=== block 1 ===
### Placed cells, one colour a class, block 1

(4 px per um)
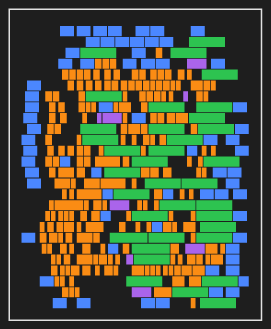

File: src/rtl/mod_74x86_arb.sv
// Round-robin arbiter sharing one W-bit 74x86-style XOR unit among four requesters.
// Each operation takes three cycles: grant/latch, execute/acknowledge, release.
module mod_74x86_arb #(
  parameter int unsigned W = 4,
  parameter int unsigned N = 4
) (
  input  logic           CLK,
  input  logic           CLR_n,
  input  logic [N-1:0]   REQ,
  input  logic [N*W-1:0] A,
  input  logic [N*W-1:0] B,
  output logic [N-1:0]   GNT,
  output logic [N-1:0]   ACK,
  output logic [W-1:0]   Y,
  output logic           BUSY,
  output logic [7:0]     OPCNT
);

  localparam int unsigned IW = $clog2(N);

  typedef enum logic [1:0] {
    IDLE = 2'd0,
    EXEC = 2'd1,
    DONE = 2'd2
  } state_t;

  state_t          state;
  state_t          state_nx;

  logic [IW-1:0]   last;
  logic [IW-1:0]   last_nx;
  logic [IW-1:0]   sel;
  logic [IW-1:0]   sel_nx;
  logic [W-1:0]    a_lat;
  logic [W-1:0]    a_lat_nx;
  logic [W-1:0]    b_lat;
  logic [W-1:0]    b_lat_nx;
  logic [W-1:0]    xor_res;
  logic [N-1:0]    gnt_nx;
  logic [N-1:0]    ack_nx;
  logic [W-1:0]    y_nx;
  logic [7:0]      opcnt_nx;
  logic            busy_nx;

  logic [IW-1:0]   win;
  logic [IW-1:0]   cand;
  logic            found;

  // One XOR gate per bit of the latched operands
  for (genvar g = 0; g < W; g++) begin : g_xor
    assign xor_res[g] = a_lat[g] ^ b_lat[g];
  end

  // Round-robin search starting just after the last served requester
  always_comb begin
    win   = last;
    cand  = last;
    found = 1'b0;
    for (int unsigned i = 1; i <= N; i++) begin
      cand = IW'((32'(last) + i) % N);
      if (!found && REQ[cand]) begin
        win   = cand;
        found = 1'b1;
      end
    end
  end

  // State register
  always_ff @(posedge CLK or negedge CLR_n) begin
    if (!CLR_n) begin
      state <= IDLE;
    end else begin
      state <= state_nx;
    end
  end

  // Next-state logic; illegal encodings fall back to IDLE
  always_comb begin
    state_nx = IDLE;
    case (state)
      IDLE:    state_nx = found ? EXEC : IDLE;
      EXEC:    state_nx = DONE;
      DONE:    state_nx = IDLE;
      default: state_nx = IDLE;
    endcase
  end

  // Next values of the registered outputs and datapath
  always_comb begin
    gnt_nx   = GNT;
    ack_nx   = ACK;
    y_nx     = Y;
    opcnt_nx = OPCNT;
    last_nx  = last;
    sel_nx   = sel;
    a_lat_nx = a_lat;
    b_lat_nx = b_lat;
    busy_nx  = (state_nx != IDLE);
    case (state)
      IDLE: begin
        gnt_nx = '0;
        ack_nx = '0;
        if (found) begin
          gnt_nx   = N'(1) << win;
          sel_nx   = win;
          a_lat_nx = A[32'(win)*W +: W];
          b_lat_nx = B[32'(win)*W +: W];
        end
      end
      EXEC: begin
        y_nx     = xor_res;
        ack_nx   = GNT;
        opcnt_nx = OPCNT + 8'd1;
        last_nx  = sel;
      end
      DONE: begin
        gnt_nx = '0;
        ack_nx = '0;
      end
      default: begin
        gnt_nx = '0;
        ack_nx = '0;
      end
    endcase
  end

  // Output and datapath registers
  always_ff @(posedge CLK or negedge CLR_n) begin
    if (!CLR_n) begin
      GNT   <= '0;
      ACK   <= '0;
      Y     <= '0;
      BUSY  <= 1'b0;
      OPCNT <= 8'd0;
      last  <= IW'(N - 1);
      sel   <= '0;
      a_lat <= '0;
      b_lat <= '0;
    end else begin
      GNT   <= gnt_nx;
      ACK   <= ack_nx;
      Y     <= y_nx;
      BUSY  <= busy_nx;
      OPCNT <= opcnt_nx;
      last  <= last_nx;
      sel   <= sel_nx;
      a_lat <= a_lat_nx;
      b_lat <= b_lat_nx;
    end
  end

endmodule

File: config.mk
export PLATFORM = sky130hd
export DESIGN_NAME = mod_74x86_arb
export DESIGN_NICKNAME = d
export VERILOG_FILES = /design/src/rtl/mod_74x86_arb.sv
export SDC_FILE = /design/constraint.sdc
export NUM_CORES = 1
export LEC_CHECK = 0
export ABC_AREA = 1
export CORE_ASPECT_RATIO = 1.25
export CORE_MARGIN = 2
export CORE_UTILIZATION = 47
export DETAILED_ROUTE_END_ITERATION = 8
export PLACE_DENSITY = 0.84
export SLEW_MARGIN = 25
export SYNTH_ARGS = -nofsm -noshare
export SYNTH_HDL_FRONTEND = slang
export SYNTH_SLANG_ARGS = --single-unit
File: constraint.sdc
create_clock -name CLK -period 2.2 [get_ports CLK]
set_input_delay 0.33 -clock CLK [delete_from_list [all_inputs] [get_ports CLK]]
set_output_delay 0.33 -clock CLK [all_outputs]
set_load 0.02 [all_outputs]
=== block 2 ===
--- src/rtl/pc_sequencer.sv ---
// Next-PC controller for the MIPS fetch path: sequential/branch/jump selection,
// imem handshake, stall hold and deferred redirects. Define PC_SEQ_PERF_EN for perf counters.
module pc_sequencer #(
    parameter logic [31:0] RESET_PC = 32'h0000_0000,
    parameter int unsigned PC_STEP  = 4
) (
    input  logic        clk,
    input  logic        rst,
    input  logic [31:0] pc_cur,
    output logic [31:0] pc_next,
    input  logic        stall,
    input  logic        branch_taken,
    input  logic [31:0] branch_target,
    input  logic        jump,
    input  logic [31:0] jump_target,
    output logic        imem_req,
    output logic [31:0] imem_addr,
    input  logic        imem_ready,
    output logic        instr_valid,
    output logic        align_err
`ifdef PC_SEQ_PERF_EN
    ,
    output logic [31:0] fetch_cnt,
    output logic [31:0] stall_cnt
`endif
);

    localparam logic [31:0] STEP = 32'(PC_STEP);

    typedef enum logic [1:0] {
        BOOT,
        FETCH,
        HOLD
    } state_t;

    state_t      state;
    logic        req_q;
    logic        pend_valid;
    logic [31:0] pend_target;

    logic        advance;
    logic        redirect;
    logic [31:0] redirect_target;
    logic        apply_redirect;
    logic [31:0] apply_target;

    // Next-PC selection; a latched redirect outranks anything arriving this cycle.
    always_comb begin
        advance         = 1'b0;
        redirect        = jump | branch_taken;
        redirect_target = jump ? jump_target : branch_target;
        apply_redirect  = pend_valid | redirect;
        apply_target    = pend_valid ? pend_target : redirect_target;
        pc_next         = pc_cur;
        align_err       = 1'b0;

        case (state)
            FETCH:   advance = imem_ready & ~stall;
            HOLD:    advance = ~stall;
            default: advance = 1'b0;
        endcase

        if (state == BOOT) begin
            pc_next = RESET_PC;
        end else if (advance) begin
            if (apply_redirect) begin
                pc_next   = {apply_target[31:2], 2'b00};
                align_err = |apply_target[1:0];
            end else begin
                pc_next = pc_cur + STEP;
            end
        end
    end

    assign imem_req    = req_q;
    assign imem_addr   = pc_cur;
    assign instr_valid = (state == FETCH) & imem_ready & ~pend_valid;

    always_ff @(posedge clk or negedge rst) begin
        if (!rst) begin
            state <= BOOT;
            req_q <= 1'b0;
        end else begin
            case (state)
                BOOT: begin
                    state <= FETCH;
                    req_q <= 1'b1;
                end
                FETCH: begin
                    if (imem_ready && stall) begin
                        state <= HOLD;
                        req_q <= 1'b0;
                    end
                end
                HOLD: begin
                    if (!stall) begin
                        state <= FETCH;
                        req_q <= 1'b1;
                    end
                end
                default: begin
                    state <= BOOT;
                    req_q <= 1'b0;
                end
            endcase
        end
    end

    // The raw target is kept so misalignment can still be flagged when it is applied.
    always_ff @(posedge clk or negedge rst) begin
        if (!rst) begin
            pend_valid  <= 1'b0;
            pend_target <= 32'h0;
        end else if (state != BOOT) begin
            if (advance) begin
                pend_valid <= 1'b0;
            end else if (redirect) begin
                pend_valid  <= 1'b1;
                pend_target <= redirect_target;
            end
        end
    end

`ifdef PC_SEQ_PERF_EN
    always_ff @(posedge clk or negedge rst) begin
        if (!rst) begin
            fetch_cnt <= 32'h0;
            stall_cnt <= 32'h0;
        end else begin
            if (instr_valid)
                fetch_cnt <= fetch_cnt + 32'h1;
            if ((state == HOLD) || (state == FETCH && !imem_ready))
                stall_cnt <= stall_cnt + 32'h1;
        end
    end
`endif

endmodule

--- config.mk ---
export PLATFORM = sky130hd
export DESIGN_NAME = pc_sequencer
export DESIGN_NICKNAME = d
export VERILOG_FILES = /design/src/rtl/pc_sequencer.sv
export SDC_FILE = /design/constraint.sdc
export NUM_CORES = 1
export LEC_CHECK = 0
export CORE_MARGIN = 8
export CORE_UTILIZATION = 30
export DETAILED_ROUTE_END_ITERATION = 16
export HOLD_SLACK_MARGIN = 0.03
export PLACE_DENSITY = 0.71
export SKIP_CTS_REPAIR_TIMING = 1
export SYNTH_ARGS = -nofsm -noshare
export SYNTH_HDL_FRONTEND = slang
export SYNTH_SLANG_ARGS = --single-unit
--- constraint.sdc ---
create_clock -name clk -period 3.8 [get_ports clk]
set_clock_uncertainty 0.1 [all_clocks]
set_input_delay 0.76 -clock clk [delete_from_list [all_inputs] [get_ports clk]]
set_output_delay 0.76 -clock clk [all_outputs]
set_load 0.005 [all_outputs]
=== block 3 ===
## config.mk

```make
export PLATFORM = sky130hd
export DESIGN_NAME = accum_arbiter
export DESIGN_NICKNAME = d
export VERILOG_FILES = /design/src/rtl/accum_arbiter_pkg.sv /design/src/rtl/accum_arbiter_rr.sv /design/src/rtl/accum_arbiter.sv
export SDC_FILE = /design/constraint.sdc
export NUM_CORES = 1
export LEC_CHECK = 0
export CELL_PAD_IN_SITES_DETAIL_PLACEMENT = 1
export CELL_PAD_IN_SITES_GLOBAL_PLACEMENT = 2
export CORE_ASPECT_RATIO = 0.8
export CORE_UTILIZATION = 29
export DETAILED_ROUTE_END_ITERATION = 7
export GPL_ROUTABILITY_DRIVEN = 0
export PLACE_DENSITY_LB_ADDON = 0.1
export SYNTH_ARGS = -nofsm -noshare
export SYNTH_HDL_FRONTEND = slang
export SYNTH_SLANG_ARGS = --single-unit
```

## constraint.sdc

```tcl
create_clock -name clk -period 3.68 [get_ports clk]
set_clock_uncertainty 0.2 [all_clocks]
set_input_delay 0.92 -clock clk [delete_from_list [all_inputs] [get_ports clk]]
set_output_delay 0.92 -clock clk [all_outputs]
set_load 0.05 [all_outputs]
```

## src/rtl/accum_arbiter_pkg.sv

```systemverilog
// Shared encodings for the two-requester accumulator: FSM states and op select values.
package accum_arbiter_pkg;

    typedef enum logic [1:0] {
        IDLE = 2'd0,
        EXEC = 2'd1,
        DONE = 2'd2
    } state_t;

    localparam logic OP_ADD = 1'b1;
    localparam logic OP_SUB = 1'b0;

endpackage

```

## src/rtl/accum_arbiter_rr.sv

```systemverilog
// Two-way round-robin arbiter; pointer holds the index of the requester served last.
module rr_arbiter_2
    import accum_arbiter_pkg::*;
(
    input  logic       clk,
    input  logic       aclr,
    input  logic       req0,
    input  logic       req1,
    input  logic       enable,
    output logic [1:0] grant,
    output logic       pointer
);

    always_comb begin
        grant = 2'b00;
        if (enable) begin
            // On a tie the requester not served last wins.
            if (req0 && req1) grant = pointer ? 2'b01 : 2'b10;
            else              grant = {req1, req0};
        end
    end

    always_ff @(posedge clk or negedge aclr) begin
        if (!aclr)        pointer <= 1'b1;
        else if (|grant)  pointer <= grant[1];
    end

endmodule

```

## src/rtl/accum_arbiter.sv

```systemverilog
// Accumulator shared by two requesters: IDLE grants one op, EXEC computes, DONE reports.
module accum_arbiter
    import accum_arbiter_pkg::*;
#(
    parameter int N = 8
) (
    input  logic         clk,
    input  logic         aclr,
    input  logic         clr,
    input  logic         req0,
    input  logic         req1,
    input  logic         op0,
    input  logic         op1,
    input  logic [N-1:0] a0,
    input  logic [N-1:0] a1,
    output logic         gnt0,
    output logic         gnt1,
    output logic         busy,
    output logic         done,
    output logic         done_id,
    output logic [N-1:0] S,
    output logic         carry,
    output logic         overflow
);

    state_t       state, state_nx;
    logic [1:0]   grant;
    logic         pointer;
    logic         arb_en;
    logic [N-1:0] b_p1;
    logic         op_p1;
    logic [N+1:0] alu_res;

    // Returns {overflow, carry/borrow, result} for S op b in N+1 bits.
    function automatic logic [N+1:0] alu_f(input logic [N-1:0] s, input logic [N-1:0] b,
                                           input logic op);
        logic [N:0]   r;
        logic [N-1:0] bp;
        bp = (op == OP_ADD) ? b : ~b;
        r  = (op == OP_ADD) ? ({1'b0, s} + {1'b0, b}) : ({1'b0, s} - {1'b0, b});
        return {(s[N-1] == bp[N-1]) && (r[N-1] != s[N-1]), r};
    endfunction

    assign arb_en  = (state == IDLE) && !clr;
    assign alu_res = alu_f(S, b_p1, op_p1);

    rr_arbiter_2 u_arb (
        .clk     (clk),
        .aclr    (aclr),
        .req0    (req0),
        .req1    (req1),
        .enable  (arb_en),
        .grant   (grant),
        .pointer (pointer)
    );

    always_ff @(posedge clk or negedge aclr) begin
        if (!aclr) state <= IDLE;
        else       state <= state_nx;
    end

    // The pointer only moves on a grant, so during EXEC/DONE it names the requester in flight.
    always_comb begin
        state_nx = state;
        busy     = 1'b0;
        gnt0     = 1'b0;
        gnt1     = 1'b0;
        done     = 1'b0;
        done_id  = 1'b0;
        case (state)
            IDLE: if (|grant) state_nx = EXEC;
            EXEC: begin
                state_nx = DONE;
                busy     = 1'b1;
                gnt0     = !pointer;
                gnt1     = pointer;
            end
            DONE: begin
                state_nx = IDLE;
                busy     = 1'b1;
                done     = 1'b1;
                done_id  = pointer;
            end
            default: state_nx = IDLE;
        endcase
    end

    // Operand capture on the granting edge (p1 = EXEC stage), result on the edge leaving EXEC.
    always_ff @(posedge clk or negedge aclr) begin
        if (!aclr) begin
            S        <= '0;
            carry    <= 1'b0;
            overflow <= 1'b0;
            b_p1     <= '0;
            op_p1    <= 1'b0;
        end else if ((state == IDLE) && clr) begin
            S        <= '0;
            carry    <= 1'b0;
            overflow <= 1'b0;
        end else if (|grant) begin
            b_p1  <= grant[1] ? a1 : a0;
            op_p1 <= grant[1] ? op1 : op0;
        end else if (state == EXEC) begin
            overflow   <= alu_res[N+1];
            {carry, S} <= alu_res[N:0];
        end
    end

endmodule

```

=== block 4 ===
[config.mk]
export PLATFORM = sky130hd
export DESIGN_NAME = control_row_readback
export DESIGN_NICKNAME = d
export VERILOG_FILES = /design/src/rtl/control_row_readback_pkg.sv /design/src/rtl/control_row_readback_fb_row_addr_seq.sv /design/src/rtl/control_row_readback.sv
export SDC_FILE = /design/constraint.sdc
export NUM_CORES = 1
export LEC_CHECK = 0
export ABC_AREA = 1
export CAP_MARGIN = 0
export CORE_MARGIN = 2
export CORE_UTILIZATION = 61
export DETAILED_ROUTE_END_ITERATION = 7
export DONT_BUFFER_PORTS = 1
export PLACE_DENSITY_LB_ADDON = 0.2
export SYNTH_ARGS = -nofsm -noshare
export SYNTH_HDL_FRONTEND = slang
export SYNTH_SLANG_ARGS = --single-unit
[constraint.sdc]
create_clock -name clk -period 1.8 [get_ports clk]
set_input_delay 0.36 -clock clk [delete_from_list [all_inputs] [get_ports clk]]
set_output_delay 0.36 -clock clk [all_outputs]
set_load 0.01 [all_outputs]
[src/rtl/control_row_readback_pkg.sv]
// Shared framebuffer geometry, address types and readback-specific helpers.
// params/types are the common framebuffer packages; control_row_readback_pkg adds stream helpers.
package params;
    localparam int PIXEL_WIDTH     = 64;
    localparam int BYTES_PER_PIXEL = 4;
    localparam int FB_ROWS         = 32;
endpackage

package types;
    typedef logic [$clog2(params::FB_ROWS)-1:0]         row_addr_t;
    typedef logic [$clog2(params::PIXEL_WIDTH)-1:0]     col_addr_t;
    typedef logic [$clog2(params::BYTES_PER_PIXEL)-1:0] pixel_addr_t;
    typedef logic [$bits(row_addr_t)+$bits(col_addr_t)+$bits(pixel_addr_t)-1:0] fb_addr_t;

    typedef enum logic [2:0] {
        RB_IDLE   = 3'd0,
        RB_HEADER = 3'd1,
        RB_READ   = 3'd2,
        RB_WAIT   = 3'd3,
        RB_SEND   = 3'd4,
        RB_DONE   = 3'd5
    } readback_state_t;
endpackage

package control_row_readback_pkg;
    localparam int ROW_BYTES    = params::PIXEL_WIDTH * params::BYTES_PER_PIXEL;
    localparam int STREAM_BYTES = 1 + ROW_BYTES;

    // Header byte is the row selector zero-extended, matching the readrow command layout.
    function automatic logic [7:0] header_byte(input types::row_addr_t row);
        return 8'(row);
    endfunction
endpackage

[src/rtl/control_row_readback_fb_row_addr_seq.sv]
// Column/pixel down-counter walking one framebuffer row from the top byte to {0,0}.
// Shared between the readback transmitter and the readrow command receiver.
module fb_row_addr_seq
    import types::*;
(
    input  logic        clk_i,
    input  logic        rst_ni,
    input  logic        load_i,
    input  logic        advance_i,
    output col_addr_t   col_o,
    output pixel_addr_t pixel_o,
    output logic        last_o
);
    localparam col_addr_t   COL_MAX = col_addr_t'(params::PIXEL_WIDTH - 1);
    localparam pixel_addr_t PIX_MAX = pixel_addr_t'(params::BYTES_PER_PIXEL - 1);

    col_addr_t   col_q, col_d;
    pixel_addr_t pixel_q, pixel_d;

    always_comb begin
        col_d   = col_q;
        pixel_d = pixel_q;
        if (load_i) begin
            col_d   = COL_MAX;
            pixel_d = PIX_MAX;
        end else if (advance_i) begin
            if (pixel_q == '0) begin
                col_d   = col_q - 1'b1;
                pixel_d = PIX_MAX;
            end else begin
                pixel_d = pixel_q - 1'b1;
            end
        end
    end

    always_ff @(posedge clk_i) begin
        if (!rst_ni) begin
            col_q   <= '0;
            pixel_q <= '0;
        end else begin
            col_q   <= col_d;
            pixel_q <= pixel_d;
        end
    end

    assign col_o   = col_q;
    assign pixel_o = pixel_q;
    assign last_o  = (col_q == '0) && (pixel_q == '0);
endmodule

[src/rtl/control_row_readback.sv]
// Streams one framebuffer row as {row selector, pixel bytes} over a valid/ready byte port.
// tx_valid/tx_data come straight from registered state, so a stalled byte holds until tx_ready.
module control_row_readback
    import types::*;
    import control_row_readback_pkg::*;
#(
    parameter int RAM_READ_LATENCY = 1,
    parameter int _UNUSED          = 0
) (
    input  logic            clk,
    input  logic            reset,
    input  logic            start,
    input  row_addr_t       row_sel,
    output fb_addr_t        addr,
    output logic            ram_read_enable,
    output logic            ram_access_start,
    input  logic [7:0]      ram_data_in,
    output logic [7:0]      tx_data,
    output logic            tx_valid,
    input  logic            tx_ready,
    output logic            busy,
    output logic            done,
    output readback_state_t state_dbg
);
    localparam int              LAT_W    = $clog2(RAM_READ_LATENCY + 1);
    localparam logic [LAT_W-1:0] LAT_LAST = LAT_W'(RAM_READ_LATENCY - 1);

    if ($bits(row_addr_t) > 8) begin : g_row_too_wide
        $error("row_addr_t does not fit in the header byte");
    end
    if (RAM_READ_LATENCY < 1 || RAM_READ_LATENCY > 4) begin : g_bad_latency
        $error("RAM_READ_LATENCY must be in 1..4");
    end
    if (_UNUSED < 0) begin : g_bad_unused
        $error("_UNUSED must be non-negative");
    end

    readback_state_t   state_q, state_d;
    row_addr_t         row_q, row_d;
    logic [7:0]        tx_data_q, tx_data_d;
    logic [LAT_W-1:0]  lat_q, lat_d;
    logic              toggle_q, toggle_d;

    logic        seq_load, seq_advance, seq_last;
    col_addr_t   seq_col;
    pixel_addr_t seq_pixel;

    fb_row_addr_seq u_addr_seq (
        .clk_i     (clk),
        .rst_ni    (reset),
        .load_i    (seq_load),
        .advance_i (seq_advance),
        .col_o     (seq_col),
        .pixel_o   (seq_pixel),
        .last_o    (seq_last)
    );

    always_comb begin
        state_d     = state_q;
        row_d       = row_q;
        tx_data_d   = tx_data_q;
        lat_d       = lat_q;
        toggle_d    = toggle_q;
        seq_load    = 1'b0;
        seq_advance = 1'b0;
        case (state_q)
            RB_IDLE: begin
                if (start) begin
                    row_d     = row_sel;
                    tx_data_d = header_byte(row_sel);
                    seq_load  = 1'b1;
                    state_d   = RB_HEADER;
                end
            end
            RB_HEADER: begin
                if (tx_ready) state_d = RB_READ;
            end
            RB_READ: begin
                toggle_d = ~toggle_q;
                lat_d    = '0;
                state_d  = RB_WAIT;
            end
            RB_WAIT: begin
                // Data is only trusted on the final latency cycle.
                if (lat_q == LAT_LAST) begin
                    tx_data_d = ram_data_in;
                    state_d   = RB_SEND;
                end else begin
                    lat_d = lat_q + 1'b1;
                end
            end
            RB_SEND: begin
                if (tx_ready) begin
                    if (seq_last) begin
                        state_d = RB_DONE;
                    end else begin
                        seq_advance = 1'b1;
                        state_d     = RB_READ;
                    end
                end
            end
            RB_DONE: state_d = RB_IDLE;
            default: state_d = RB_IDLE;
        endcase
    end

    always_ff @(posedge clk) begin
        if (!reset) begin
            state_q   <= RB_IDLE;
            row_q     <= '0;
            tx_data_q <= '0;
            lat_q     <= '0;
            toggle_q  <= 1'b0;
        end else begin
            state_q   <= state_d;
            row_q     <= row_d;
            tx_data_q <= tx_data_d;
            lat_q     <= lat_d;
            toggle_q  <= toggle_d;
        end
    end

    // Address is held through WAIT so RAMs with multi-cycle latency see a stable address.
    assign addr             = {row_q, seq_col, seq_pixel};
    assign ram_read_enable  = (state_q == RB_READ);
    assign ram_access_start = toggle_q;
    assign tx_data          = tx_data_q;
    assign tx_valid         = (state_q == RB_HEADER) || (state_q == RB_SEND);
    assign busy             = (state_q != RB_IDLE);
    assign done             = (state_q == RB_DONE);
    assign state_dbg        = state_q;
endmodule
=== block 5 ===
--- src/rtl/pixel_span_coalescer.sv ---
// Merges horizontally contiguous pixels of one row into spans of up to MAX_SPAN pixels.
// Define PIXEL_COALESCER_TIMEOUT_EN to flush a partial span after TIMEOUT idle cycles.
module pixel_span_coalescer #(
  parameter int unsigned MAX_SPAN = 8,
  parameter int unsigned TIMEOUT  = 16
) (
  input  logic                   clock,
  input  logic                   reset,
  input  logic [63:0]            pixel_data,
  input  logic                   pixel_data_valid,
  output logic                   pixel_ready,
  input  logic                   flush,
  output logic                   span_valid,
  input  logic                   span_ready,
  output logic [11:0]            span_x,
  output logic [11:0]            span_y,
  output logic [4:0]             span_length,
  output logic [32*MAX_SPAN-1:0] span_data,
  output logic                   idle
);

  localparam int unsigned DATA_W = 32 * MAX_SPAN;
  localparam int unsigned LEN_W  = 5;
  localparam int unsigned CNT_W  = 8;
  localparam logic [LEN_W-1:0] LEN_MAX  = LEN_W'(MAX_SPAN);
  localparam logic [LEN_W-1:0] LEN_LAST = LEN_W'(MAX_SPAN - 1);

  // Pixel fields; the zero pad nibbles carry nothing.
  logic [11:0] x_in;
  logic [11:0] y_in;
  logic [31:0] argb_in;
  logic        unused_pad;

  assign x_in       = pixel_data[59:48];
  assign y_in       = pixel_data[43:32];
  assign argb_in    = pixel_data[31:0];
  assign unused_pad = ^{pixel_data[63:60], pixel_data[47:44]};

  logic              acc_valid;
  logic [11:0]       acc_x;
  logic [11:0]       acc_y;
  logic [LEN_W-1:0]  acc_len;
  logic [DATA_W-1:0] acc_data;

  logic [12:0]       acc_end;
  logic              adjacent;
  logic              room;
  logic              out_free;
  logic              accept;
  logic              append;
  logic              start_new;
  logic              completes;
  logic              timeout_hit;
  logic              drain;
  logic              xfer_acc;
  logic              load_out;
  logic [DATA_W-1:0] merged_data;

  // Carry out of x + len is kept so a span never wraps from x=4095 to x=0.
  assign acc_end   = {1'b0, acc_x} + 13'(acc_len);
  assign adjacent  = acc_valid && (y_in == acc_y) && (acc_end == {1'b0, x_in});
  assign room      = acc_len < LEN_MAX;
  assign out_free  = !span_valid || span_ready;

  assign pixel_ready = !flush && (!acc_valid || out_free || (adjacent && room));
  assign accept      = pixel_data_valid && pixel_ready;
  assign append      = accept && adjacent && room;
  assign start_new   = accept && !append;

  // The pixel that fills a span goes straight to the output when it is free.
  assign completes = append && (acc_len == LEN_LAST) && out_free;

  assign drain    = !accept && acc_valid && out_free &&
                    ((acc_len == LEN_MAX) || flush || timeout_hit);
  assign xfer_acc = (start_new && acc_valid) || drain;
  assign load_out = xfer_acc || completes;

  assign idle = !acc_valid && !span_valid;

  // Accumulator contents with the incoming colour placed at slot acc_len.
  always_comb begin
    merged_data = acc_data;
    for (int unsigned i = 0; i < MAX_SPAN; i++) begin
      if (LEN_W'(i) == acc_len) begin
        merged_data[32*i +: 32] = argb_in;
      end
    end
  end

`ifdef PIXEL_COALESCER_TIMEOUT_EN
  logic [CNT_W-1:0] idle_cnt;

  assign timeout_hit = (idle_cnt == CNT_W'(TIMEOUT));

  // Counts cycles a partial span waits without new pixels; saturates at TIMEOUT.
  always_ff @(posedge clock) begin
    if (reset) begin
      idle_cnt <= '0;
    end else if (accept || load_out) begin
      idle_cnt <= '0;
    end else if (acc_valid && !timeout_hit) begin
      idle_cnt <= idle_cnt + CNT_W'(1);
    end
  end
`else
  logic unused_timeout;

  assign timeout_hit    = 1'b0;
  assign unused_timeout = ^CNT_W'(TIMEOUT);
`endif

  // Accumulator: open span being built from the pixel stream.
  always_ff @(posedge clock) begin
    if (reset) begin
      acc_valid <= 1'b0;
      acc_x     <= '0;
      acc_y     <= '0;
      acc_len   <= '0;
      acc_data  <= '0;
    end else if (start_new) begin
      acc_valid <= 1'b1;
      acc_x     <= x_in;
      acc_y     <= y_in;
      acc_len   <= LEN_W'(1);
      acc_data  <= DATA_W'(argb_in);
    end else if (completes || drain) begin
      acc_valid <= 1'b0;
      acc_len   <= '0;
      acc_data  <= '0;
    end else if (append) begin
      acc_len   <= acc_len + LEN_W'(1);
      acc_data  <= merged_data;
    end
  end

  // Output span register; held while the consumer stalls.
  always_ff @(posedge clock) begin
    if (reset) begin
      span_valid  <= 1'b0;
      span_x      <= '0;
      span_y      <= '0;
      span_length <= '0;
      span_data   <= '0;
    end else if (load_out) begin
      span_valid  <= 1'b1;
      span_x      <= acc_x;
      span_y      <= acc_y;
      span_length <= completes ? LEN_MAX : acc_len;
      span_data   <= completes ? merged_data : acc_data;
    end else if (span_ready) begin
      span_valid  <= 1'b0;
    end
  end

endmodule

--- config.mk ---
export PLATFORM = sky130hd
export DESIGN_NAME = pixel_span_coalescer
export DESIGN_NICKNAME = d
export VERILOG_FILES = /design/src/rtl/pixel_span_coalescer.sv
export SDC_FILE = /design/constraint.sdc
export NUM_CORES = 1
export LEC_CHECK = 0
export CAP_MARGIN = 20
export CORE_ASPECT_RATIO = 0.5
export CORE_UTILIZATION = 35
export DETAILED_ROUTE_END_ITERATION = 7
export PLACE_DENSITY_LB_ADDON = 0.15
export SYNTH_ARGS = -nofsm -noshare
export SYNTH_HDL_FRONTEND = slang
export SYNTH_SLANG_ARGS = --single-unit
--- constraint.sdc ---
create_clock -name clock -period 7.09 [get_ports clock]
set_clock_uncertainty 0.2 [all_clocks]
set_input_delay 0.709 -clock clock [delete_from_list [all_inputs] [get_ports clock]]
set_output_delay 0.709 -clock clock [all_outputs]
set_load 0.01 [all_outputs]

## Gallery

Wires at chosen ports, followed through buffers.
(a)
(2 px per um)
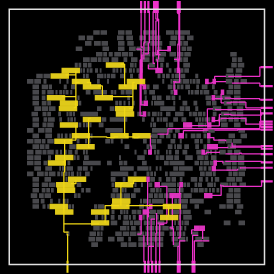
(b)
(4 px per um)
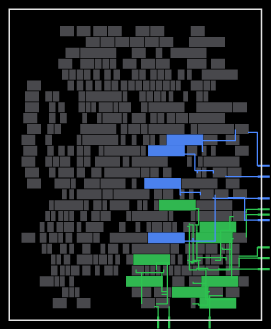
(c)
(1 px per um)
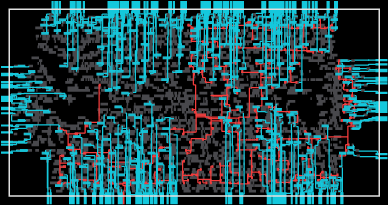
(d)
(3 px per um)
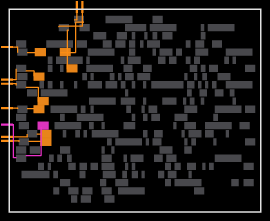
(e)
(6 px per um)
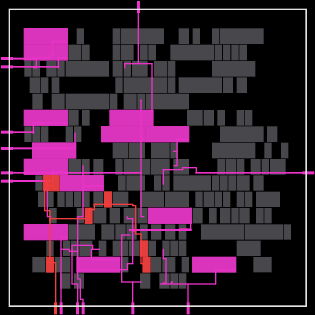
(b) -> block 1
(c) -> block 5
(d) -> block 3
(a) -> block 2
(e) -> block 4
The one with the fewest cells is (e).
The one with the most cells is (c).

### Met1 routing, block 5

(1.5 px per um) Supply wires on this layer in grey.
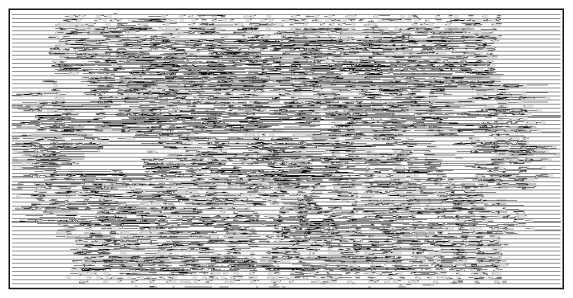
wire length on this layer: 36.5 mm
main direction: horizontal
nets with wire on the layer: 2695
share of all routed wire: 45%
longest straight run: 71.8 um
DR vias: 19.8k
routed wire length: 80400 um

==> git commit body, block 5 <==
Log flow metrics for this revision

- Synthesized-area fraction occupied by and/or/nand/nor cells: 0.140
* Number of clock buffer instances in the layout: 78
- Post-layout period usage: 0.749
- Post-CTS setup buffer count: 0
* Io pins: 357
* Met2 wirelength from detailed routing: 38700 um
* Most used logic cell in the final layout: sky130_fd_sc_hd__dfxtp_1
- The run finished with clean final reports.
* HPWL after detailed placement: 47600 um
* Clk sinks: 572
- For this run, combinational gates with multiple inputs come to 1784.
- Number of flops mapped to enable cells by yosys: 0
* Total of cells resized after clock tree synthesis: 0
- Area grow syn2layout: 23.9%
- The number of clock buffers added by TritonCTS is between 50 and 60.
- Tool warnings: between 40 and 50
* Effective utilization at floorplan: 0.358
- Total die area: 68200 sq um
- Final setup violation count: 0
* Power of the sequential group: 3340 uW
- The synthesis stat section lists a flop and latch total of between 500 and 600.
- Count of filler cells inserted in the layout: 6353
- In the per-layer breakdown of the detailed-route log, met1 shows 36500 um.
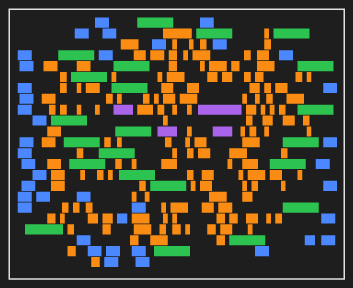
*Placed cells, one colour a class, block 3*
(4 px per um)
| colour | class | cells | share of their area |
|---|---|---|---|
| orange | combinational and other logic | 146 | 49% |
| blue | other buffers and delay cells | 39 | 19% |
| purple | clock drivers and dummy loads | 4 | 3.6% |
| green | flops | 22 | 28% |

==> git commit body, block 3 <==
Log flow metrics for this revision

* Outcome: completed
* Peak-usage layer in the global routing report: met2
* Type of the worst setup path: register to output pin
* Required arrival time at the worst endpoint: 2560 ps
- Setup repair after global routing left no endpoint under its margin.
- Core box area: 5060 sq um
- CTS HTree Levels: 1
* Total number of tap cells: roughly 62
* Gate Area: 943 sq um
- Effective utilization at floorplan: 0.303
* Total die area: 5590 sq um
- Setup slack of the worst register-to-register path: 720 ps
* Comb gates: roughly 140
- Per the synthesis report, the AND-OR/OR-AND share of the synthesized area is 0.174.
* Top-area cell share: 0.342
- The clock period could shrink to 3150 ps.
- Post-synth ARST share: 1.00
- Logic depth along the worst register-to-register path is recorded as 9.
* First-pass GRT wire length: 6800 um
- Syn Inst Count: about 170
- For this run the aggregate overflow at the end of global routing stands at 0.
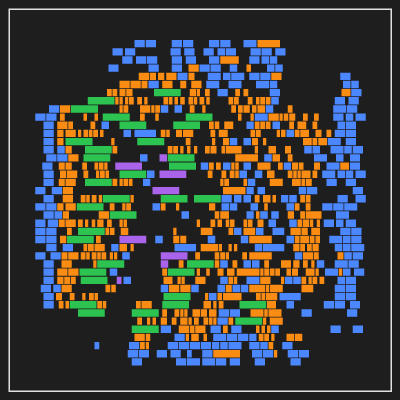
*Placed cells, one colour a class, block 2*
(3 px per um)
| colour | class | cells | share of their area |
|---|---|---|---|
| green | flops | 35 | 14% |
| blue | other buffers and delay cells | 272 | 42% |
| orange | combinational and other logic | 402 | 41% |
| purple | clock drivers and dummy loads | 8 | 2.4% |
finished layout cell area: 6250 sq um
core box area: 12000 sq um
sequential cell area share: 0.140

==> git commit body, block 2 <==
Log flow metrics for this revision

- The flow ran to the end, but the final reports show violations.
- The checks that failed: setup timing.
* HPWL after detailed placement: 12500 um
- For this run, design rule violations remaining after detail routing come to 0.
- Max stage delay cell, worst path: sky130_fd_sc_hd__clkdlybuf4s50_1
- Fraction of power consumed by the clock network: 0.134
* CTS HTree Levels: 2
- Synthesized-area fraction occupied by and/or/nand/nor cells: 0.261
* Io pins: 169
- The post-route utilization of the core is recorded as 0.521.
- Port buffering added 168 buffers.
* Pin slew with the least headroom to its limit: 990 ps
- Looking at the global route congestion table, the highest-usage layer is met2.
* Topmost layer with routed signal wires: met4
- Number of global-route vias before repair: 4760
* Number of storage elements in the synthesis netlist: 35
- Mean instance size in the synthesized netlist: 7.24 sq um
* Count of filler cells inserted in the layout: 1171
- Pin count of the biggest net entering global routing: 66
- Cell types occupying the most area after synthesis: sky130_fd_sc_hd__dfrtp_1, sky130_fd_sc_hd__mux2i_1, sky130_fd_sc_hd__o21ai_0, sky130_fd_sc_hd__nand2_1, sky130_fd_sc_hd__buf_4
- Most frequent cell after synthesis: sky130_fd_sc_hd__nand2_1
* Pre-CTS setup slack: -496 ps
- In the per-layer breakdown of the detailed-route log, met1 shows roughly 6700 um.
* Tot GR Track Use: 0.180
* Final setup violation count: 3
* Area grow syn2layout: 69.7%
* Top power consumer group: combinational cells
* Combinational share of cell area: 0.392
- Top cells by count: sky130_fd_sc_hd__nand2_1, sky130_fd_sc_hd__o21ai_0, sky130_fd_sc_hd__a21oi_1
- The worst setup path is of the input port to output pin kind.
- The script logs the ratio of routed vias to standard cells as 5.32.
- Routed wire length: around 15000 um
* Number of standard cells reported by yosys: 509
- Number of flops mapped to enable cells by yosys: 0
- Counting the inverters off the clock network in the layout gives 8.
- According to the report, the first pass of detailed routing completed in 7 iterations.
- In this design, the critical path's most frequently occurring cell is sky130_fd_sc_hd__clkdlybuf4s50_1.
* Minimum setup slack in the final design: -143 ps
- The script computed a power per unit cell area of 477 nW/um^2.
* Tool warnings: 29
* Flop Count: 35
- Non-Filler Instances: 864
* Post-synth mux share: 0.0924
- Largest area contributor in the synthesized netlist: sky130_fd_sc_hd__dfrtp_1
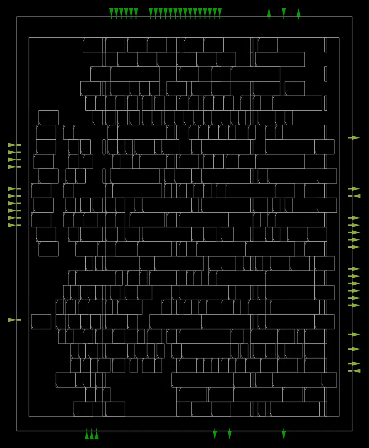
*Placed standard cells, block 1*
core box area: 4100 sq um
share of the core filled with cells: 0.669

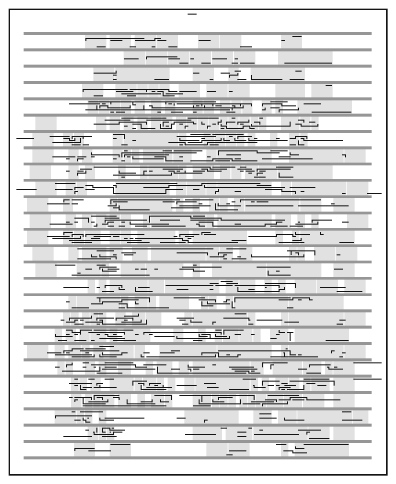
*Met1 routing, block 1*
(6 px per um) Supply wires on this layer in grey.
nets with wire on the layer: 292
longest straight run: 23.9 um
share of all routed wire: 39%
DR vias: 1957
met1 track demand over resource in global routing: 0.245
routed wire length: 4820 um

About 'Placed cells, one colour a class' of block 1:
| colour | class | cells | share of their area |
|---|---|---|---|
| green | flops | 35 | 33% |
| orange | combinational and other logic | 200 | 40% |
| blue | other buffers and delay cells | 67 | 24% |
| purple | clock drivers and dummy loads | 8 | 3.0% |

==> git commit body, block 1 <==
Log flow metrics for this revision

- Worst setup path endpoint: b_lat[1]
- The capture point of the worst register-to-register path is recorded as b_lat[1].
- Type of the most critical hold path: input port to asynchronous set/reset pin
* Final hold vios: 0
- Mean instance size in the synthesized netlist: ~8.3 sq um
- For reference, the top cells by count after synthesis are sky130_fd_sc_hd__nand3_1, sky130_fd_sc_hd__nand2_1, sky130_fd_sc_hd__dfrtp_1.
- FP Rows: 26
- The cell area that synthesis handed to floorplanning was 2020 sq um.
- CTS saw 35 sinks.
* Inserted Clock Buffers: 5
- Minimum setup slack in the final design: 208 ps
* Post-synthesis compound-gate area fraction: 0.0451
- CTS tree: yes
* Top power consumer group: combinational cells
- The flow ran to the end, and the final reports show no timing, DRC or antenna violations.
- The non-clock inverters instantiated in the layout total 16.
- Net Sw Frac: 0.495
- Met2 wirelength from detailed routing: 2540 um
* Non-clock buffer count: 67
- Data on the critical path arrives at its endpoint at 2170 ps.
- Yosys warning total: 0
* Sum of internal, switching and leakage power: 4480 uW
- Per STA, the highest per-stage delay on the worst path measures roughly 600 ps.
- Measured against the total synthesized area, the mux share comes to 0.
* FF/Latch Area: 878 sq um
* Top library cells by usage in the layout, fill and taps aside: sky130_fd_sc_hd__nand3_1, sky130_fd_sc_hd__nand2_1, sky130_fd_sc_hd__clkdlybuf4s50_1
* Io pins: between 50 and 60
- Per the synthesis report, the adder-cell share of the synthesized area is 0.00618.
- After global routing the overflow that remains totals 0.
- Chip area in the Yosys report: ~2000 sq um
- Tool warnings: 26
- The final max-slew violation count recorded for this run is 0.
- The flow inserted 56 tap cells.
* Cell type taking the most area: multi-input combinational cells
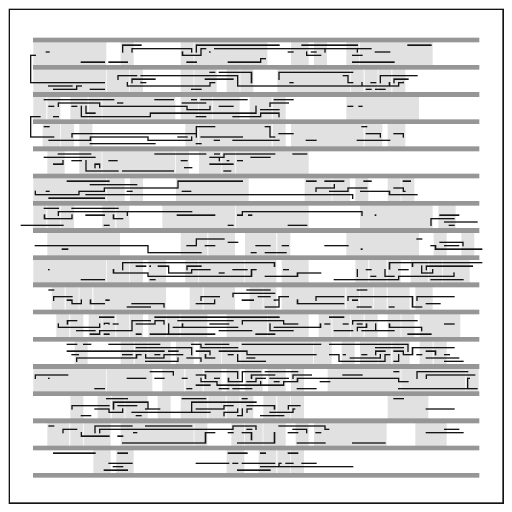
*Met1 routing, block 4*
(10 px per um) Supply wires on this layer in grey.
share of all routed wire: 43%
nets with wire on the layer: 175
main direction: horizontal
longest straight run: 26.7 um

==> git commit body, block 4 <==
Log flow metrics for this revision

* Outcome: completed
- First-pass GRT wire length: between 4000 and 5000 um
- Routability congestion estimate: 0.859
- Post-CTS setup buffer count: 0
- Gate Area: about 650 sq um
* Nets in the synthesized netlist: 192
- Comb gates: 126
* Effective utilization at floorplan: 0.643
- In the detailed route, the total length drawn on met3 is 194 um.
- Top-area cell share: 0.401
- Cell area after placement: 1270 sq um
* Worst-case reg-to-reg path depth: 10
* FF/Latch Area: roughly 500 sq um
* Hold path startpoint: reset
* Power of the sequential group: between 700 and 800 uW

=== block 6 ===
### Placed standard cells, block 6

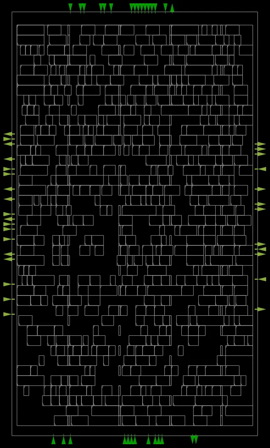

`config.mk`:
```
export PLATFORM = sky130hd
export DESIGN_NAME = alu_exec
export DESIGN_NICKNAME = d
export VERILOG_FILES = /design/src/rtl/alu_exec.sv
export SDC_FILE = /design/constraint.sdc
export NUM_CORES = 1
export LEC_CHECK = 0
export CAP_MARGIN = 20
export CORE_ASPECT_RATIO = 1.75
export CORE_UTILIZATION = 47
export DETAILED_ROUTE_END_ITERATION = 7
export PLACE_DENSITY = 0.72
export SLEW_MARGIN = 25
export SYNTH_ARGS = -nofsm -noshare
export SYNTH_HDL_FRONTEND = slang
export SYNTH_SLANG_ARGS = --single-unit
```
`constraint.sdc`:
```
create_clock -name clk -period 8.4 [get_ports clk]
set_input_delay 2.1 -clock clk [delete_from_list [all_inputs] [get_ports clk]]
set_output_delay 2.1 -clock clk [all_outputs]
set_load 0.01 [all_outputs]
```
`src/rtl/alu_exec.sv`:
```
// alu_exec: 8-bit single-cycle ALU with combinational result, registered flags and store buffer.
// Build option ALU_MUL_EN: when defined, opcode 11010 is an 8x8 multiply; otherwise it passes A.
module alu_exec (
    input  logic       clk,
    input  logic       reset,
    input  logic [7:0] A,
    input  logic [7:0] B,
    input  logic [7:0] data_in,
    input  logic [4:0] op_dec,
    input  logic [7:0] ans_ex,
    output logic [7:0] ans_tmp,
    output logic [3:0] flag_ex,
    output logic [7:0] data_out_buff
);
    localparam int unsigned W   = 8;
    localparam int unsigned OPW = 5;
    localparam int unsigned FW  = 4;

    localparam logic [OPW-1:0] OP_ADD   = 5'b00000;
    localparam logic [OPW-1:0] OP_ADC   = 5'b00001;
    localparam logic [OPW-1:0] OP_SUB   = 5'b00010;
    localparam logic [OPW-1:0] OP_SBB   = 5'b00011;
    localparam logic [OPW-1:0] OP_AND   = 5'b00100;
    localparam logic [OPW-1:0] OP_OR    = 5'b00101;
    localparam logic [OPW-1:0] OP_XOR   = 5'b00110;
    localparam logic [OPW-1:0] OP_NOT   = 5'b00111;
    localparam logic [OPW-1:0] OP_INC   = 5'b01000;
    localparam logic [OPW-1:0] OP_DEC   = 5'b01001;
    localparam logic [OPW-1:0] OP_NEG   = 5'b01010;
    localparam logic [OPW-1:0] OP_PASSB = 5'b01011;
    localparam logic [OPW-1:0] OP_SHL   = 5'b01100;
    localparam logic [OPW-1:0] OP_SHR   = 5'b01101;
    localparam logic [OPW-1:0] OP_ASR   = 5'b01110;
    localparam logic [OPW-1:0] OP_ROL   = 5'b01111;
    localparam logic [OPW-1:0] OP_ROR   = 5'b10000;
    localparam logic [OPW-1:0] OP_RCL   = 5'b10001;
    localparam logic [OPW-1:0] OP_RCR   = 5'b10010;
    localparam logic [OPW-1:0] OP_CMP   = 5'b10011;
    localparam logic [OPW-1:0] OP_NOR   = 5'b10100;
    localparam logic [OPW-1:0] OP_XNOR  = 5'b10101;
    localparam logic [OPW-1:0] OP_PASSA = 5'b10110;
    localparam logic [OPW-1:0] OP_PASSX = 5'b10111;
    localparam logic [OPW-1:0] OP_LOAD  = 5'b11000;
    localparam logic [OPW-1:0] OP_STORE = 5'b11001;
    localparam logic [OPW-1:0] OP_MUL   = 5'b11010;
    localparam logic [OPW-1:0] OP_SWAP  = 5'b11011;
    localparam logic [OPW-1:0] OP_CLC   = 5'b11100;
    localparam logic [OPW-1:0] OP_STC   = 5'b11101;
    localparam logic [OPW-1:0] OP_ACC   = 5'b11110;
    localparam logic [OPW-1:0] OP_NOP   = 5'b11111;

    // How the current op affects the flag register
    typedef enum logic [2:0] {
        FL_NONE,
        FL_ARITH,
        FL_LOGIC,
        FL_SHIFT,
        FL_CARRY,
        FL_MUL
    } flag_cls_e;

    flag_cls_e      cls;
    logic [W-1:0]   res_pre;
    logic [W-1:0]   ans_res;
    logic [W-1:0]   ar_x;
    logic [W-1:0]   ar_y;
    logic           ar_cin;
    logic           ar_sub;
    logic [W:0]     ar_wide;
    logic [W-1:0]   ar_res;
    logic           ar_c;
    logic           ar_v;
    logic           sh_c;
    logic           c_set;
    logic           store_en;
    logic           c_cur;
    logic [FW-1:0]  flag_nxt;

    assign c_cur = flag_ex[0];

`ifdef ALU_MUL_EN
    localparam int unsigned PW = 2 * W;
    logic [PW-1:0] prod;
    logic          mul_hi;

    assign prod   = PW'(A) * PW'(B);
    assign mul_hi = (prod[PW-1:W] != '0);
`endif

    // Opcode decode: non-arithmetic result, adder operands and flag class
    always_comb begin
        res_pre  = A;
        ar_x     = '0;
        ar_y     = '0;
        ar_cin   = 1'b0;
        ar_sub   = 1'b0;
        sh_c     = c_cur;
        c_set    = c_cur;
        store_en = 1'b0;
        cls      = FL_NONE;
        case (op_dec)
            OP_ADD:   begin ar_x = A; ar_y = B; cls = FL_ARITH; end
            OP_ADC:   begin ar_x = A; ar_y = B; ar_cin = c_cur; cls = FL_ARITH; end
            OP_SUB:   begin ar_x = A; ar_y = B; ar_sub = 1'b1; cls = FL_ARITH; end
            OP_SBB:   begin ar_x = A; ar_y = B; ar_cin = c_cur; ar_sub = 1'b1; cls = FL_ARITH; end
            OP_AND:   begin res_pre = A & B; cls = FL_LOGIC; end
            OP_OR:    begin res_pre = A | B; cls = FL_LOGIC; end
            OP_XOR:   begin res_pre = A ^ B; cls = FL_LOGIC; end
            OP_NOT:   begin res_pre = ~A; cls = FL_LOGIC; end
            OP_INC:   begin ar_x = A; ar_y = W'(1); cls = FL_ARITH; end
            OP_DEC:   begin ar_x = A; ar_y = W'(1); ar_sub = 1'b1; cls = FL_ARITH; end
            OP_NEG:   begin ar_x = '0; ar_y = A; ar_sub = 1'b1; cls = FL_ARITH; end
            OP_PASSB: begin res_pre = B; cls = FL_LOGIC; end
            OP_SHL:   begin res_pre = {A[W-2:0], 1'b0}; sh_c = A[W-1]; cls = FL_SHIFT; end
            OP_SHR:   begin res_pre = {1'b0, A[W-1:1]}; sh_c = A[0]; cls = FL_SHIFT; end
            OP_ASR:   begin res_pre = {A[W-1], A[W-1:1]}; sh_c = A[0]; cls = FL_SHIFT; end
            OP_ROL:   begin res_pre = {A[W-2:0], A[W-1]}; sh_c = A[W-1]; cls = FL_SHIFT; end
            OP_ROR:   begin res_pre = {A[0], A[W-1:1]}; sh_c = A[0]; cls = FL_SHIFT; end
            OP_RCL:   begin res_pre = {A[W-2:0], c_cur}; sh_c = A[W-1]; cls = FL_SHIFT; end
            OP_RCR:   begin res_pre = {c_cur, A[W-1:1]}; sh_c = A[0]; cls = FL_SHIFT; end
            OP_CMP:   begin ar_x = A; ar_y = B; ar_sub = 1'b1; cls = FL_ARITH; end
            OP_NOR:   begin res_pre = ~(A | B); cls = FL_LOGIC; end
            OP_XNOR:  begin res_pre = ~(A ^ B); cls = FL_LOGIC; end
            OP_PASSA: begin res_pre = A; cls = FL_LOGIC; end
            OP_PASSX: begin res_pre = ans_ex; cls = FL_LOGIC; end
            OP_LOAD:  begin res_pre = data_in; cls = FL_LOGIC; end
            OP_STORE: begin res_pre = A; store_en = 1'b1; end
`ifdef ALU_MUL_EN
            OP_MUL:   begin res_pre = prod[W-1:0]; cls = FL_MUL; end
`else
            OP_MUL:   begin res_pre = A; end
`endif
            OP_SWAP:  begin res_pre = {A[W/2-1:0], A[W-1:W/2]}; cls = FL_LOGIC; end
            OP_CLC:   begin res_pre = A; c_set = 1'b0; cls = FL_CARRY; end
            OP_STC:   begin res_pre = A; c_set = 1'b1; cls = FL_CARRY; end
            OP_ACC:   begin ar_x = ans_ex; ar_y = A; cls = FL_ARITH; end
            OP_NOP:   begin res_pre = ans_ex; end
            default:  begin res_pre = A; end
        endcase
    end

    // Shared 9-bit adder/subtractor; bit 8 is carry for add and borrow for subtract
    always_comb begin
        if (ar_sub) begin
            ar_wide = {1'b0, ar_x} - {1'b0, ar_y} - {{W{1'b0}}, ar_cin};
        end else begin
            ar_wide = {1'b0, ar_x} + {1'b0, ar_y} + {{W{1'b0}}, ar_cin};
        end
        ar_res = ar_wide[W-1:0];
        ar_c   = ar_wide[W];
        if (ar_sub) begin
            ar_v = (ar_x[W-1] != ar_y[W-1]) && (ar_res[W-1] != ar_x[W-1]);
        end else begin
            ar_v = (ar_x[W-1] == ar_y[W-1]) && (ar_res[W-1] != ar_x[W-1]);
        end
    end

    // Final result and next flag value; CMP keeps A on the bus but flags the difference
    always_comb begin
        ans_res  = res_pre;
        flag_nxt = flag_ex;
        case (cls)
            FL_ARITH: begin
                if (op_dec != OP_CMP) begin
                    ans_res = ar_res;
                end
                flag_nxt = {ar_v, ar_res[W-1], (ar_res == '0), ar_c};
            end
            FL_LOGIC: flag_nxt = {1'b0, res_pre[W-1], (res_pre == '0), c_cur};
            FL_SHIFT: flag_nxt = {1'b0, res_pre[W-1], (res_pre == '0), sh_c};
            FL_CARRY: flag_nxt = {flag_ex[FW-1:1], c_set};
`ifdef ALU_MUL_EN
            FL_MUL:   flag_nxt = {mul_hi, res_pre[W-1], (res_pre == '0), mul_hi};
`endif
            default:  flag_nxt = flag_ex;
        endcase
    end

    assign ans_tmp = reset ? '0 : ans_res;

    always_ff @(posedge clk) begin
        if (reset) begin
            flag_ex       <= '0;
            data_out_buff <= '0;
        end else begin
            flag_ex <= flag_nxt;
            if (store_en) begin
                data_out_buff <= A;
            end
        end
    end

endmodule

```
=== block 7 ===
`config.mk`:
```
export PLATFORM = sky130hd
export DESIGN_NAME = apb_regfile
export DESIGN_NICKNAME = d
export VERILOG_FILES = /design/src/rtl/apb_pkg.sv /design/src/rtl/apb_regfile_cell.sv /design/src/rtl/apb_regfile.sv
export SDC_FILE = /design/constraint.sdc
export NUM_CORES = 1
export LEC_CHECK = 0
export CAP_MARGIN = 20
export CORE_AREA = 2 2 204 166
export DETAILED_ROUTE_END_ITERATION = 8
export DIE_AREA = 0 0 206 168
export PLACE_DENSITY = 0.79
export SLEW_MARGIN = 20
export SYNTH_ARGS = -nofsm -noshare
export SYNTH_HDL_FRONTEND = slang
export SYNTH_SLANG_ARGS = --single-unit
```
`constraint.sdc`:
```
create_clock -name pclk -period 15.72 [get_ports pclk]
set_input_delay 3.144 -clock pclk [delete_from_list [all_inputs] [get_ports pclk]]
set_output_delay 3.144 -clock pclk [all_outputs]
set_load 0.05 [all_outputs]
```
`src/rtl/apb_pkg.sv`:
```
// rtl/apb_pkg.sv - shared types and helpers for the APB register file
package apb_pkg;

    typedef enum logic {
        IDLE   = 1'b0,
        ACCESS = 1'b1
    } apb_state_t;

    typedef struct packed {
        logic ready;
        logic err;
    } apb_resp_t;

    // Number of byte-offset address bits below the word index.
    function automatic int ADDR_LSB(input int data_width);
        return $clog2(data_width / 8);
    endfunction

endpackage

```
`src/rtl/apb_regfile_cell.sv`:
```
// rtl/apb_regfile_cell.sv - one byte-strobed control register with reset value
module apb_regfile_cell
    import apb_pkg::*;
#(
    parameter int                    DATA_WIDTH = 32,
    parameter logic [DATA_WIDTH-1:0] RESET_VAL  = '0
) (
    input  logic                    clk_i,
    input  logic                    rst_i,
    input  logic                    en_i,
    input  logic [DATA_WIDTH/8-1:0] strb_i,
    input  logic [DATA_WIDTH-1:0]   wdata_i,
    output logic [DATA_WIDTH-1:0]   q_o
);

    logic [DATA_WIDTH-1:0] q_q;

    always_ff @(posedge clk_i or posedge rst_i) begin
        if (rst_i) begin
            q_q <= RESET_VAL;
        end else if (en_i) begin
            for (int k = 0; k < DATA_WIDTH / 8; k++) begin
                if (strb_i[k]) begin
                    q_q[8*k +: 8] <= wdata_i[8*k +: 8];
                end
            end
        end
    end

    assign q_o = q_q;

endmodule

```
`src/rtl/apb_regfile.sv`:
```
// rtl/apb_regfile.sv - APB completer with strobed control registers and a status word
module apb_regfile
    import apb_pkg::*;
#(
    parameter int                    ADDR_WIDTH  = 32,
    parameter int                    DATA_WIDTH  = 32,
    parameter int                    NUM_REGS    = 8,
    parameter int                    WAIT_CYCLES = 0,
    parameter logic [DATA_WIDTH-1:0] RESET_VAL   = '0
) (
    input  logic                           pclk,
    input  logic                           preset,
    input  logic [ADDR_WIDTH-1:0]          paddr,
    input  logic [2:0]                     pprot,
    input  logic                           pnse,
    input  logic                           psel,
    input  logic                           penable,
    input  logic                           pwrite,
    input  logic [DATA_WIDTH-1:0]          pwdata,
    input  logic [DATA_WIDTH/8-1:0]        pstrb,
    output logic                           pready,
    output logic [DATA_WIDTH-1:0]          prdata,
    output logic                           pslverr,
    input  logic [DATA_WIDTH-1:0]          status_in,
    output logic [NUM_REGS*DATA_WIDTH-1:0] reg_q,
    output logic [NUM_REGS-1:0]            reg_wr
);

    localparam int LSB = ADDR_LSB(DATA_WIDTH);
    localparam int NB  = DATA_WIDTH / 8;
    localparam int IW  = $clog2(NUM_REGS + 1);
    localparam int CW  = (WAIT_CYCLES > 0) ? $clog2(WAIT_CYCLES + 1) : 1;

    apb_state_t            state_q;
    logic [IW-1:0]         idx_q;
    logic                  wr_q;
    logic                  err_q;
    logic [DATA_WIDTH-1:0] wdata_q;
    logic [DATA_WIDTH-1:0] rdata_q;
    logic [NB-1:0]         strb_q;
    logic [CW-1:0]         cnt_q;
    logic [NUM_REGS-1:0]   reg_wr_q;
    logic [NUM_REGS-1:0]   reg_wr_d;

    logic [ADDR_WIDTH-1:0] word_idx;
    logic                  setup;
    logic                  misaligned;
    logic                  status_hit;
    logic                  dec_err;
    logic [DATA_WIDTH-1:0] rd_word;
    logic                  commit;
    apb_resp_t             resp;
    logic                  unused_in;

    assign unused_in  = ^{pprot, pnse};
    assign word_idx   = paddr >> LSB;
    assign setup      = psel & ~penable;
    assign misaligned = (paddr & ADDR_WIDTH'(NB - 1)) != '0;
    assign status_hit = word_idx == ADDR_WIDTH'(NUM_REGS);
    assign dec_err    = misaligned | (word_idx > ADDR_WIDTH'(NUM_REGS)) | (pwrite & status_hit);

    // Read word is frozen at the setup edge so late status changes are not seen.
    always_comb begin
        rd_word = '0;
        if (!dec_err) begin
            if (status_hit) begin
                rd_word = status_in;
            end else begin
                for (int i = 0; i < NUM_REGS; i++) begin
                    if (word_idx == ADDR_WIDTH'(i)) begin
                        rd_word = reg_q[i*DATA_WIDTH +: DATA_WIDTH];
                    end
                end
            end
        end
    end

    always_comb begin
        resp.ready = (state_q == ACCESS) & (cnt_q == '0) & psel & penable;
        resp.err   = err_q;
    end

    assign commit = resp.ready & wr_q & ~err_q;

    always_comb begin
        reg_wr_d = '0;
        for (int i = 0; i < NUM_REGS; i++) begin
            reg_wr_d[i] = commit & (idx_q == IW'(i));
        end
    end

    always_ff @(posedge pclk or posedge preset) begin
        if (preset) begin
            state_q  <= IDLE;
            idx_q    <= '0;
            wr_q     <= 1'b0;
            err_q    <= 1'b0;
            wdata_q  <= '0;
            rdata_q  <= '0;
            strb_q   <= '0;
            cnt_q    <= '0;
            reg_wr_q <= '0;
        end else begin
            reg_wr_q <= reg_wr_d;
            case (state_q)
                IDLE: begin
                    if (setup) begin
                        idx_q   <= word_idx[IW-1:0];
                        wr_q    <= pwrite;
                        err_q   <= dec_err;
                        wdata_q <= pwdata;
                        strb_q  <= pstrb;
                        rdata_q <= pwrite ? '0 : rd_word;
                        cnt_q   <= CW'(WAIT_CYCLES);
                        state_q <= ACCESS;
                    end
                end
                ACCESS: begin
                    // A dropped psel is an abort: leave without committing.
                    if (!psel || resp.ready) begin
                        state_q <= IDLE;
                    end else if (penable && cnt_q != '0) begin
                        cnt_q <= cnt_q - 1'b1;
                    end
                end
            endcase
        end
    end

    for (genvar g = 0; g < NUM_REGS; g++) begin : g_cell
        apb_regfile_cell #(
            .DATA_WIDTH (DATA_WIDTH),
            .RESET_VAL  (RESET_VAL)
        ) u_cell (
            .clk_i   (pclk),
            .rst_i   (preset),
            .en_i    (reg_wr_d[g]),
            .strb_i  (strb_q),
            .wdata_i (wdata_q),
            .q_o     (reg_q[g*DATA_WIDTH +: DATA_WIDTH])
        );
    end

    assign pready  = resp.ready;
    assign pslverr = resp.ready & resp.err;
    assign prdata  = resp.ready ? rdata_q : '0;
    assign reg_wr  = reg_wr_q;

endmodule

```
=== block 8 ===
[src/rtl/vblank_write_scheduler_pkg.sv]
// Shared types and constants for the vblank write scheduler.
// Holds the engine state enum, command types and transfer sizes.
package vblank_write_scheduler_pkg;

  typedef enum logic [2:0] {
    ST_CMD,
    ST_HEADER,
    ST_DATA,
    ST_TEXT,
    ST_DISCARD
  } state_t;

  typedef enum logic [2:0] {
    CT_HDR    = 3'd0,
    CT_TXT    = 3'd1,
    CT_HEALTH = 3'd2
  } cmd_t;

  localparam int         SPRITE_WORDS = 512;
  localparam int         TEXT_WORDS   = 3;
  localparam logic [6:0] MAX_HEALTH   = 7'd100;

  function automatic logic [6:0] clamp_health(
    input logic [6:0] v
  );
    return (v > MAX_HEALTH) ? MAX_HEALTH : v;
  endfunction

endpackage

[src/rtl/vblank_write_scheduler_fifo.sv]
// Single-clock word FIFO feeding the scheduler engine.
// Pushes while full and pops while empty are ignored.
module sync_word_fifo #(
  parameter int WIDTH = 32,
  parameter int DEPTH = 4
) (
  input  logic             clk,
  input  logic             rst_n,
  input  logic             push,
  input  logic [WIDTH-1:0] din,
  input  logic             pop,
  output logic [WIDTH-1:0] dout,
  output logic             full,
  output logic             empty
);

  localparam int AW = (DEPTH > 1) ? $clog2(DEPTH) : 1;

  logic [WIDTH-1:0] mem [DEPTH];
  logic [AW-1:0]    wptr;
  logic [AW-1:0]    rptr;
  logic [AW:0]      count;
  logic             do_push;
  logic             do_pop;

  assign full    = (count == (AW+1)'(DEPTH));
  assign empty   = (count == '0);
  assign do_push = push & ~full;
  assign do_pop  = pop & ~empty;
  assign dout    = mem[rptr];

  // Storage array, written only on an accepted push.
  always_ff @(posedge clk) begin
    if (do_push) mem[wptr] <= din;
  end

  // Pointers and occupancy; push and pop may coincide.
  always_ff @(posedge clk or negedge rst_n) begin
    if (!rst_n) begin
      wptr  <= '0;
      rptr  <= '0;
      count <= '0;
    end else begin
      if (do_push) wptr <= wptr + AW'(1);
      if (do_pop)  rptr <= rptr + AW'(1);
      count <= count + (AW+1)'(do_push)
                     - (AW+1)'(do_pop);
    end
  end

endmodule

[src/rtl/vblank_write_scheduler.sv]
// Drains buffered command words into sprite, palette and text
// RAM write ports, advancing only while vblank is high.
module vblank_write_scheduler
  import vblank_write_scheduler_pkg::*;
#(
  parameter logic [14:0] NUMPIXELSPERSPRITE = 15'd4096,
  parameter logic [4:0]  NUMCOLORSINHEADER  = 5'd16,
  parameter int          FIFO_DEPTH         = 4
) (
  input  logic        vgaclk,
  input  logic        reset_n,
  input  logic [31:0] in_word,
  input  logic        in_valid,
  output logic        in_ready,
  input  logic        vblank,
  output logic        pix_we,
  output logic [14:0] pix_addr,
  output logic [3:0]  pix_data,
  output logic        hdr_we,
  output logic [2:0]  hdr_sprite,
  output logic [3:0]  hdr_color,
  output logic [23:0] hdr_rgb,
  output logic        txt_we,
  output logic [3:0]  txt_stream,
  output logic [3:0]  txt_char,
  output logic [7:0]  txt_byte,
  output logic [6:0]  health1,
  output logic [6:0]  health2,
  output logic        busy,
  output logic [7:0]  err_count
);

  localparam logic [11:0] HDR_LAST =
    12'(int'(NUMCOLORSINHEADER) - 1);
  localparam logic [11:0] PIX_LAST =
    12'(SPRITE_WORDS * 8 - 1);
  localparam logic [11:0] TXT_LAST =
    12'(TEXT_WORDS * 4 - 1);
  localparam logic [11:0] DSC_LAST =
    12'(int'(NUMCOLORSINHEADER) + SPRITE_WORDS - 1);

  state_t      state, state_n;
  logic [11:0] cnt, cnt_n;
  logic [3:0]  sel, sel_n;
  logic [31:0] head;
  logic        full, empty, pop;
  cmd_t        typ;
  logic [7:0]  err_inc;

  logic        pix_we_n, hdr_we_n, txt_we_n;
  logic [14:0] pix_addr_n;
  logic [3:0]  pix_data_n;
  logic [2:0]  hdr_sprite_n;
  logic [3:0]  hdr_color_n;
  logic [23:0] hdr_rgb_n;
  logic [3:0]  txt_stream_n, txt_char_n;
  logic [7:0]  txt_byte_n;
  logic [6:0]  h1_n, h2_n;
  logic [7:0]  err_n;

  sync_word_fifo #(
    .WIDTH(32),
    .DEPTH(FIFO_DEPTH)
  ) u_fifo (
    .clk  (vgaclk),
    .rst_n(reset_n),
    .push (in_valid),
    .din  (in_word),
    .pop  (pop),
    .dout (head),
    .full (full),
    .empty(empty)
  );

  assign in_ready = reset_n & ~full;
  assign busy     = ~empty | (state != ST_CMD);
  assign typ      = cmd_t'(head[10:8]);
  assign err_inc  = (err_count == 8'hFF) ?
                    err_count : err_count + 8'd1;

  // Next-state and next-output decode for one head-word step.
  always_comb begin
    state_n      = state;
    cnt_n        = cnt;
    sel_n        = sel;
    pop          = 1'b0;
    pix_we_n     = 1'b0;
    pix_addr_n   = pix_addr;
    pix_data_n   = pix_data;
    hdr_we_n     = 1'b0;
    hdr_sprite_n = hdr_sprite;
    hdr_color_n  = hdr_color;
    hdr_rgb_n    = hdr_rgb;
    txt_we_n     = 1'b0;
    txt_stream_n = txt_stream;
    txt_char_n   = txt_char;
    txt_byte_n   = txt_byte;
    h1_n         = health1;
    h2_n         = health2;
    err_n        = err_count;
    if (vblank && !empty) begin
      unique case (state)
        ST_CMD: begin
          pop   = 1'b1;
          sel_n = head[3:0];
          cnt_n = '0;
          unique case (1'b1)
            typ == CT_HDR && !head[3]:
              state_n = ST_HEADER;
            typ == CT_HDR && head[3]: begin
              state_n = ST_DISCARD;
              err_n   = err_inc;
            end
            typ == CT_TXT:
              state_n = ST_TEXT;
            typ == CT_HEALTH: begin
              h1_n = clamp_health(head[30:24]);
              h2_n = clamp_health(head[22:16]);
            end
            default:
              err_n = err_inc;
          endcase
        end
        ST_HEADER: begin
          pop          = 1'b1;
          hdr_we_n     = 1'b1;
          hdr_sprite_n = sel[2:0];
          hdr_color_n  = cnt[3:0];
          hdr_rgb_n    = head[23:0];
          cnt_n        = cnt + 12'd1;
          if (cnt == HDR_LAST) begin
            state_n = ST_DATA;
            cnt_n   = '0;
          end
        end
        ST_DATA: begin
          pix_we_n   = 1'b1;
          pix_addr_n = 15'(sel[2:0]) * NUMPIXELSPERSPRITE
                     + {3'b000, cnt};
          pix_data_n = head[{~cnt[2:0], 2'b00} +: 4];
          pop        = (cnt[2:0] == 3'd7);
          cnt_n      = cnt + 12'd1;
          if (cnt == PIX_LAST) begin
            state_n = ST_CMD;
            cnt_n   = '0;
          end
        end
        ST_TEXT: begin
          txt_we_n     = 1'b1;
          txt_stream_n = sel;
          txt_char_n   = cnt[3:0];
          txt_byte_n   = head[{~cnt[1:0], 3'b000} +: 8];
          pop          = (cnt[1:0] == 2'd3);
          cnt_n        = cnt + 12'd1;
          if (cnt == TXT_LAST) begin
            state_n = ST_CMD;
            cnt_n   = '0;
          end
        end
        ST_DISCARD: begin
          pop   = 1'b1;
          cnt_n = cnt + 12'd1;
          if (cnt == DSC_LAST) begin
            state_n = ST_CMD;
            cnt_n   = '0;
          end
        end
        default: begin
          state_n = ST_CMD;
          cnt_n   = '0;
        end
      endcase
    end
  end

  // Engine state and registered write ports.
  always_ff @(posedge vgaclk or negedge reset_n) begin
    if (!reset_n) begin
      state      <= ST_CMD;
      cnt        <= '0;
      sel        <= '0;
      pix_we     <= 1'b0;
      pix_addr   <= '0;
      pix_data   <= '0;
      hdr_we     <= 1'b0;
      hdr_sprite <= '0;
      hdr_color  <= '0;
      hdr_rgb    <= '0;
      txt_we     <= 1'b0;
      txt_stream <= '0;
      txt_char   <= '0;
      txt_byte   <= '0;
      health1    <= MAX_HEALTH;
      health2    <= MAX_HEALTH;
      err_count  <= '0;
    end else begin
      state      <= state_n;
      cnt        <= cnt_n;
      sel        <= sel_n;
      pix_we     <= pix_we_n;
      pix_addr   <= pix_addr_n;
      pix_data   <= pix_data_n;
      hdr_we     <= hdr_we_n;
      hdr_sprite <= hdr_sprite_n;
      hdr_color  <= hdr_color_n;
      hdr_rgb    <= hdr_rgb_n;
      txt_we     <= txt_we_n;
      txt_stream <= txt_stream_n;
      txt_char   <= txt_char_n;
      txt_byte   <= txt_byte_n;
      health1    <= h1_n;
      health2    <= h2_n;
      err_count  <= err_n;
    end
  end

endmodule

[config.mk]
export PLATFORM = sky130hd
export DESIGN_NAME = vblank_write_scheduler
export DESIGN_NICKNAME = d
export VERILOG_FILES = /design/src/rtl/vblank_write_scheduler_pkg.sv /design/src/rtl/vblank_write_scheduler_fifo.sv /design/src/rtl/vblank_write_scheduler.sv
export SDC_FILE = /design/constraint.sdc
export NUM_CORES = 1
export LEC_CHECK = 0
export CAP_MARGIN = 40
export CORE_MARGIN = 3
export CORE_UTILIZATION = 27
export CTS_CLUSTER_DIAMETER = 200
export DETAILED_ROUTE_END_ITERATION = 8
export GPL_TIMING_DRIVEN = 0
export PLACE_DENSITY = 0.41
export RECOVER_POWER = 25
export SLEW_MARGIN = 20
export SYNTH_ARGS = -nofsm -noshare
export SYNTH_HDL_FRONTEND = slang
export SYNTH_SLANG_ARGS = --single-unit
[constraint.sdc]
create_clock -name vgaclk -period 2.8 [get_ports vgaclk]
set_input_delay 0.56 -clock vgaclk [delete_from_list [all_inputs] [get_ports vgaclk]]
set_output_delay 0.56 -clock vgaclk [all_outputs]
set_load 0.05 [all_outputs]
### Met1 routing, block 6

(6 px per um) Supply wires on this layer in grey.
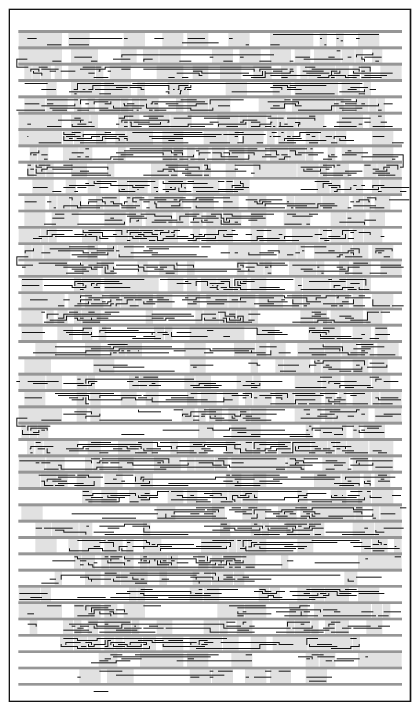
share of all routed wire: 33%
longest straight run: 49.2 um
wire length on this layer: 5030 um
nets with wire on the layer: 560
DR vias: 4291
met1 track demand over resource in global routing: 0.421
routed wire length: 15100 um

## Picture notes: 'Placed standard cells' of block 6
Non-Filler Instances: 632
FP Rows: 40
core box area: 6960 sq um

==> git commit body, block 6 <==
Log flow metrics for this revision

- Across the routed clock network, the largest skew measured is 0.485 ps.
* Final setup violation count: 0
- Adder-Cell Fraction of Synth Area: 0.151
* Number of global-route vias before repair: 4290
* Routed length per instance: 23.8 um
- Net switching power of the design: 177 uW
- Nets in the synthesized netlist: about 560
* Topmost layer with routed signal wires: met4
- Post-synth mux share: 0.0481
* Cell type taking the most area: multi-input combinational cells
- The launch point of the critical path was reported as op_dec[1].
- In this run the critical register-to-register path is launched from flag_ex[0].
- Hold repair after CTS inserted 0 buffers.
- Most frequent cell after synthesis: sky130_fd_sc_hd__nor2_1
* Outcome: completed
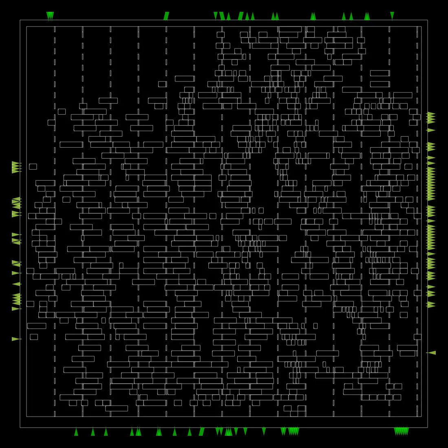
*Placed standard cells, block 8*
Flop Count: 245
share of the core filled with cells: 0.357
Non-Filler Instances: 1359
sequential cell area share: 0.503
FP Rows: 71

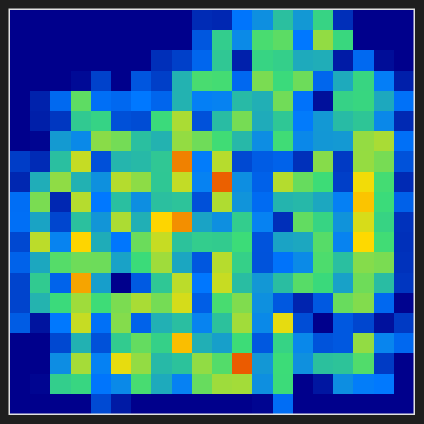
*Local utilization, block 8*
(2 px per um) 20 x 20 tiles, from dark blue (low) to red (high), 0 to 100% covered.
emptiest ninth of the die: top left
tiles over 75% full: 2.5%
mean over tiles: 32%
fullest tile: 90%

==> git commit body, block 8 <==
Log flow metrics for this revision

* RSZ-0062 raised after global routing: no
* Peak-usage layer in the global routing report: met2
- Clk Latency, worst-skew pair: 570 ps
- Number of antenna cells inserted: 2
* Largest fanout on the critical path: 7
- Outcome: completed
- Per the final report, the share of cell area in clock cells is 0.0706.
- Post-layout period usage: 0.974
- Power density over the cells: ~1200 nW/um^2
- Clk sinks: around 250
* Kind of start point of the critical path: input port
- DRC violations left: 0
- In this run, the synthesized area fraction spent on adder and majority cells is recorded as 0.0128.
* Cell Type Count: 60
* Dpl cells: between 1k and 1.5k
- Post-route clock skew: 25.7 ps
- Endpoint of the lowest-slack register-to-register path: txt_byte[7]
- Combinational share of cell area: 0.252
* Remaining global-route overflow: 0
- Number of DRC markers after the initial detailed-route iteration: 335
* Critical path, cell by cell: dlygate4sd3_1 > buf_12 > buf_16 > a21boi_0 > dlygate4sd2_1
- Yosys warning total: 0
* Worst-case reg-to-reg path depth: 4
- For reference, the post-synthesis area per instance comes to around 16 sq um.
* Power attributed to the clock group: between 3000 and 4000 uW
* Commonest flop: sky130_fd_sc_hd__edfxtp_1
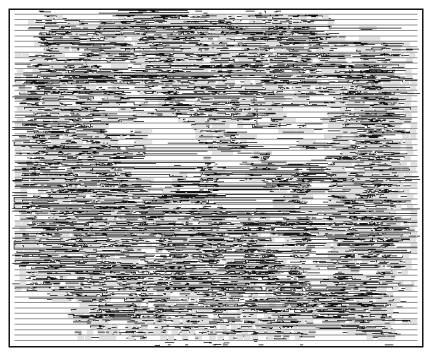
*Met1 routing, block 7*
(2 px per um) Supply wires on this layer in grey.
longest straight run: 84.2 um
share of all routed wire: 40%
main direction: horizontal
nets with wire on the layer: 1605

==> git commit body, block 7 <==
Log flow metrics for this revision

- Post-layout period usage: 0.559
- Non-Filler Instances: 2166
- Summing all flip-flop and latch instances after layout gives 8510 sq um.
* Worst hold path cell count: 2
* Met3 layer usage reported by global route: 0.0883
- Final count of pins violating max slew: 0
* Net switching power of the design: 455 uW
- # nets final: 1814
- The floorplan report lists the tap cell count as 434.
- After clock tree synthesis, the setup repair step added 0 buffers.
- After filler insertion, the fill cell instance count of the layout stands at 2483.
* Routed wire length: 60700 um
- Peak-usage layer in the global routing report: met2
* Post-synth ARST share: 1.00
- The cell-mix breakdown from Yosys lists the adder-cell area share as 0.
- The critical path ends at prdata[9].
- Of the total power, combinational logic draws 0.049.
* Outcome: completed
- First-pass GRT wire length: 88600 um
* IR drop worst, VDD: just under 0.08 mV
* Pin slew with the least headroom to its limit: 1150 ps
* Io pins: 407
- HPWL after detailed placement: 39800 um
- For this run, global-route usage on met2 was measured as 0.536.
- Flop Count: 340
- The cell-mix breakdown from Yosys lists the simple-gate area share as 0.125.
- Final setup violation count: 0
- Top power consumer group: the clock network
* DRC violations left: 0
* Fraction of power consumed by the clock network: 0.480
- Xor/xnor share: 0.000556
- Min cycle time layout: 8790 ps
- Chip area in the Yosys report: about 16000 sq um
- Delay-heaviest family, CP: buffers and inverters

=== block 9 ===
### Met1 routing, block 9

(3 px per um) Supply wires on this layer in grey.
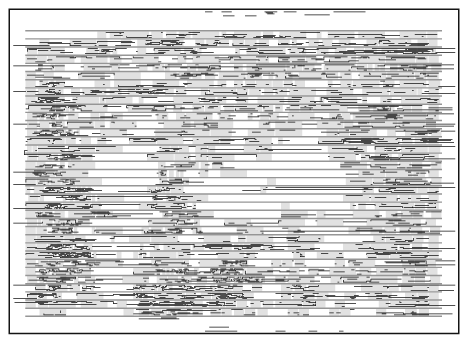

<file path="config.mk">
export PLATFORM = sky130hd
export DESIGN_NAME = ifmem_bus_arb
export DESIGN_NICKNAME = d
export VERILOG_FILES = /design/src/rtl/ifmem_bus_arb.sv
export SDC_FILE = /design/constraint.sdc
export NUM_CORES = 1
export LEC_CHECK = 0
export CAP_MARGIN = 20
export CORE_ASPECT_RATIO = 0.7
export CORE_MARGIN = 5
export CORE_UTILIZATION = 41
export CTS_CLUSTER_SIZE = 24
export DETAILED_ROUTE_END_ITERATION = 16
export GPL_ROUTABILITY_DRIVEN = 0
export GPL_TIMING_DRIVEN = 0
export PLACE_DENSITY = 0.89
export SYNTH_ARGS = -nofsm -noshare
export SYNTH_HDL_FRONTEND = slang
export SYNTH_SLANG_ARGS = --single-unit
</file>
<file path="constraint.sdc">
create_clock -name clk -period 2.39 [get_ports clk]
set_input_delay 0.3585 -clock clk [delete_from_list [all_inputs] [get_ports clk]]
set_output_delay 0.3585 -clock clk [all_outputs]
set_load 0.01 [all_outputs]
</file>
<file path="src/rtl/ifmem_bus_arb.sv">
// Arbiter sharing one memory bus port between instruction fetch (IF) and the MEM stage.
// Define IFMEM_BUS_TIMEOUT_EN to add a bus_rdy watchdog that aborts hung transactions via bus_err.
module ifmem_bus_arb #(
    parameter int ADDR_W        = 30,
    parameter int DATA_W        = 32,
    parameter int MEM_BURST_MAX = 4,
    parameter int TIMEOUT       = 16
) (
    input  logic              clk,
    input  logic              reset,
    input  logic              if_req,
    input  logic [ADDR_W-1:0] if_addr,
    output logic [DATA_W-1:0] if_rdata,
    output logic              if_busy,
    input  logic              mem_req,
    input  logic              mem_rw,
    input  logic [ADDR_W-1:0] mem_addr,
    input  logic [DATA_W-1:0] mem_wdata,
    output logic [DATA_W-1:0] mem_rdata,
    output logic              mem_busy,
    output logic              bus_req,
    output logic              bus_rw,
    output logic [ADDR_W-1:0] bus_addr,
    output logic [DATA_W-1:0] bus_wdata,
    input  logic [DATA_W-1:0] bus_rdata,
    input  logic              bus_rdy,
    output logic              bus_err
);

    typedef enum logic [1:0] {
        IDLE    = 2'd0,
        IF_ACC  = 2'd1,
        MEM_ACC = 2'd2
    } state_t;

    state_t            state;
    logic [3:0]        burst_cnt;
    logic [DATA_W-1:0] if_rdata_q;
    logic [DATA_W-1:0] mem_rdata_q;
    logic              mem_grant;
    logic              if_grant;
    logic              if_done;
    logic              mem_done;
    logic              abort;

    // MEM wins unless IF has already waited through MEM_BURST_MAX MEM grants.
    assign mem_grant = (state == IDLE) && mem_req &&
                       (!if_req || (burst_cnt < 4'(MEM_BURST_MAX)));
    assign if_grant  = (state == IDLE) && if_req && !mem_grant;
    assign if_done   = (state == IF_ACC)  && bus_rdy;
    assign mem_done  = (state == MEM_ACC) && bus_rdy;

`ifdef IFMEM_BUS_TIMEOUT_EN
    logic [7:0] wdog;

    assign abort   = (state != IDLE) && !bus_rdy && (wdog == 8'(TIMEOUT - 1));
    assign bus_err = abort;

    always_ff @(posedge clk or negedge reset) begin
        if (!reset) begin
            wdog <= 8'd0;
        end else if (mem_grant || if_grant) begin
            wdog <= 8'd0;
        end else if ((state != IDLE) && !bus_rdy) begin
            wdog <= wdog + 8'd1;
        end
    end
`else
    assign abort   = 1'b0;
    assign bus_err = 1'b0;
`endif

    assign if_busy  = if_req  && !(if_done  || ((state == IF_ACC)  && abort));
    assign mem_busy = mem_req && !(mem_done || ((state == MEM_ACC) && abort));

    // Read data is passed straight through in the completing cycle, then held.
    always_comb begin
        if_rdata = if_rdata_q;
        if (if_done) begin
            if_rdata = bus_rdata;
        end else if ((state == IF_ACC) && abort) begin
            if_rdata = '0;
        end
    end

    always_comb begin
        mem_rdata = mem_rdata_q;
        if (mem_done) begin
            mem_rdata = bus_rdata;
        end else if ((state == MEM_ACC) && abort) begin
            mem_rdata = '0;
        end
    end

    always_ff @(posedge clk or negedge reset) begin
        if (!reset) begin
            state       <= IDLE;
            bus_req     <= 1'b0;
            bus_rw      <= 1'b0;
            bus_addr    <= '0;
            bus_wdata   <= '0;
            burst_cnt   <= 4'd0;
            if_rdata_q  <= '0;
            mem_rdata_q <= '0;
        end else begin
            case (state)
                IDLE: begin
                    if (mem_grant) begin
                        state     <= MEM_ACC;
                        bus_req   <= 1'b1;
                        bus_rw    <= mem_rw;
                        bus_addr  <= mem_addr;
                        bus_wdata <= mem_wdata;
                        if (!if_req) begin
                            burst_cnt <= 4'd0;
                        end else if (burst_cnt < 4'(MEM_BURST_MAX)) begin
                            burst_cnt <= burst_cnt + 4'd1;
                        end
                    end else if (if_grant) begin
                        state     <= IF_ACC;
                        bus_req   <= 1'b1;
                        bus_rw    <= 1'b0;
                        bus_addr  <= if_addr;
                        burst_cnt <= 4'd0;
                    end else begin
                        burst_cnt <= 4'd0;
                    end
                end
                IF_ACC: begin
                    if (bus_rdy) begin
                        state      <= IDLE;
                        bus_req    <= 1'b0;
                        if_rdata_q <= bus_rdata;
                    end else if (abort) begin
                        state      <= IDLE;
                        bus_req    <= 1'b0;
                        if_rdata_q <= '0;
                    end
                end
                MEM_ACC: begin
                    if (bus_rdy) begin
                        state       <= IDLE;
                        bus_req     <= 1'b0;
                        mem_rdata_q <= bus_rdata;
                    end else if (abort) begin
                        state       <= IDLE;
                        bus_req     <= 1'b0;
                        mem_rdata_q <= '0;
                    end
                end
                default: begin
                    state   <= IDLE;
                    bus_req <= 1'b0;
                end
            endcase
        end
    end

endmodule

</file>
=== block 10 ===
[src/rtl/stream_demux2_pkg.sv]
// Shared types for the two-way stream demultiplexer.
// Latency: n/a (types only).
// Backpressure: n/a (types only).
package stream_demux2_pkg;

    // The select bit is the destination index, so the encoding below is fixed.
    typedef enum logic {
        DEST_M0 = 1'b0,
        DEST_M1 = 1'b1
    } dest_e;

    function automatic dest_e sel_to_dest(input logic sel);
        return sel ? DEST_M1 : DEST_M0;
    endfunction

endpackage

[src/rtl/stream_fifo.sv]
// Small synchronous FIFO with head-of-queue visible combinationally.
// Latency: a push is visible at the head one cycle later; no empty-bypass.
// Backpressure: push ignored when full, pop ignored when empty; no full-bypass.
module stream_fifo #(
    parameter int W     = 8,
    parameter int DEPTH = 2,
    parameter int AW    = $clog2(DEPTH)
) (
    input  logic          clk,
    input  logic          reset,
    input  logic          push_vld,
    input  logic [W-1:0]  push_dat,
    input  logic          pop_rdy,
    output logic [W-1:0]  head_dat,
    output logic [AW:0]   level,
    output logic          full,
    output logic          empty
);

    localparam logic [AW:0] FULL_LVL = (AW+1)'(DEPTH);

    logic [W-1:0]  mem [DEPTH];
    logic [AW-1:0] wr_ptr;
    logic [AW-1:0] rd_ptr;
    logic [AW:0]   cnt;
    logic          do_push;
    logic          do_pop;

    assign full  = (cnt == FULL_LVL);
    assign empty = (cnt == '0);

    // Gating here keeps the counter inside 0..DEPTH even if a caller misbehaves.
    assign do_push = push_vld & ~full;
    assign do_pop  = pop_rdy & ~empty;

    always_ff @(posedge clk) begin
        if (reset) begin
            wr_ptr <= '0;
            rd_ptr <= '0;
            cnt    <= '0;
            for (int i = 0; i < DEPTH; i++) begin
                mem[i] <= '0;
            end
        end else begin
            if (do_push) begin
                mem[wr_ptr] <= push_dat;
                wr_ptr      <= wr_ptr + 1'b1;
            end
            if (do_pop) begin
                rd_ptr <= rd_ptr + 1'b1;
            end
            case ({do_push, do_pop})
                2'b10:   cnt <= cnt + 1'b1;
                2'b01:   cnt <= cnt - 1'b1;
                default: cnt <= cnt;
            endcase
        end
    end

    assign head_dat = mem[rd_ptr];
    assign level    = cnt;

endmodule

[src/rtl/stream_demux2.sv]
// Steers one valid/ready stream to one of two outputs, each with its own FIFO.
// Latency: 1 cycle from input acceptance to output valid; 1 beat/cycle per output.
// Backpressure: s_ready reflects only the selected FIFO's fullness, never m*_ready.
module stream_demux2
    import stream_demux2_pkg::*;
#(
    parameter int W     = 8,
    parameter int DEPTH = 2,
    parameter int AW    = $clog2(DEPTH)
) (
    input  logic          clk,
    input  logic          reset,
    input  logic          s_valid,
    output logic          s_ready,
    input  logic [W-1:0]  s_data,
    input  logic          s_sel,
    output logic          m0_valid,
    input  logic          m0_ready,
    output logic [W-1:0]  m0_data,
    output logic [AW:0]   m0_level,
    output logic          m1_valid,
    input  logic          m1_ready,
    output logic [W-1:0]  m1_data,
    output logic [AW:0]   m1_level
);

    dest_e dest;
    logic  full0;
    logic  full1;
    logic  empty0;
    logic  empty1;
    logic  accept;
    logic  push0;
    logic  push1;

    assign dest    = sel_to_dest(s_sel);
    assign s_ready = (dest == DEST_M1) ? ~full1 : ~full0;
    assign accept  = s_valid & s_ready;
    assign push0   = accept & (dest == DEST_M0);
    assign push1   = accept & (dest == DEST_M1);

    assign m0_valid = ~empty0;
    assign m1_valid = ~empty1;

    stream_fifo #(.W(W), .DEPTH(DEPTH), .AW(AW)) u_fifo0 (
        .clk      (clk),
        .reset    (reset),
        .push_vld (push0),
        .push_dat (s_data),
        .pop_rdy  (m0_ready),
        .head_dat (m0_data),
        .level    (m0_level),
        .full     (full0),
        .empty    (empty0)
    );

    stream_fifo #(.W(W), .DEPTH(DEPTH), .AW(AW)) u_fifo1 (
        .clk      (clk),
        .reset    (reset),
        .push_vld (push1),
        .push_dat (s_data),
        .pop_rdy  (m1_ready),
        .head_dat (m1_data),
        .level    (m1_level),
        .full     (full1),
        .empty    (empty1)
    );

    // A stalled producer may withdraw the beat, but must not retarget or alter it.
    a_stall_stable: assert property (
        @(posedge clk) disable iff (reset)
        (s_valid && !s_ready) |=> (!s_valid || ($stable(s_sel) && $stable(s_data)))
    ) else $error("stream_demux2: s_sel/s_data changed while stalled");

endmodule

[config.mk]
export PLATFORM = sky130hd
export DESIGN_NAME = stream_demux2
export DESIGN_NICKNAME = d
export VERILOG_FILES = /design/src/rtl/stream_demux2_pkg.sv /design/src/rtl/stream_fifo.sv /design/src/rtl/stream_demux2.sv
export SDC_FILE = /design/constraint.sdc
export NUM_CORES = 1
export LEC_CHECK = 0
export CORE_MARGIN = 8
export CORE_UTILIZATION = 30
export DETAILED_ROUTE_END_ITERATION = 10
export RECOVER_POWER = 25
export SLEW_MARGIN = 5
export SYNTH_ARGS = -nofsm -noshare
export SYNTH_HDL_FRONTEND = slang
export SYNTH_HIERARCHICAL = 1
export SYNTH_SLANG_ARGS = --single-unit
[constraint.sdc]
create_clock -name clk -period 2 [get_ports clk]
set_input_delay 0.4 -clock clk [delete_from_list [all_inputs] [get_ports clk]]
set_output_delay 0.4 -clock clk [all_outputs]
set_load 0.03 [all_outputs]
=== block 11 ===
File: src/rtl/csa_pipe_adder_pkg.sv
// Shared helpers for the segmented carry-propagate adder: segment count,
// per-segment width and the default segment width.
package csa_pipe_pkg;

    localparam int SEG_W_DEFAULT = 8;

    // Number of carry-propagate segments (ceiling division).
    function automatic int seg_num(input int data_w, input int seg_w);
        return (data_w + seg_w - 1) / seg_w;
    endfunction

    // Width of segment k; the top segment may be narrower than seg_w.
    function automatic int seg_width(input int k, input int data_w, input int seg_w);
        int rem;
        rem = data_w - k * seg_w;
        return (rem < seg_w) ? rem : seg_w;
    endfunction

endpackage

File: src/rtl/csa_pipe_adder_if.sv
// Handshake/data bundle between the wallace compressor, the adder and its
// consumer. The sideband tag exists only when CSA_PIPE_TAG_EN is defined.
interface csa_pipe_adder_if #(
    parameter int DATA_W = 16,
    parameter int TAG_W  = 4
);
    logic              i_vld;
    logic              o_rdy;
    logic [DATA_W-1:0] i_sum;
    logic [DATA_W-1:0] i_carry;
    logic              o_vld;
    logic              i_rdy;
    logic [DATA_W-1:0] o_res;
    logic              o_cout;
`ifdef CSA_PIPE_TAG_EN
    logic [TAG_W-1:0]  i_tag;
    logic [TAG_W-1:0]  o_tag;
`endif

    // Adder side.
    modport slave (
        input  i_vld, i_sum, i_carry, i_rdy,
`ifdef CSA_PIPE_TAG_EN
        input  i_tag,
        output o_tag,
`endif
        output o_rdy, o_vld, o_res, o_cout
    );

    // Producer/consumer side.
    modport master (
        output i_vld, i_sum, i_carry, i_rdy,
`ifdef CSA_PIPE_TAG_EN
        output i_tag,
        input  o_tag,
`endif
        input  o_rdy, o_vld, o_res, o_cout
    );

endinterface

File: src/rtl/csa_pipe_adder_stage.sv
// One carry-propagate segment: adds segment K of the travelling sum/carry
// words plus the carry from the previous stage, and holds the transaction
// while downstream is stalled. Optional tag under CSA_PIPE_TAG_EN.
module csa_pipe_stage
    import csa_pipe_pkg::*;
#(
    parameter int DATA_W = 16,
    parameter int SEG_W  = SEG_W_DEFAULT,
    parameter int TAG_W  = 4,
    parameter int K      = 0
) (
    input  logic              clk,
    input  logic              rst,
    input  logic              prev_vld,
    input  logic [DATA_W-1:0] prev_res,
    input  logic [DATA_W-1:0] prev_car,
    input  logic              prev_cout,
`ifdef CSA_PIPE_TAG_EN
    input  logic [TAG_W-1:0]  prev_tag,
    output logic [TAG_W-1:0]  tag,
`endif
    input  logic              next_adv,
    output logic              adv,
    output logic              vld,
    output logic [DATA_W-1:0] res,
    output logic [DATA_W-1:0] car,
    output logic              cout
);
    localparam int LO = K * SEG_W;
    localparam int W  = seg_width(K, DATA_W, SEG_W);

    logic [W:0]        seg_sum;
    logic [DATA_W-1:0] res_nxt;
    logic [DATA_W-1:0] car_nxt;

    assign seg_sum = {1'b0, prev_res[LO +: W]} + {1'b0, prev_car[LO +: W]}
                   + {{W{1'b0}}, prev_cout};

    // Stage may load when empty or when the stage after it is moving.
    assign adv = !vld || next_adv;

    // Splice the resolved segment in; resolved carry bits are cleared.
    always_comb begin
        res_nxt           = prev_res;
        res_nxt[LO +: W]  = seg_sum[W-1:0];
        car_nxt           = prev_car;
        car_nxt[LO +: W]  = '0;
    end

    // Stage registers: valid follows the advance rule, data only for valid beats.
    always_ff @(posedge clk) begin
        if (rst) begin
            vld  <= 1'b0;
            res  <= '0;
            car  <= '0;
            cout <= 1'b0;
`ifdef CSA_PIPE_TAG_EN
            tag  <= '0;
`endif
        end else if (adv) begin
            vld <= prev_vld;
            if (prev_vld) begin
                res  <= res_nxt;
                car  <= car_nxt;
                cout <= seg_sum[W];
`ifdef CSA_PIPE_TAG_EN
                tag  <= prev_tag;
`endif
            end
        end
    end

endmodule

File: src/rtl/csa_pipe_adder.sv
// Pipelined carry-propagate adder resolving the wallace sum/carry pair.
// The carry chain is cut into SEG_W-bit segments, one register stage each.
// Optional sideband tag enabled by defining CSA_PIPE_TAG_EN.
module csa_pipe_adder
    import csa_pipe_pkg::*;
#(
    parameter int DATA_W = 16,
    parameter int SEG_W  = SEG_W_DEFAULT,
    parameter int TAG_W  = 4
) (
    input  logic               i_clk,
    input  logic               i_rst,
    csa_pipe_adder_if.slave    bus
);
    localparam int NSEG = seg_num(DATA_W, SEG_W);

    // Index 0 is the upstream input; index k+1 is the output of stage k.
    logic              vld_s  [NSEG+1];
    logic [DATA_W-1:0] res_s  [NSEG+1];
    logic [DATA_W-1:0] car_s  [NSEG+1];
    logic              cout_s [NSEG+1];
`ifdef CSA_PIPE_TAG_EN
    logic [TAG_W-1:0]  tag_s  [NSEG+1];
    assign tag_s[0] = bus.i_tag;
    assign bus.o_tag = tag_s[NSEG];
`endif

    assign vld_s[0]  = bus.i_vld;
    assign res_s[0]  = bus.i_sum;
    assign car_s[0]  = bus.i_carry;
    assign cout_s[0] = 1'b0;

    // Every carry bit is resolved by the last stage; nothing consumes it.
    logic unused_car;
    assign unused_car = ^car_s[NSEG];

    for (genvar k = 0; k < NSEG; k++) begin : g_seg
        logic adv;
        logic next_adv;

        if (k == NSEG - 1) begin : g_tail
            assign next_adv = bus.i_rdy;
        end else begin : g_body
            assign next_adv = g_seg[k+1].adv;
        end

        csa_pipe_stage #(
            .DATA_W (DATA_W),
            .SEG_W  (SEG_W),
            .TAG_W  (TAG_W),
            .K      (k)
        ) u_stage (
            .clk       (i_clk),
            .rst       (i_rst),
            .prev_vld  (vld_s[k]),
            .prev_res  (res_s[k]),
            .prev_car  (car_s[k]),
            .prev_cout (cout_s[k]),
`ifdef CSA_PIPE_TAG_EN
            .prev_tag  (tag_s[k]),
            .tag       (tag_s[k+1]),
`endif
            .next_adv  (next_adv),
            .adv       (adv),
            .vld       (vld_s[k+1]),
            .res       (res_s[k+1]),
            .car       (car_s[k+1]),
            .cout      (cout_s[k+1])
        );
    end

    assign bus.o_rdy  = g_seg[0].adv;
    assign bus.o_vld  = vld_s[NSEG];
    assign bus.o_res  = res_s[NSEG];
    assign bus.o_cout = cout_s[NSEG];

endmodule

File: src/flat_wrapper.sv
// flat-port wrapper written by rule: the top's interface ports become plain ports
module csa_pipe_adder_flat import csa_pipe_pkg::*;
#(
    parameter int DATA_W = 16,
    parameter int SEG_W  = SEG_W_DEFAULT,
    parameter int TAG_W  = 4
)
  (i_clk, i_rst, bus_i_vld, bus_i_sum, bus_i_carry, bus_i_rdy, bus_o_rdy, bus_o_vld, bus_o_res, bus_o_cout);
  csa_pipe_adder_if #(.DATA_W(DATA_W), .TAG_W(TAG_W)) bus_i ();
  input  logic i_clk;
  input  logic i_rst;
  input wire logic [$bits(bus_i.i_vld)-1:0] bus_i_vld;
  input wire logic [$bits(bus_i.i_sum)-1:0] bus_i_sum;
  input wire logic [$bits(bus_i.i_carry)-1:0] bus_i_carry;
  input wire logic [$bits(bus_i.i_rdy)-1:0] bus_i_rdy;
  output wire logic [$bits(bus_i.o_rdy)-1:0] bus_o_rdy;
  output wire logic [$bits(bus_i.o_vld)-1:0] bus_o_vld;
  output wire logic [$bits(bus_i.o_res)-1:0] bus_o_res;
  output wire logic [$bits(bus_i.o_cout)-1:0] bus_o_cout;
  assign bus_i.i_vld = bus_i_vld;
  assign bus_i.i_sum = bus_i_sum;
  assign bus_i.i_carry = bus_i_carry;
  assign bus_i.i_rdy = bus_i_rdy;
  assign bus_o_rdy = bus_i.o_rdy;
  assign bus_o_vld = bus_i.o_vld;
  assign bus_o_res = bus_i.o_res;
  assign bus_o_cout = bus_i.o_cout;
  csa_pipe_adder #(.DATA_W(DATA_W), .SEG_W(SEG_W), .TAG_W(TAG_W)) u_core (.i_clk(i_clk), .i_rst(i_rst), .bus(bus_i));
endmodule
File: config.mk
export PLATFORM = sky130hd
export DESIGN_NAME = csa_pipe_adder_flat
export DESIGN_NICKNAME = d
export VERILOG_FILES = /design/src/rtl/csa_pipe_adder_pkg.sv /design/src/rtl/csa_pipe_adder_if.sv /design/src/rtl/csa_pipe_adder_stage.sv /design/src/rtl/csa_pipe_adder.sv /design/src/flat_wrapper.sv
export SDC_FILE = /design/constraint.sdc
export NUM_CORES = 1
export LEC_CHECK = 0
export CELL_PAD_IN_SITES_DETAIL_PLACEMENT = 1
export CELL_PAD_IN_SITES_GLOBAL_PLACEMENT = 2
export CORE_ASPECT_RATIO = 1.1
export CORE_MARGIN = 10
export CORE_UTILIZATION = 28
export DETAILED_ROUTE_END_ITERATION = 7
export HOLD_SLACK_MARGIN = 0.02
export PLACE_DENSITY_LB_ADDON = 0.1
export RECOVER_POWER = 25
export SYNTH_ARGS = -nofsm -noshare
export SYNTH_HDL_FRONTEND = slang
export SYNTH_HIERARCHICAL = 1
export SYNTH_SLANG_ARGS = --single-unit
File: constraint.sdc
create_clock -name i_clk -period 2.25 [get_ports i_clk]
set_clock_uncertainty 0.1 [all_clocks]
set_input_delay 0.225 -clock i_clk [delete_from_list [all_inputs] [get_ports i_clk]]
set_output_delay 0.225 -clock i_clk [all_outputs]
set_load 0.01 [all_outputs]
=== block 12 ===
--- config.mk ---
export PLATFORM = sky130hd
export DESIGN_NAME = lif_neuron_array_flat
export DESIGN_NICKNAME = d
export VERILOG_FILES = /design/src/rtl/lif_neuron_array_if.sv /design/src/rtl/lif_neuron_array.sv /design/src/flat_wrapper.sv
export SDC_FILE = /design/constraint.sdc
export NUM_CORES = 1
export LEC_CHECK = 0
export ABC_AREA = 1
export CORE_ASPECT_RATIO = 0.6
export CORE_MARGIN = 2
export CORE_UTILIZATION = 55
export DETAILED_ROUTE_END_ITERATION = 10
export PLACE_DENSITY = 0.75
export SLEW_MARGIN = 5
export SYNTH_ARGS = -nofsm -noshare
export SYNTH_HDL_FRONTEND = slang
export SYNTH_SLANG_ARGS = --single-unit
--- constraint.sdc ---
create_clock -name clk -period 9.06 [get_ports clk]
set_clock_uncertainty 0.15 [all_clocks]
set_input_delay 1.359 -clock clk [delete_from_list [all_inputs] [get_ports clk]]
set_output_delay 1.359 -clock clk [all_outputs]
set_load 0.03 [all_outputs]
--- src/rtl/lif_neuron_array_if.sv ---
// Bus bundle for lif_neuron_array: timestep control, input current stream,
// per-neuron spike results, end-of-step summary and an FSM debug tap.
interface lif_neuron_array_if #(
   parameter int DATA_W      = 16,
   parameter int NUM_NEURONS = 4
);
   localparam int IDX_W = $clog2(NUM_NEURONS);
   localparam int CNT_W = $clog2(NUM_NEURONS + 1);

   // Input stream: a beat transfers on a rising clk edge where in_valid and
   // in_ready are both high; in_current must hold steady while in_valid waits.
   logic              step_start;
   logic              in_valid;
   logic              in_ready;
   logic [DATA_W-1:0] in_current;
   logic              spike_valid;
   logic              spike;
   logic [IDX_W-1:0]  spike_idx;
   logic [DATA_W-1:0] v_out;
   logic              step_done;
   logic [CNT_W-1:0]  step_spike_count;
   logic [1:0]        dbg_state;

   modport master (
      output step_start, in_valid, in_current,
      input  in_ready, spike_valid, spike, spike_idx, v_out,
             step_done, step_spike_count, dbg_state
   );

   modport slave (
      input  step_start, in_valid, in_current,
      output in_ready, spike_valid, spike, spike_idx, v_out,
             step_done, step_spike_count, dbg_state
   );
endinterface

--- src/rtl/lif_neuron_array.sv ---
// Time-multiplexed leaky integrate-and-fire neuron array sharing one update datapath.
// Optional adaptive threshold is enabled with the LIF_ADAPT_EN macro.
module lif_neuron_array #(
   parameter int NUM_NEURONS       = 4,
   parameter int DATA_W            = 16,
   parameter int THRESHOLD         = 1000,
   parameter int REST_POTENTIAL    = 650,
   parameter int RESET_POTENTIAL   = 600,
   parameter int LEAK_SHIFT        = 4,
   parameter int REFRACTORY_PERIOD = 2,
   parameter int ADAPT_INC         = 50
) (
   input logic                clk,
   input logic                rst,
   lif_neuron_array_if.slave  bus
);
   localparam int IDX_W = $clog2(NUM_NEURONS);
   localparam int CNT_W = $clog2(NUM_NEURONS + 1);
   localparam int REF_W = (REFRACTORY_PERIOD > 0) ? $clog2(REFRACTORY_PERIOD + 1) : 1;

   localparam logic [DATA_W-1:0] P_MAX   = '1;
   localparam logic [DATA_W-1:0] P_REST  = DATA_W'(REST_POTENTIAL);
   localparam logic [DATA_W-1:0] P_RESET = DATA_W'(RESET_POTENTIAL);
   localparam logic [DATA_W-1:0] P_THR   = DATA_W'(THRESHOLD);
   localparam logic [REF_W-1:0]  P_REF   = REF_W'(REFRACTORY_PERIOD);
   localparam logic [IDX_W-1:0]  P_LAST  = IDX_W'(NUM_NEURONS - 1);

   typedef enum logic [1:0] {S_IDLE = 2'd0, S_RUN = 2'd1, S_DONE = 2'd2} state_t;

   state_t            r_state;
   logic [IDX_W-1:0]  r_idx;
   logic [CNT_W-1:0]  r_cnt;
   logic [CNT_W-1:0]  r_step_cnt;
   logic              r_in_ready;
   logic              r_spike_valid;
   logic              r_spike;
   logic [IDX_W-1:0]  r_spike_idx;
   logic [DATA_W-1:0] r_v_out;
   logic              r_step_done;
   logic [DATA_W-1:0] r_v   [NUM_NEURONS];
   logic [REF_W-1:0]  r_ref [NUM_NEURONS];

   logic              w_accept;
   logic              w_fire;
   logic [DATA_W-1:0] w_v, w_vl, w_vn, w_v_next, w_thr;
   logic [DATA_W:0]   w_sum;
   logic [REF_W-1:0]  w_r, w_r_next;
`ifdef LIF_ADAPT_EN
   logic [DATA_W-1:0] r_a [NUM_NEURONS];
   logic [DATA_W-1:0] w_a, w_a_next;
   logic [DATA_W:0]   w_thr_sum, w_a_sum;
`endif

   assign w_accept = r_in_ready && bus.in_valid;

   always_comb begin
      w_v = r_v[r_idx];
      w_r = r_ref[r_idx];
      if (w_v > P_REST)
         w_vl = w_v - ((w_v - P_REST) >> LEAK_SHIFT);
      else if (w_v < P_REST)
         w_vl = w_v + ((P_REST - w_v) >> LEAK_SHIFT);
      else
         w_vl = w_v;
      w_sum = {1'b0, w_vl} + {1'b0, bus.in_current};
      w_vn  = w_sum[DATA_W] ? P_MAX : w_sum[DATA_W-1:0];
`ifdef LIF_ADAPT_EN
      w_a       = r_a[r_idx];
      w_thr_sum = {1'b0, P_THR} + {1'b0, w_a};
      w_thr     = w_thr_sum[DATA_W] ? P_MAX : w_thr_sum[DATA_W-1:0];
      w_a_sum   = {1'b0, w_a} + (DATA_W + 1)'(ADAPT_INC);
`else
      w_thr = P_THR;
`endif
      w_fire = (w_r == '0) && (w_vn >= w_thr);
      if (w_r != '0) begin
         w_v_next = P_RESET;
         w_r_next = w_r - REF_W'(1);
      end else if (w_fire) begin
         w_v_next = P_RESET;
         w_r_next = P_REF;
      end else begin
         w_v_next = w_vn;
         w_r_next = '0;
      end
`ifdef LIF_ADAPT_EN
      if (w_r != '0)
         w_a_next = w_a;
      else if (w_fire)
         w_a_next = w_a_sum[DATA_W] ? P_MAX : w_a_sum[DATA_W-1:0];
      else if (w_a != '0)
         w_a_next = w_a - DATA_W'(1);
      else
         w_a_next = w_a;
`endif
   end

   // Per-neuron state: only the addressed entry changes on an accepted beat.
   always_ff @(posedge clk) begin
      if (rst) begin
         for (int i = 0; i < NUM_NEURONS; i++) begin
            r_v[i]   <= P_REST;
            r_ref[i] <= '0;
`ifdef LIF_ADAPT_EN
            r_a[i]   <= '0;
`endif
         end
      end else if (w_accept) begin
         r_v[r_idx]   <= w_v_next;
         r_ref[r_idx] <= w_r_next;
`ifdef LIF_ADAPT_EN
         r_a[r_idx]   <= w_a_next;
`endif
      end
   end

   // step_done is registered out of DONE, so it lands one cycle after the last result.
   always_ff @(posedge clk) begin
      if (rst) begin
         r_state       <= S_IDLE;
         r_idx         <= '0;
         r_cnt         <= '0;
         r_step_cnt    <= '0;
         r_in_ready    <= 1'b0;
         r_spike_valid <= 1'b0;
         r_spike       <= 1'b0;
         r_spike_idx   <= '0;
         r_v_out       <= '0;
         r_step_done   <= 1'b0;
      end else begin
         r_spike_valid <= w_accept;
         r_spike       <= w_accept && w_fire;
         r_spike_idx   <= w_accept ? r_idx : '0;
         r_v_out       <= w_accept ? w_v_next : '0;
         r_step_done   <= 1'b0;
         case (r_state)
            S_IDLE: begin
               if (bus.step_start) begin
                  r_state    <= S_RUN;
                  r_idx      <= '0;
                  r_cnt      <= '0;
                  r_in_ready <= 1'b1;
               end
            end
            S_RUN: begin
               if (w_accept) begin
                  if (w_fire)
                     r_cnt <= r_cnt + CNT_W'(1);
                  if (r_idx == P_LAST) begin
                     r_state    <= S_DONE;
                     r_idx      <= '0;
                     r_in_ready <= 1'b0;
                  end else begin
                     r_idx <= r_idx + IDX_W'(1);
                  end
               end
            end
            S_DONE: begin
               r_state     <= S_IDLE;
               r_step_done <= 1'b1;
               r_step_cnt  <= r_cnt;
            end
            default: r_state <= S_IDLE;
         endcase
      end
   end

   assign bus.in_ready         = r_in_ready;
   assign bus.spike_valid      = r_spike_valid;
   assign bus.spike            = r_spike;
   assign bus.spike_idx        = r_spike_idx;
   assign bus.v_out            = r_v_out;
   assign bus.step_done        = r_step_done;
   assign bus.step_spike_count = r_step_cnt;
   assign bus.dbg_state        = r_state;
endmodule

--- src/flat_wrapper.sv ---
// flat-port wrapper written by rule: the top's interface ports become plain ports
module lif_neuron_array_flat 
#(
   parameter int NUM_NEURONS       = 4,
   parameter int DATA_W            = 16,
   parameter int THRESHOLD         = 1000,
   parameter int REST_POTENTIAL    = 650,
   parameter int RESET_POTENTIAL   = 600,
   parameter int LEAK_SHIFT        = 4,
   parameter int REFRACTORY_PERIOD = 2,
   parameter int ADAPT_INC         = 50
)
  (clk, rst, bus_step_start, bus_in_valid, bus_in_current, bus_in_ready, bus_spike_valid, bus_spike, bus_spike_idx, bus_v_out, bus_step_done, bus_step_spike_count, bus_dbg_state);
  lif_neuron_array_if #(.DATA_W(DATA_W), .NUM_NEURONS(NUM_NEURONS)) bus_i ();
  input logic clk;
  input logic rst;
  input wire logic [$bits(bus_i.step_start)-1:0] bus_step_start;
  input wire logic [$bits(bus_i.in_valid)-1:0] bus_in_valid;
  input wire logic [$bits(bus_i.in_current)-1:0] bus_in_current;
  output wire logic [$bits(bus_i.in_ready)-1:0] bus_in_ready;
  output wire logic [$bits(bus_i.spike_valid)-1:0] bus_spike_valid;
  output wire logic [$bits(bus_i.spike)-1:0] bus_spike;
  output wire logic [$bits(bus_i.spike_idx)-1:0] bus_spike_idx;
  output wire logic [$bits(bus_i.v_out)-1:0] bus_v_out;
  output wire logic [$bits(bus_i.step_done)-1:0] bus_step_done;
  output wire logic [$bits(bus_i.step_spike_count)-1:0] bus_step_spike_count;
  output wire logic [$bits(bus_i.dbg_state)-1:0] bus_dbg_state;
  assign bus_i.step_start = bus_step_start;
  assign bus_i.in_valid = bus_in_valid;
  assign bus_i.in_current = bus_in_current;
  assign bus_in_ready = bus_i.in_ready;
  assign bus_spike_valid = bus_i.spike_valid;
  assign bus_spike = bus_i.spike;
  assign bus_spike_idx = bus_i.spike_idx;
  assign bus_v_out = bus_i.v_out;
  assign bus_step_done = bus_i.step_done;
  assign bus_step_spike_count = bus_i.step_spike_count;
  assign bus_dbg_state = bus_i.dbg_state;
  lif_neuron_array #(.NUM_NEURONS(NUM_NEURONS), .DATA_W(DATA_W), .THRESHOLD(THRESHOLD), .REST_POTENTIAL(REST_POTENTIAL), .RESET_POTENTIAL(RESET_POTENTIAL), .LEAK_SHIFT(LEAK_SHIFT), .REFRACTORY_PERIOD(REFRACTORY_PERIOD), .ADAPT_INC(ADAPT_INC)) u_core (.clk(clk), .rst(rst), .bus(bus_i));
endmodule
### Wires at chosen ports, followed through buffers, block 11

(2 px per um)
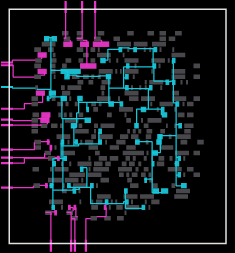
| colour | port | bits | direction | edge | end cells | buffers | wire |
|---|---|---|---|---|---|---|---|
| cyan | `i_rst` | 1 | input | left | 60 | 2 | 654 um |
| magenta | `bus_i_sum` | 16 | input | 9 left, 4 bottom, 3 top | 17 | 16 | 320 um |
tally of buffers added on design ports: 54
io pins: 55

==> git commit body, block 11 <==
Log flow metrics for this revision

* Outcome: completed
* Post-cts hold buffer count: 0
- The share of the core area taken by cells at floorplan is 0.284.
- Arr. time, crit path: 2270 ps
- Top power consumer group: sequential cells
- The via count of the first global-routing pass is ~2.3k.
- The final report lists the setup-violating endpoint count as 0.
- Number of antenna cells inserted: 0
- Comb gates: roughly 210
- Seq pwr share: 0.462
- During synthesis, Yosys emitted a total of 6 warnings.
- Critical path, cell by cell: fa_2 > fa_2 > a211oi_4 > o21bai_1 > and4_4 > a211o_1
- Leaving out the clock tree, the finished layout contains an inverter count of 2.
- The floorplan step defined a core boundary enclosing 8320 sq um.
- Largest fanout on the critical path: 3
- Using the TritonRoute via totals, the vias-per-cell ratio works out to 4.76.
- Fmax: between 0.4 and 0.5 GHz
* Power attributed to the clock group: 606 uW
* Worst-case reg-to-reg path depth: 6
- For the worst setup path, the data required time is ~2300 ps.
- The slowest stage of the critical path belongs to the cell sky130_fd_sc_hd__fa_2.
* Met1 track demand over resource in global routing: 0.148
* CP Depth: 6
- Endpoint, Worst Hold: u_core/g_seg[1].u_stage/res[11]
- Once detail routing completed, the nets flagged for antenna violations numbered 0.
- Flop Count: 44
- Combinational share of cell area: 0.443
* Top library cells by usage in the layout, fill and taps aside: sky130_fd_sc_hd__nand2_1, sky130_fd_sc_hd__clkdlybuf4s50_1, sky130_fd_sc_hd__dfxtp_1
- Clock transition at path regs: 90 ps
- # nets final: between 300 and 400
- After layout, the minimum clock period comes to 2190 ps.
* Clk sinks: 44
- Total die area: roughly 13000 sq um
- Relative to the synthesized area, the layout overhead comes to 32.6%.
* Cell repeated most along the worst path: sky130_fd_sc_hd__fa_2
- Summing over every cut layer, the via total after detailed routing is approximately 2.1k.
- The number of nets in the synthesized netlist is 327.
* Crit path largest cell delay: ~420 ps
* Finished layout cell area: about 3100 sq um
- HPWL after detailed placement: 5130 um
- The worst setup path is of the register to register kind.
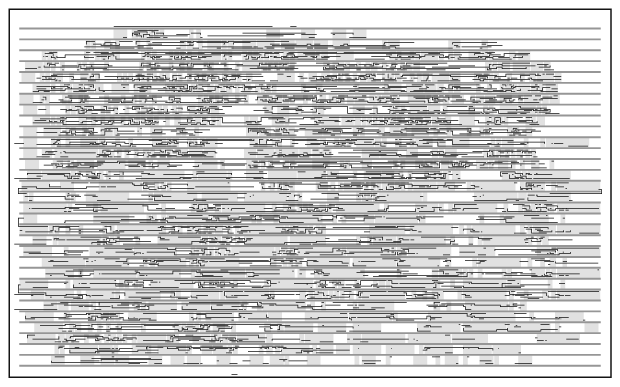
*Met1 routing, block 12*
(4 px per um) Supply wires on this layer in grey.
nets with wire on the layer: 992
longest straight run: 50.1 um
wire length on this layer: 9060 um

==> git commit body, block 12 <==
Log flow metrics for this revision

- Dpl cells: 1136
* Outcome: completed
- Yosys mapped the design onto around 47 distinct sky130hd cell types.
- Top library cells by usage in the layout, fill and taps aside: sky130_fd_sc_hd__nand2_1, sky130_fd_sc_hd__inv_1, sky130_fd_sc_hd__nor2_1
- Remaining global-route overflow: 0
- Chip area in the Yosys report: 7040 sq um
- The design received a total of about 170 well taps at floorplan.
- The via count of the first global-routing pass came to 5548.
- For reference, the final report shows the max-slew violation count at 0.
- Looking at the reg2reg group, the worst path ends at u_core.r_v[3][4].
* Max_slew headroom: 0.241
- Final setup TNS: 0 ps
* Largest register FFs: between 60 and 70
* Minimum setup slack in the final design: 1710 ps
- In this run, the synthesized area fraction spent on AND-OR/OR-AND gates is recorded as 0.117.
- Delay-heaviest family, CP: simple AND/OR/NAND/NOR gates
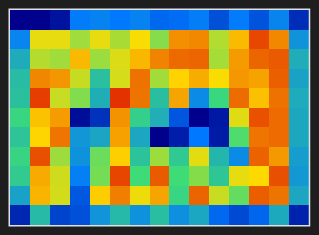
*Local utilization, block 9*
(2 px per um) 15 x 11 tiles, from dark blue (low) to red (high), 0 to 100% covered.
nearly empty tiles: 2.4%
mean over tiles: 55%
fullest tile: 94%
tiles over 75% full: 33%
share of the core filled with cells: 0.680
core box area: 13200 sq um
effective utilization at floorplan: 0.421

## Picture notes: 'Met1 routing' of block 9
longest straight run: 59.8 um
share of all routed wire: 39%
nets with wire on the layer: 741
main direction: horizontal

==> git commit body, block 9 <==
Log flow metrics for this revision

* Internal power: 7820 uW
- Gate Area: 2070 sq um
* Pin count of the biggest net entering global routing: between 80 and 90
* Required arrival time at the worst endpoint: 2030 ps
* Post-route clock skew: 7.26 ps
- The synthesis stat section lists a flop and latch total of 134.
* Nets in the synthesized netlist: 557
* Combinational share of power: 0.468
- Yosys warning total: 0
- The share of synthesized area in the top cell type comes to 0.602.
* Post-synthesis compound-gate area fraction: 0.119
- In this run the cell area of the synthesized design comes to 5570 sq um.
* Outcome: completed
* Layout cell share with drive strength beyond 1: 0.250
* Post-CTS setup buffer count: 5
- First-pass GRT wire length: 26500 um
- Number of buffer and inverter instances along the worst setup path: 3
* Top cells by count: sky130_fd_sc_hd__dfrtp_1, sky130_fd_sc_hd__mux2_2, sky130_fd_sc_hd__nor2_1
- Walking the worst path, the cells encountered are inv_2 > ha_2 > nand2_4 > buf_8 > mux2_4 > dlygate4sd2_1.
* Endpoint, Worst Hold: burst_cnt[0]
- The number of antenna diodes in the final layout is 0.
* Cell type taking the most area: flip-flops and latches
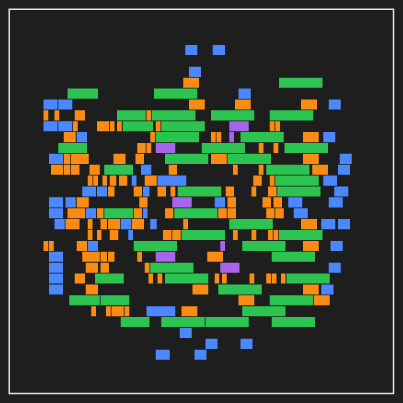
*Placed cells, one colour a class, block 10*
(4 px per um)
| colour | class | cells | share of their area |
|---|---|---|---|
| purple | clock drivers and dummy loads | 7 | 3.2% |
| green | flops | 42 | 48% |
| orange | combinational and other logic | 113 | 30% |
| blue | other buffers and delay cells | 51 | 19% |
core box area: 6240 sq um
FP Rows: 29

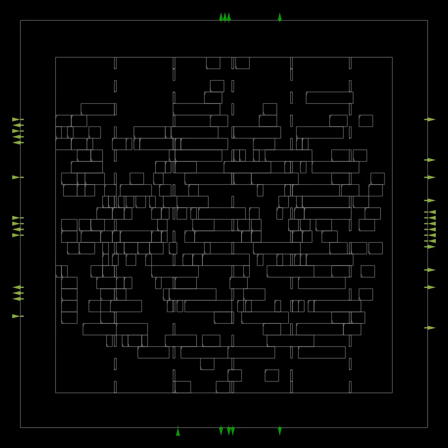
*Placed standard cells, block 10*
share of the core filled with cells: 0.403
count of filler cells inserted in the layout: 622

==> git commit body, block 10 <==
Log flow metrics for this revision

* Met3 layer usage reported by global route: 0.0304
- Met2 wirelength from detailed routing: 1610 um
- Final setup TNS: 0 ps
- Endpoint, Worst Hold: u_fifo1/wr_ptr
- Among all stages on the critical path, the maximum delay recorded is about 660 ps.
- Type of the worst setup path: register to output pin
- Max stage delay cell, worst path: sky130_fd_sc_hd__clkdlybuf4s50_1
- Sum of internal, switching and leakage power: 2900 uW
- The initial utilization of the core area, before any placement, comes to 0.305.
- Cell types occupying the most area after synthesis: sky130_fd_sc_hd__edfxtp_1, sky130_fd_sc_hd__dfxtp_1, sky130_fd_sc_hd__mux2_2, sky130_fd_sc_hd__nor2_1, sky130_fd_sc_hd__nand2b_1
- Number of standard cells reported by yosys: 161
- For this design the total switching power over the nets is 1030 uW.
- Comb gates: 107
- Most frequent cell after synthesis: sky130_fd_sc_hd__nor2_1
* Clk Latency, worst-skew pair: 280 ps
- According to the tapcell log, the count of inserted taps is 77.
- Xor/xnor share: 0.0276
- The run finished with clean final reports.
* Cell area after placement: 2480 sq um
* Cell Type Count: 24
- After synthesis, the chip area reported by Yosys is between 1500 and 2000 sq um.
- With fillers left out, the area of the finished cells amounts to roughly 2500 sq um.
- The die is 95.7 um wide.
- In this run the remaining antenna-violating nets after routing total 0.
* Top power consumer group: combinational cells
- Across the VDD grid, the largest voltage drop is just under 0.7 mV.
- Before any placement, the netlist area is recorded as around 1900 sq um.
- The power report attributes to the combinational group a share of 0.415.


## Gallery

Met1 routing.
panel A
(6 px per um) Supply wires on this layer in grey.
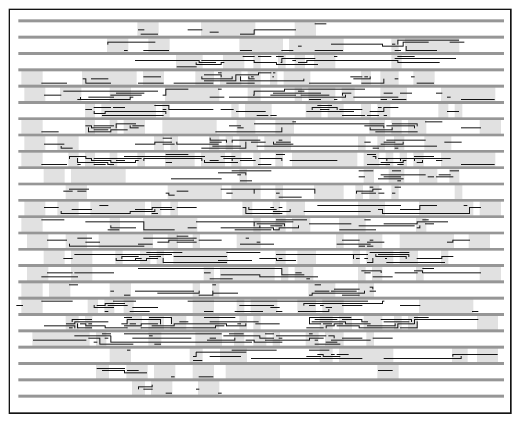
panel B
(4 px per um) Supply wires on this layer in grey.
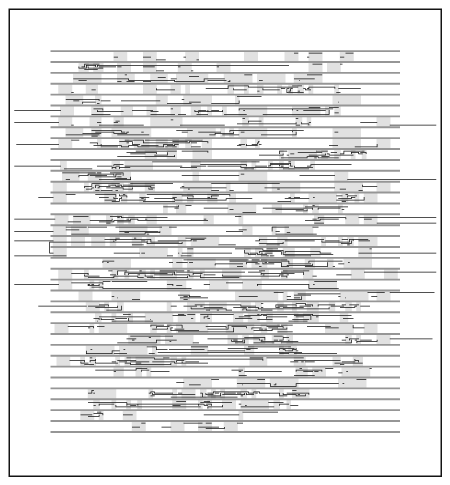
panel C
(4 px per um) Supply wires on this layer in grey.
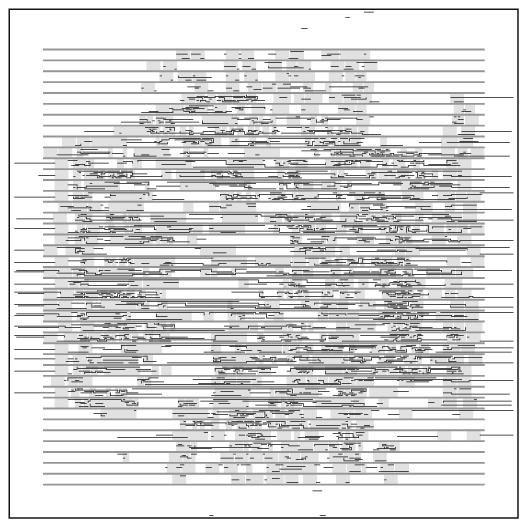
panel D
(2 px per um) Supply wires on this layer in grey.
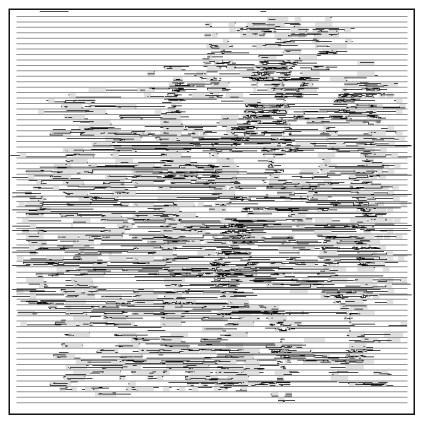
panel E
(4 px per um) Supply wires on this layer in grey.
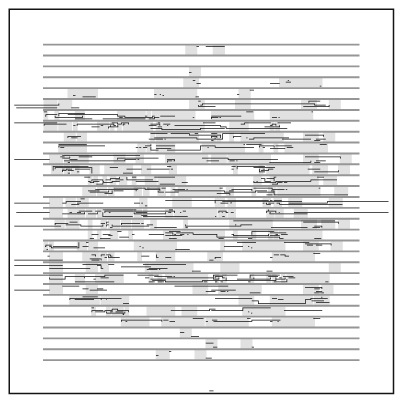
panel D: block 8
panel B: block 11
panel C: block 2
panel A: block 3
panel E: block 10

Key to panel C:
share of all routed wire: 44%
wire length on this layer: 6740 um
longest straight run: 52.9 um


==> layout pictures side by side <==
Placed standard cells.
shot_01.png
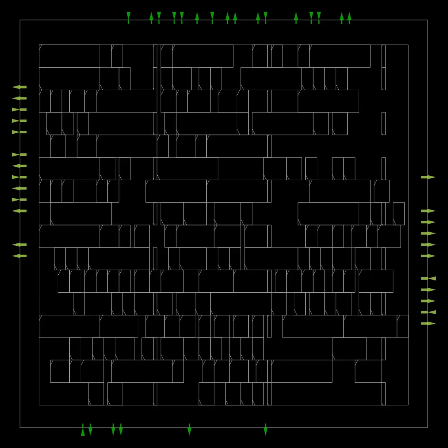
shot_02.png
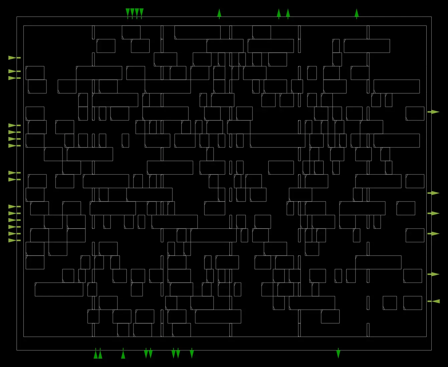
shot_03.png
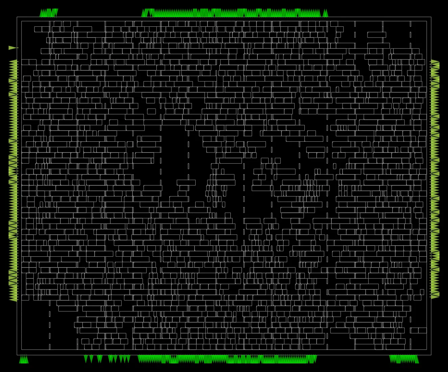
shot_04.png
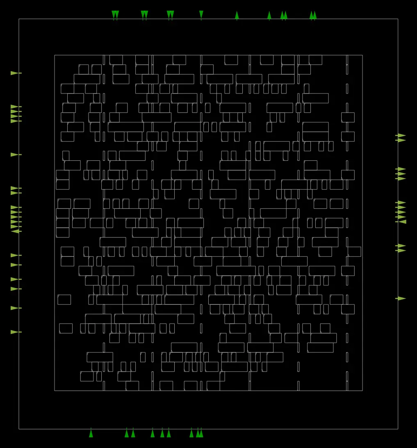
shot_05.png
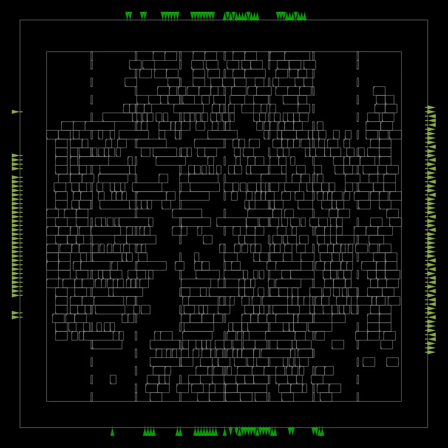
shot_06.png
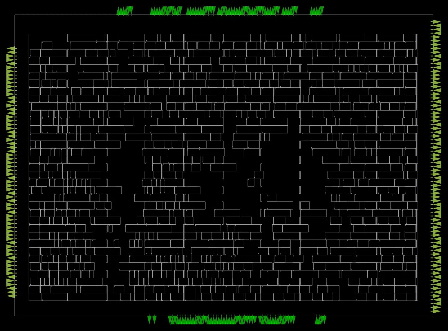
shot_01.png comes from block 4.
shot_06.png comes from block 9.
shot_02.png comes from block 3.
shot_03.png comes from block 7.
shot_04.png comes from block 11.
shot_05.png comes from block 2.
- most cells: shot_03.png

Power and IR drop assume default switching activity.
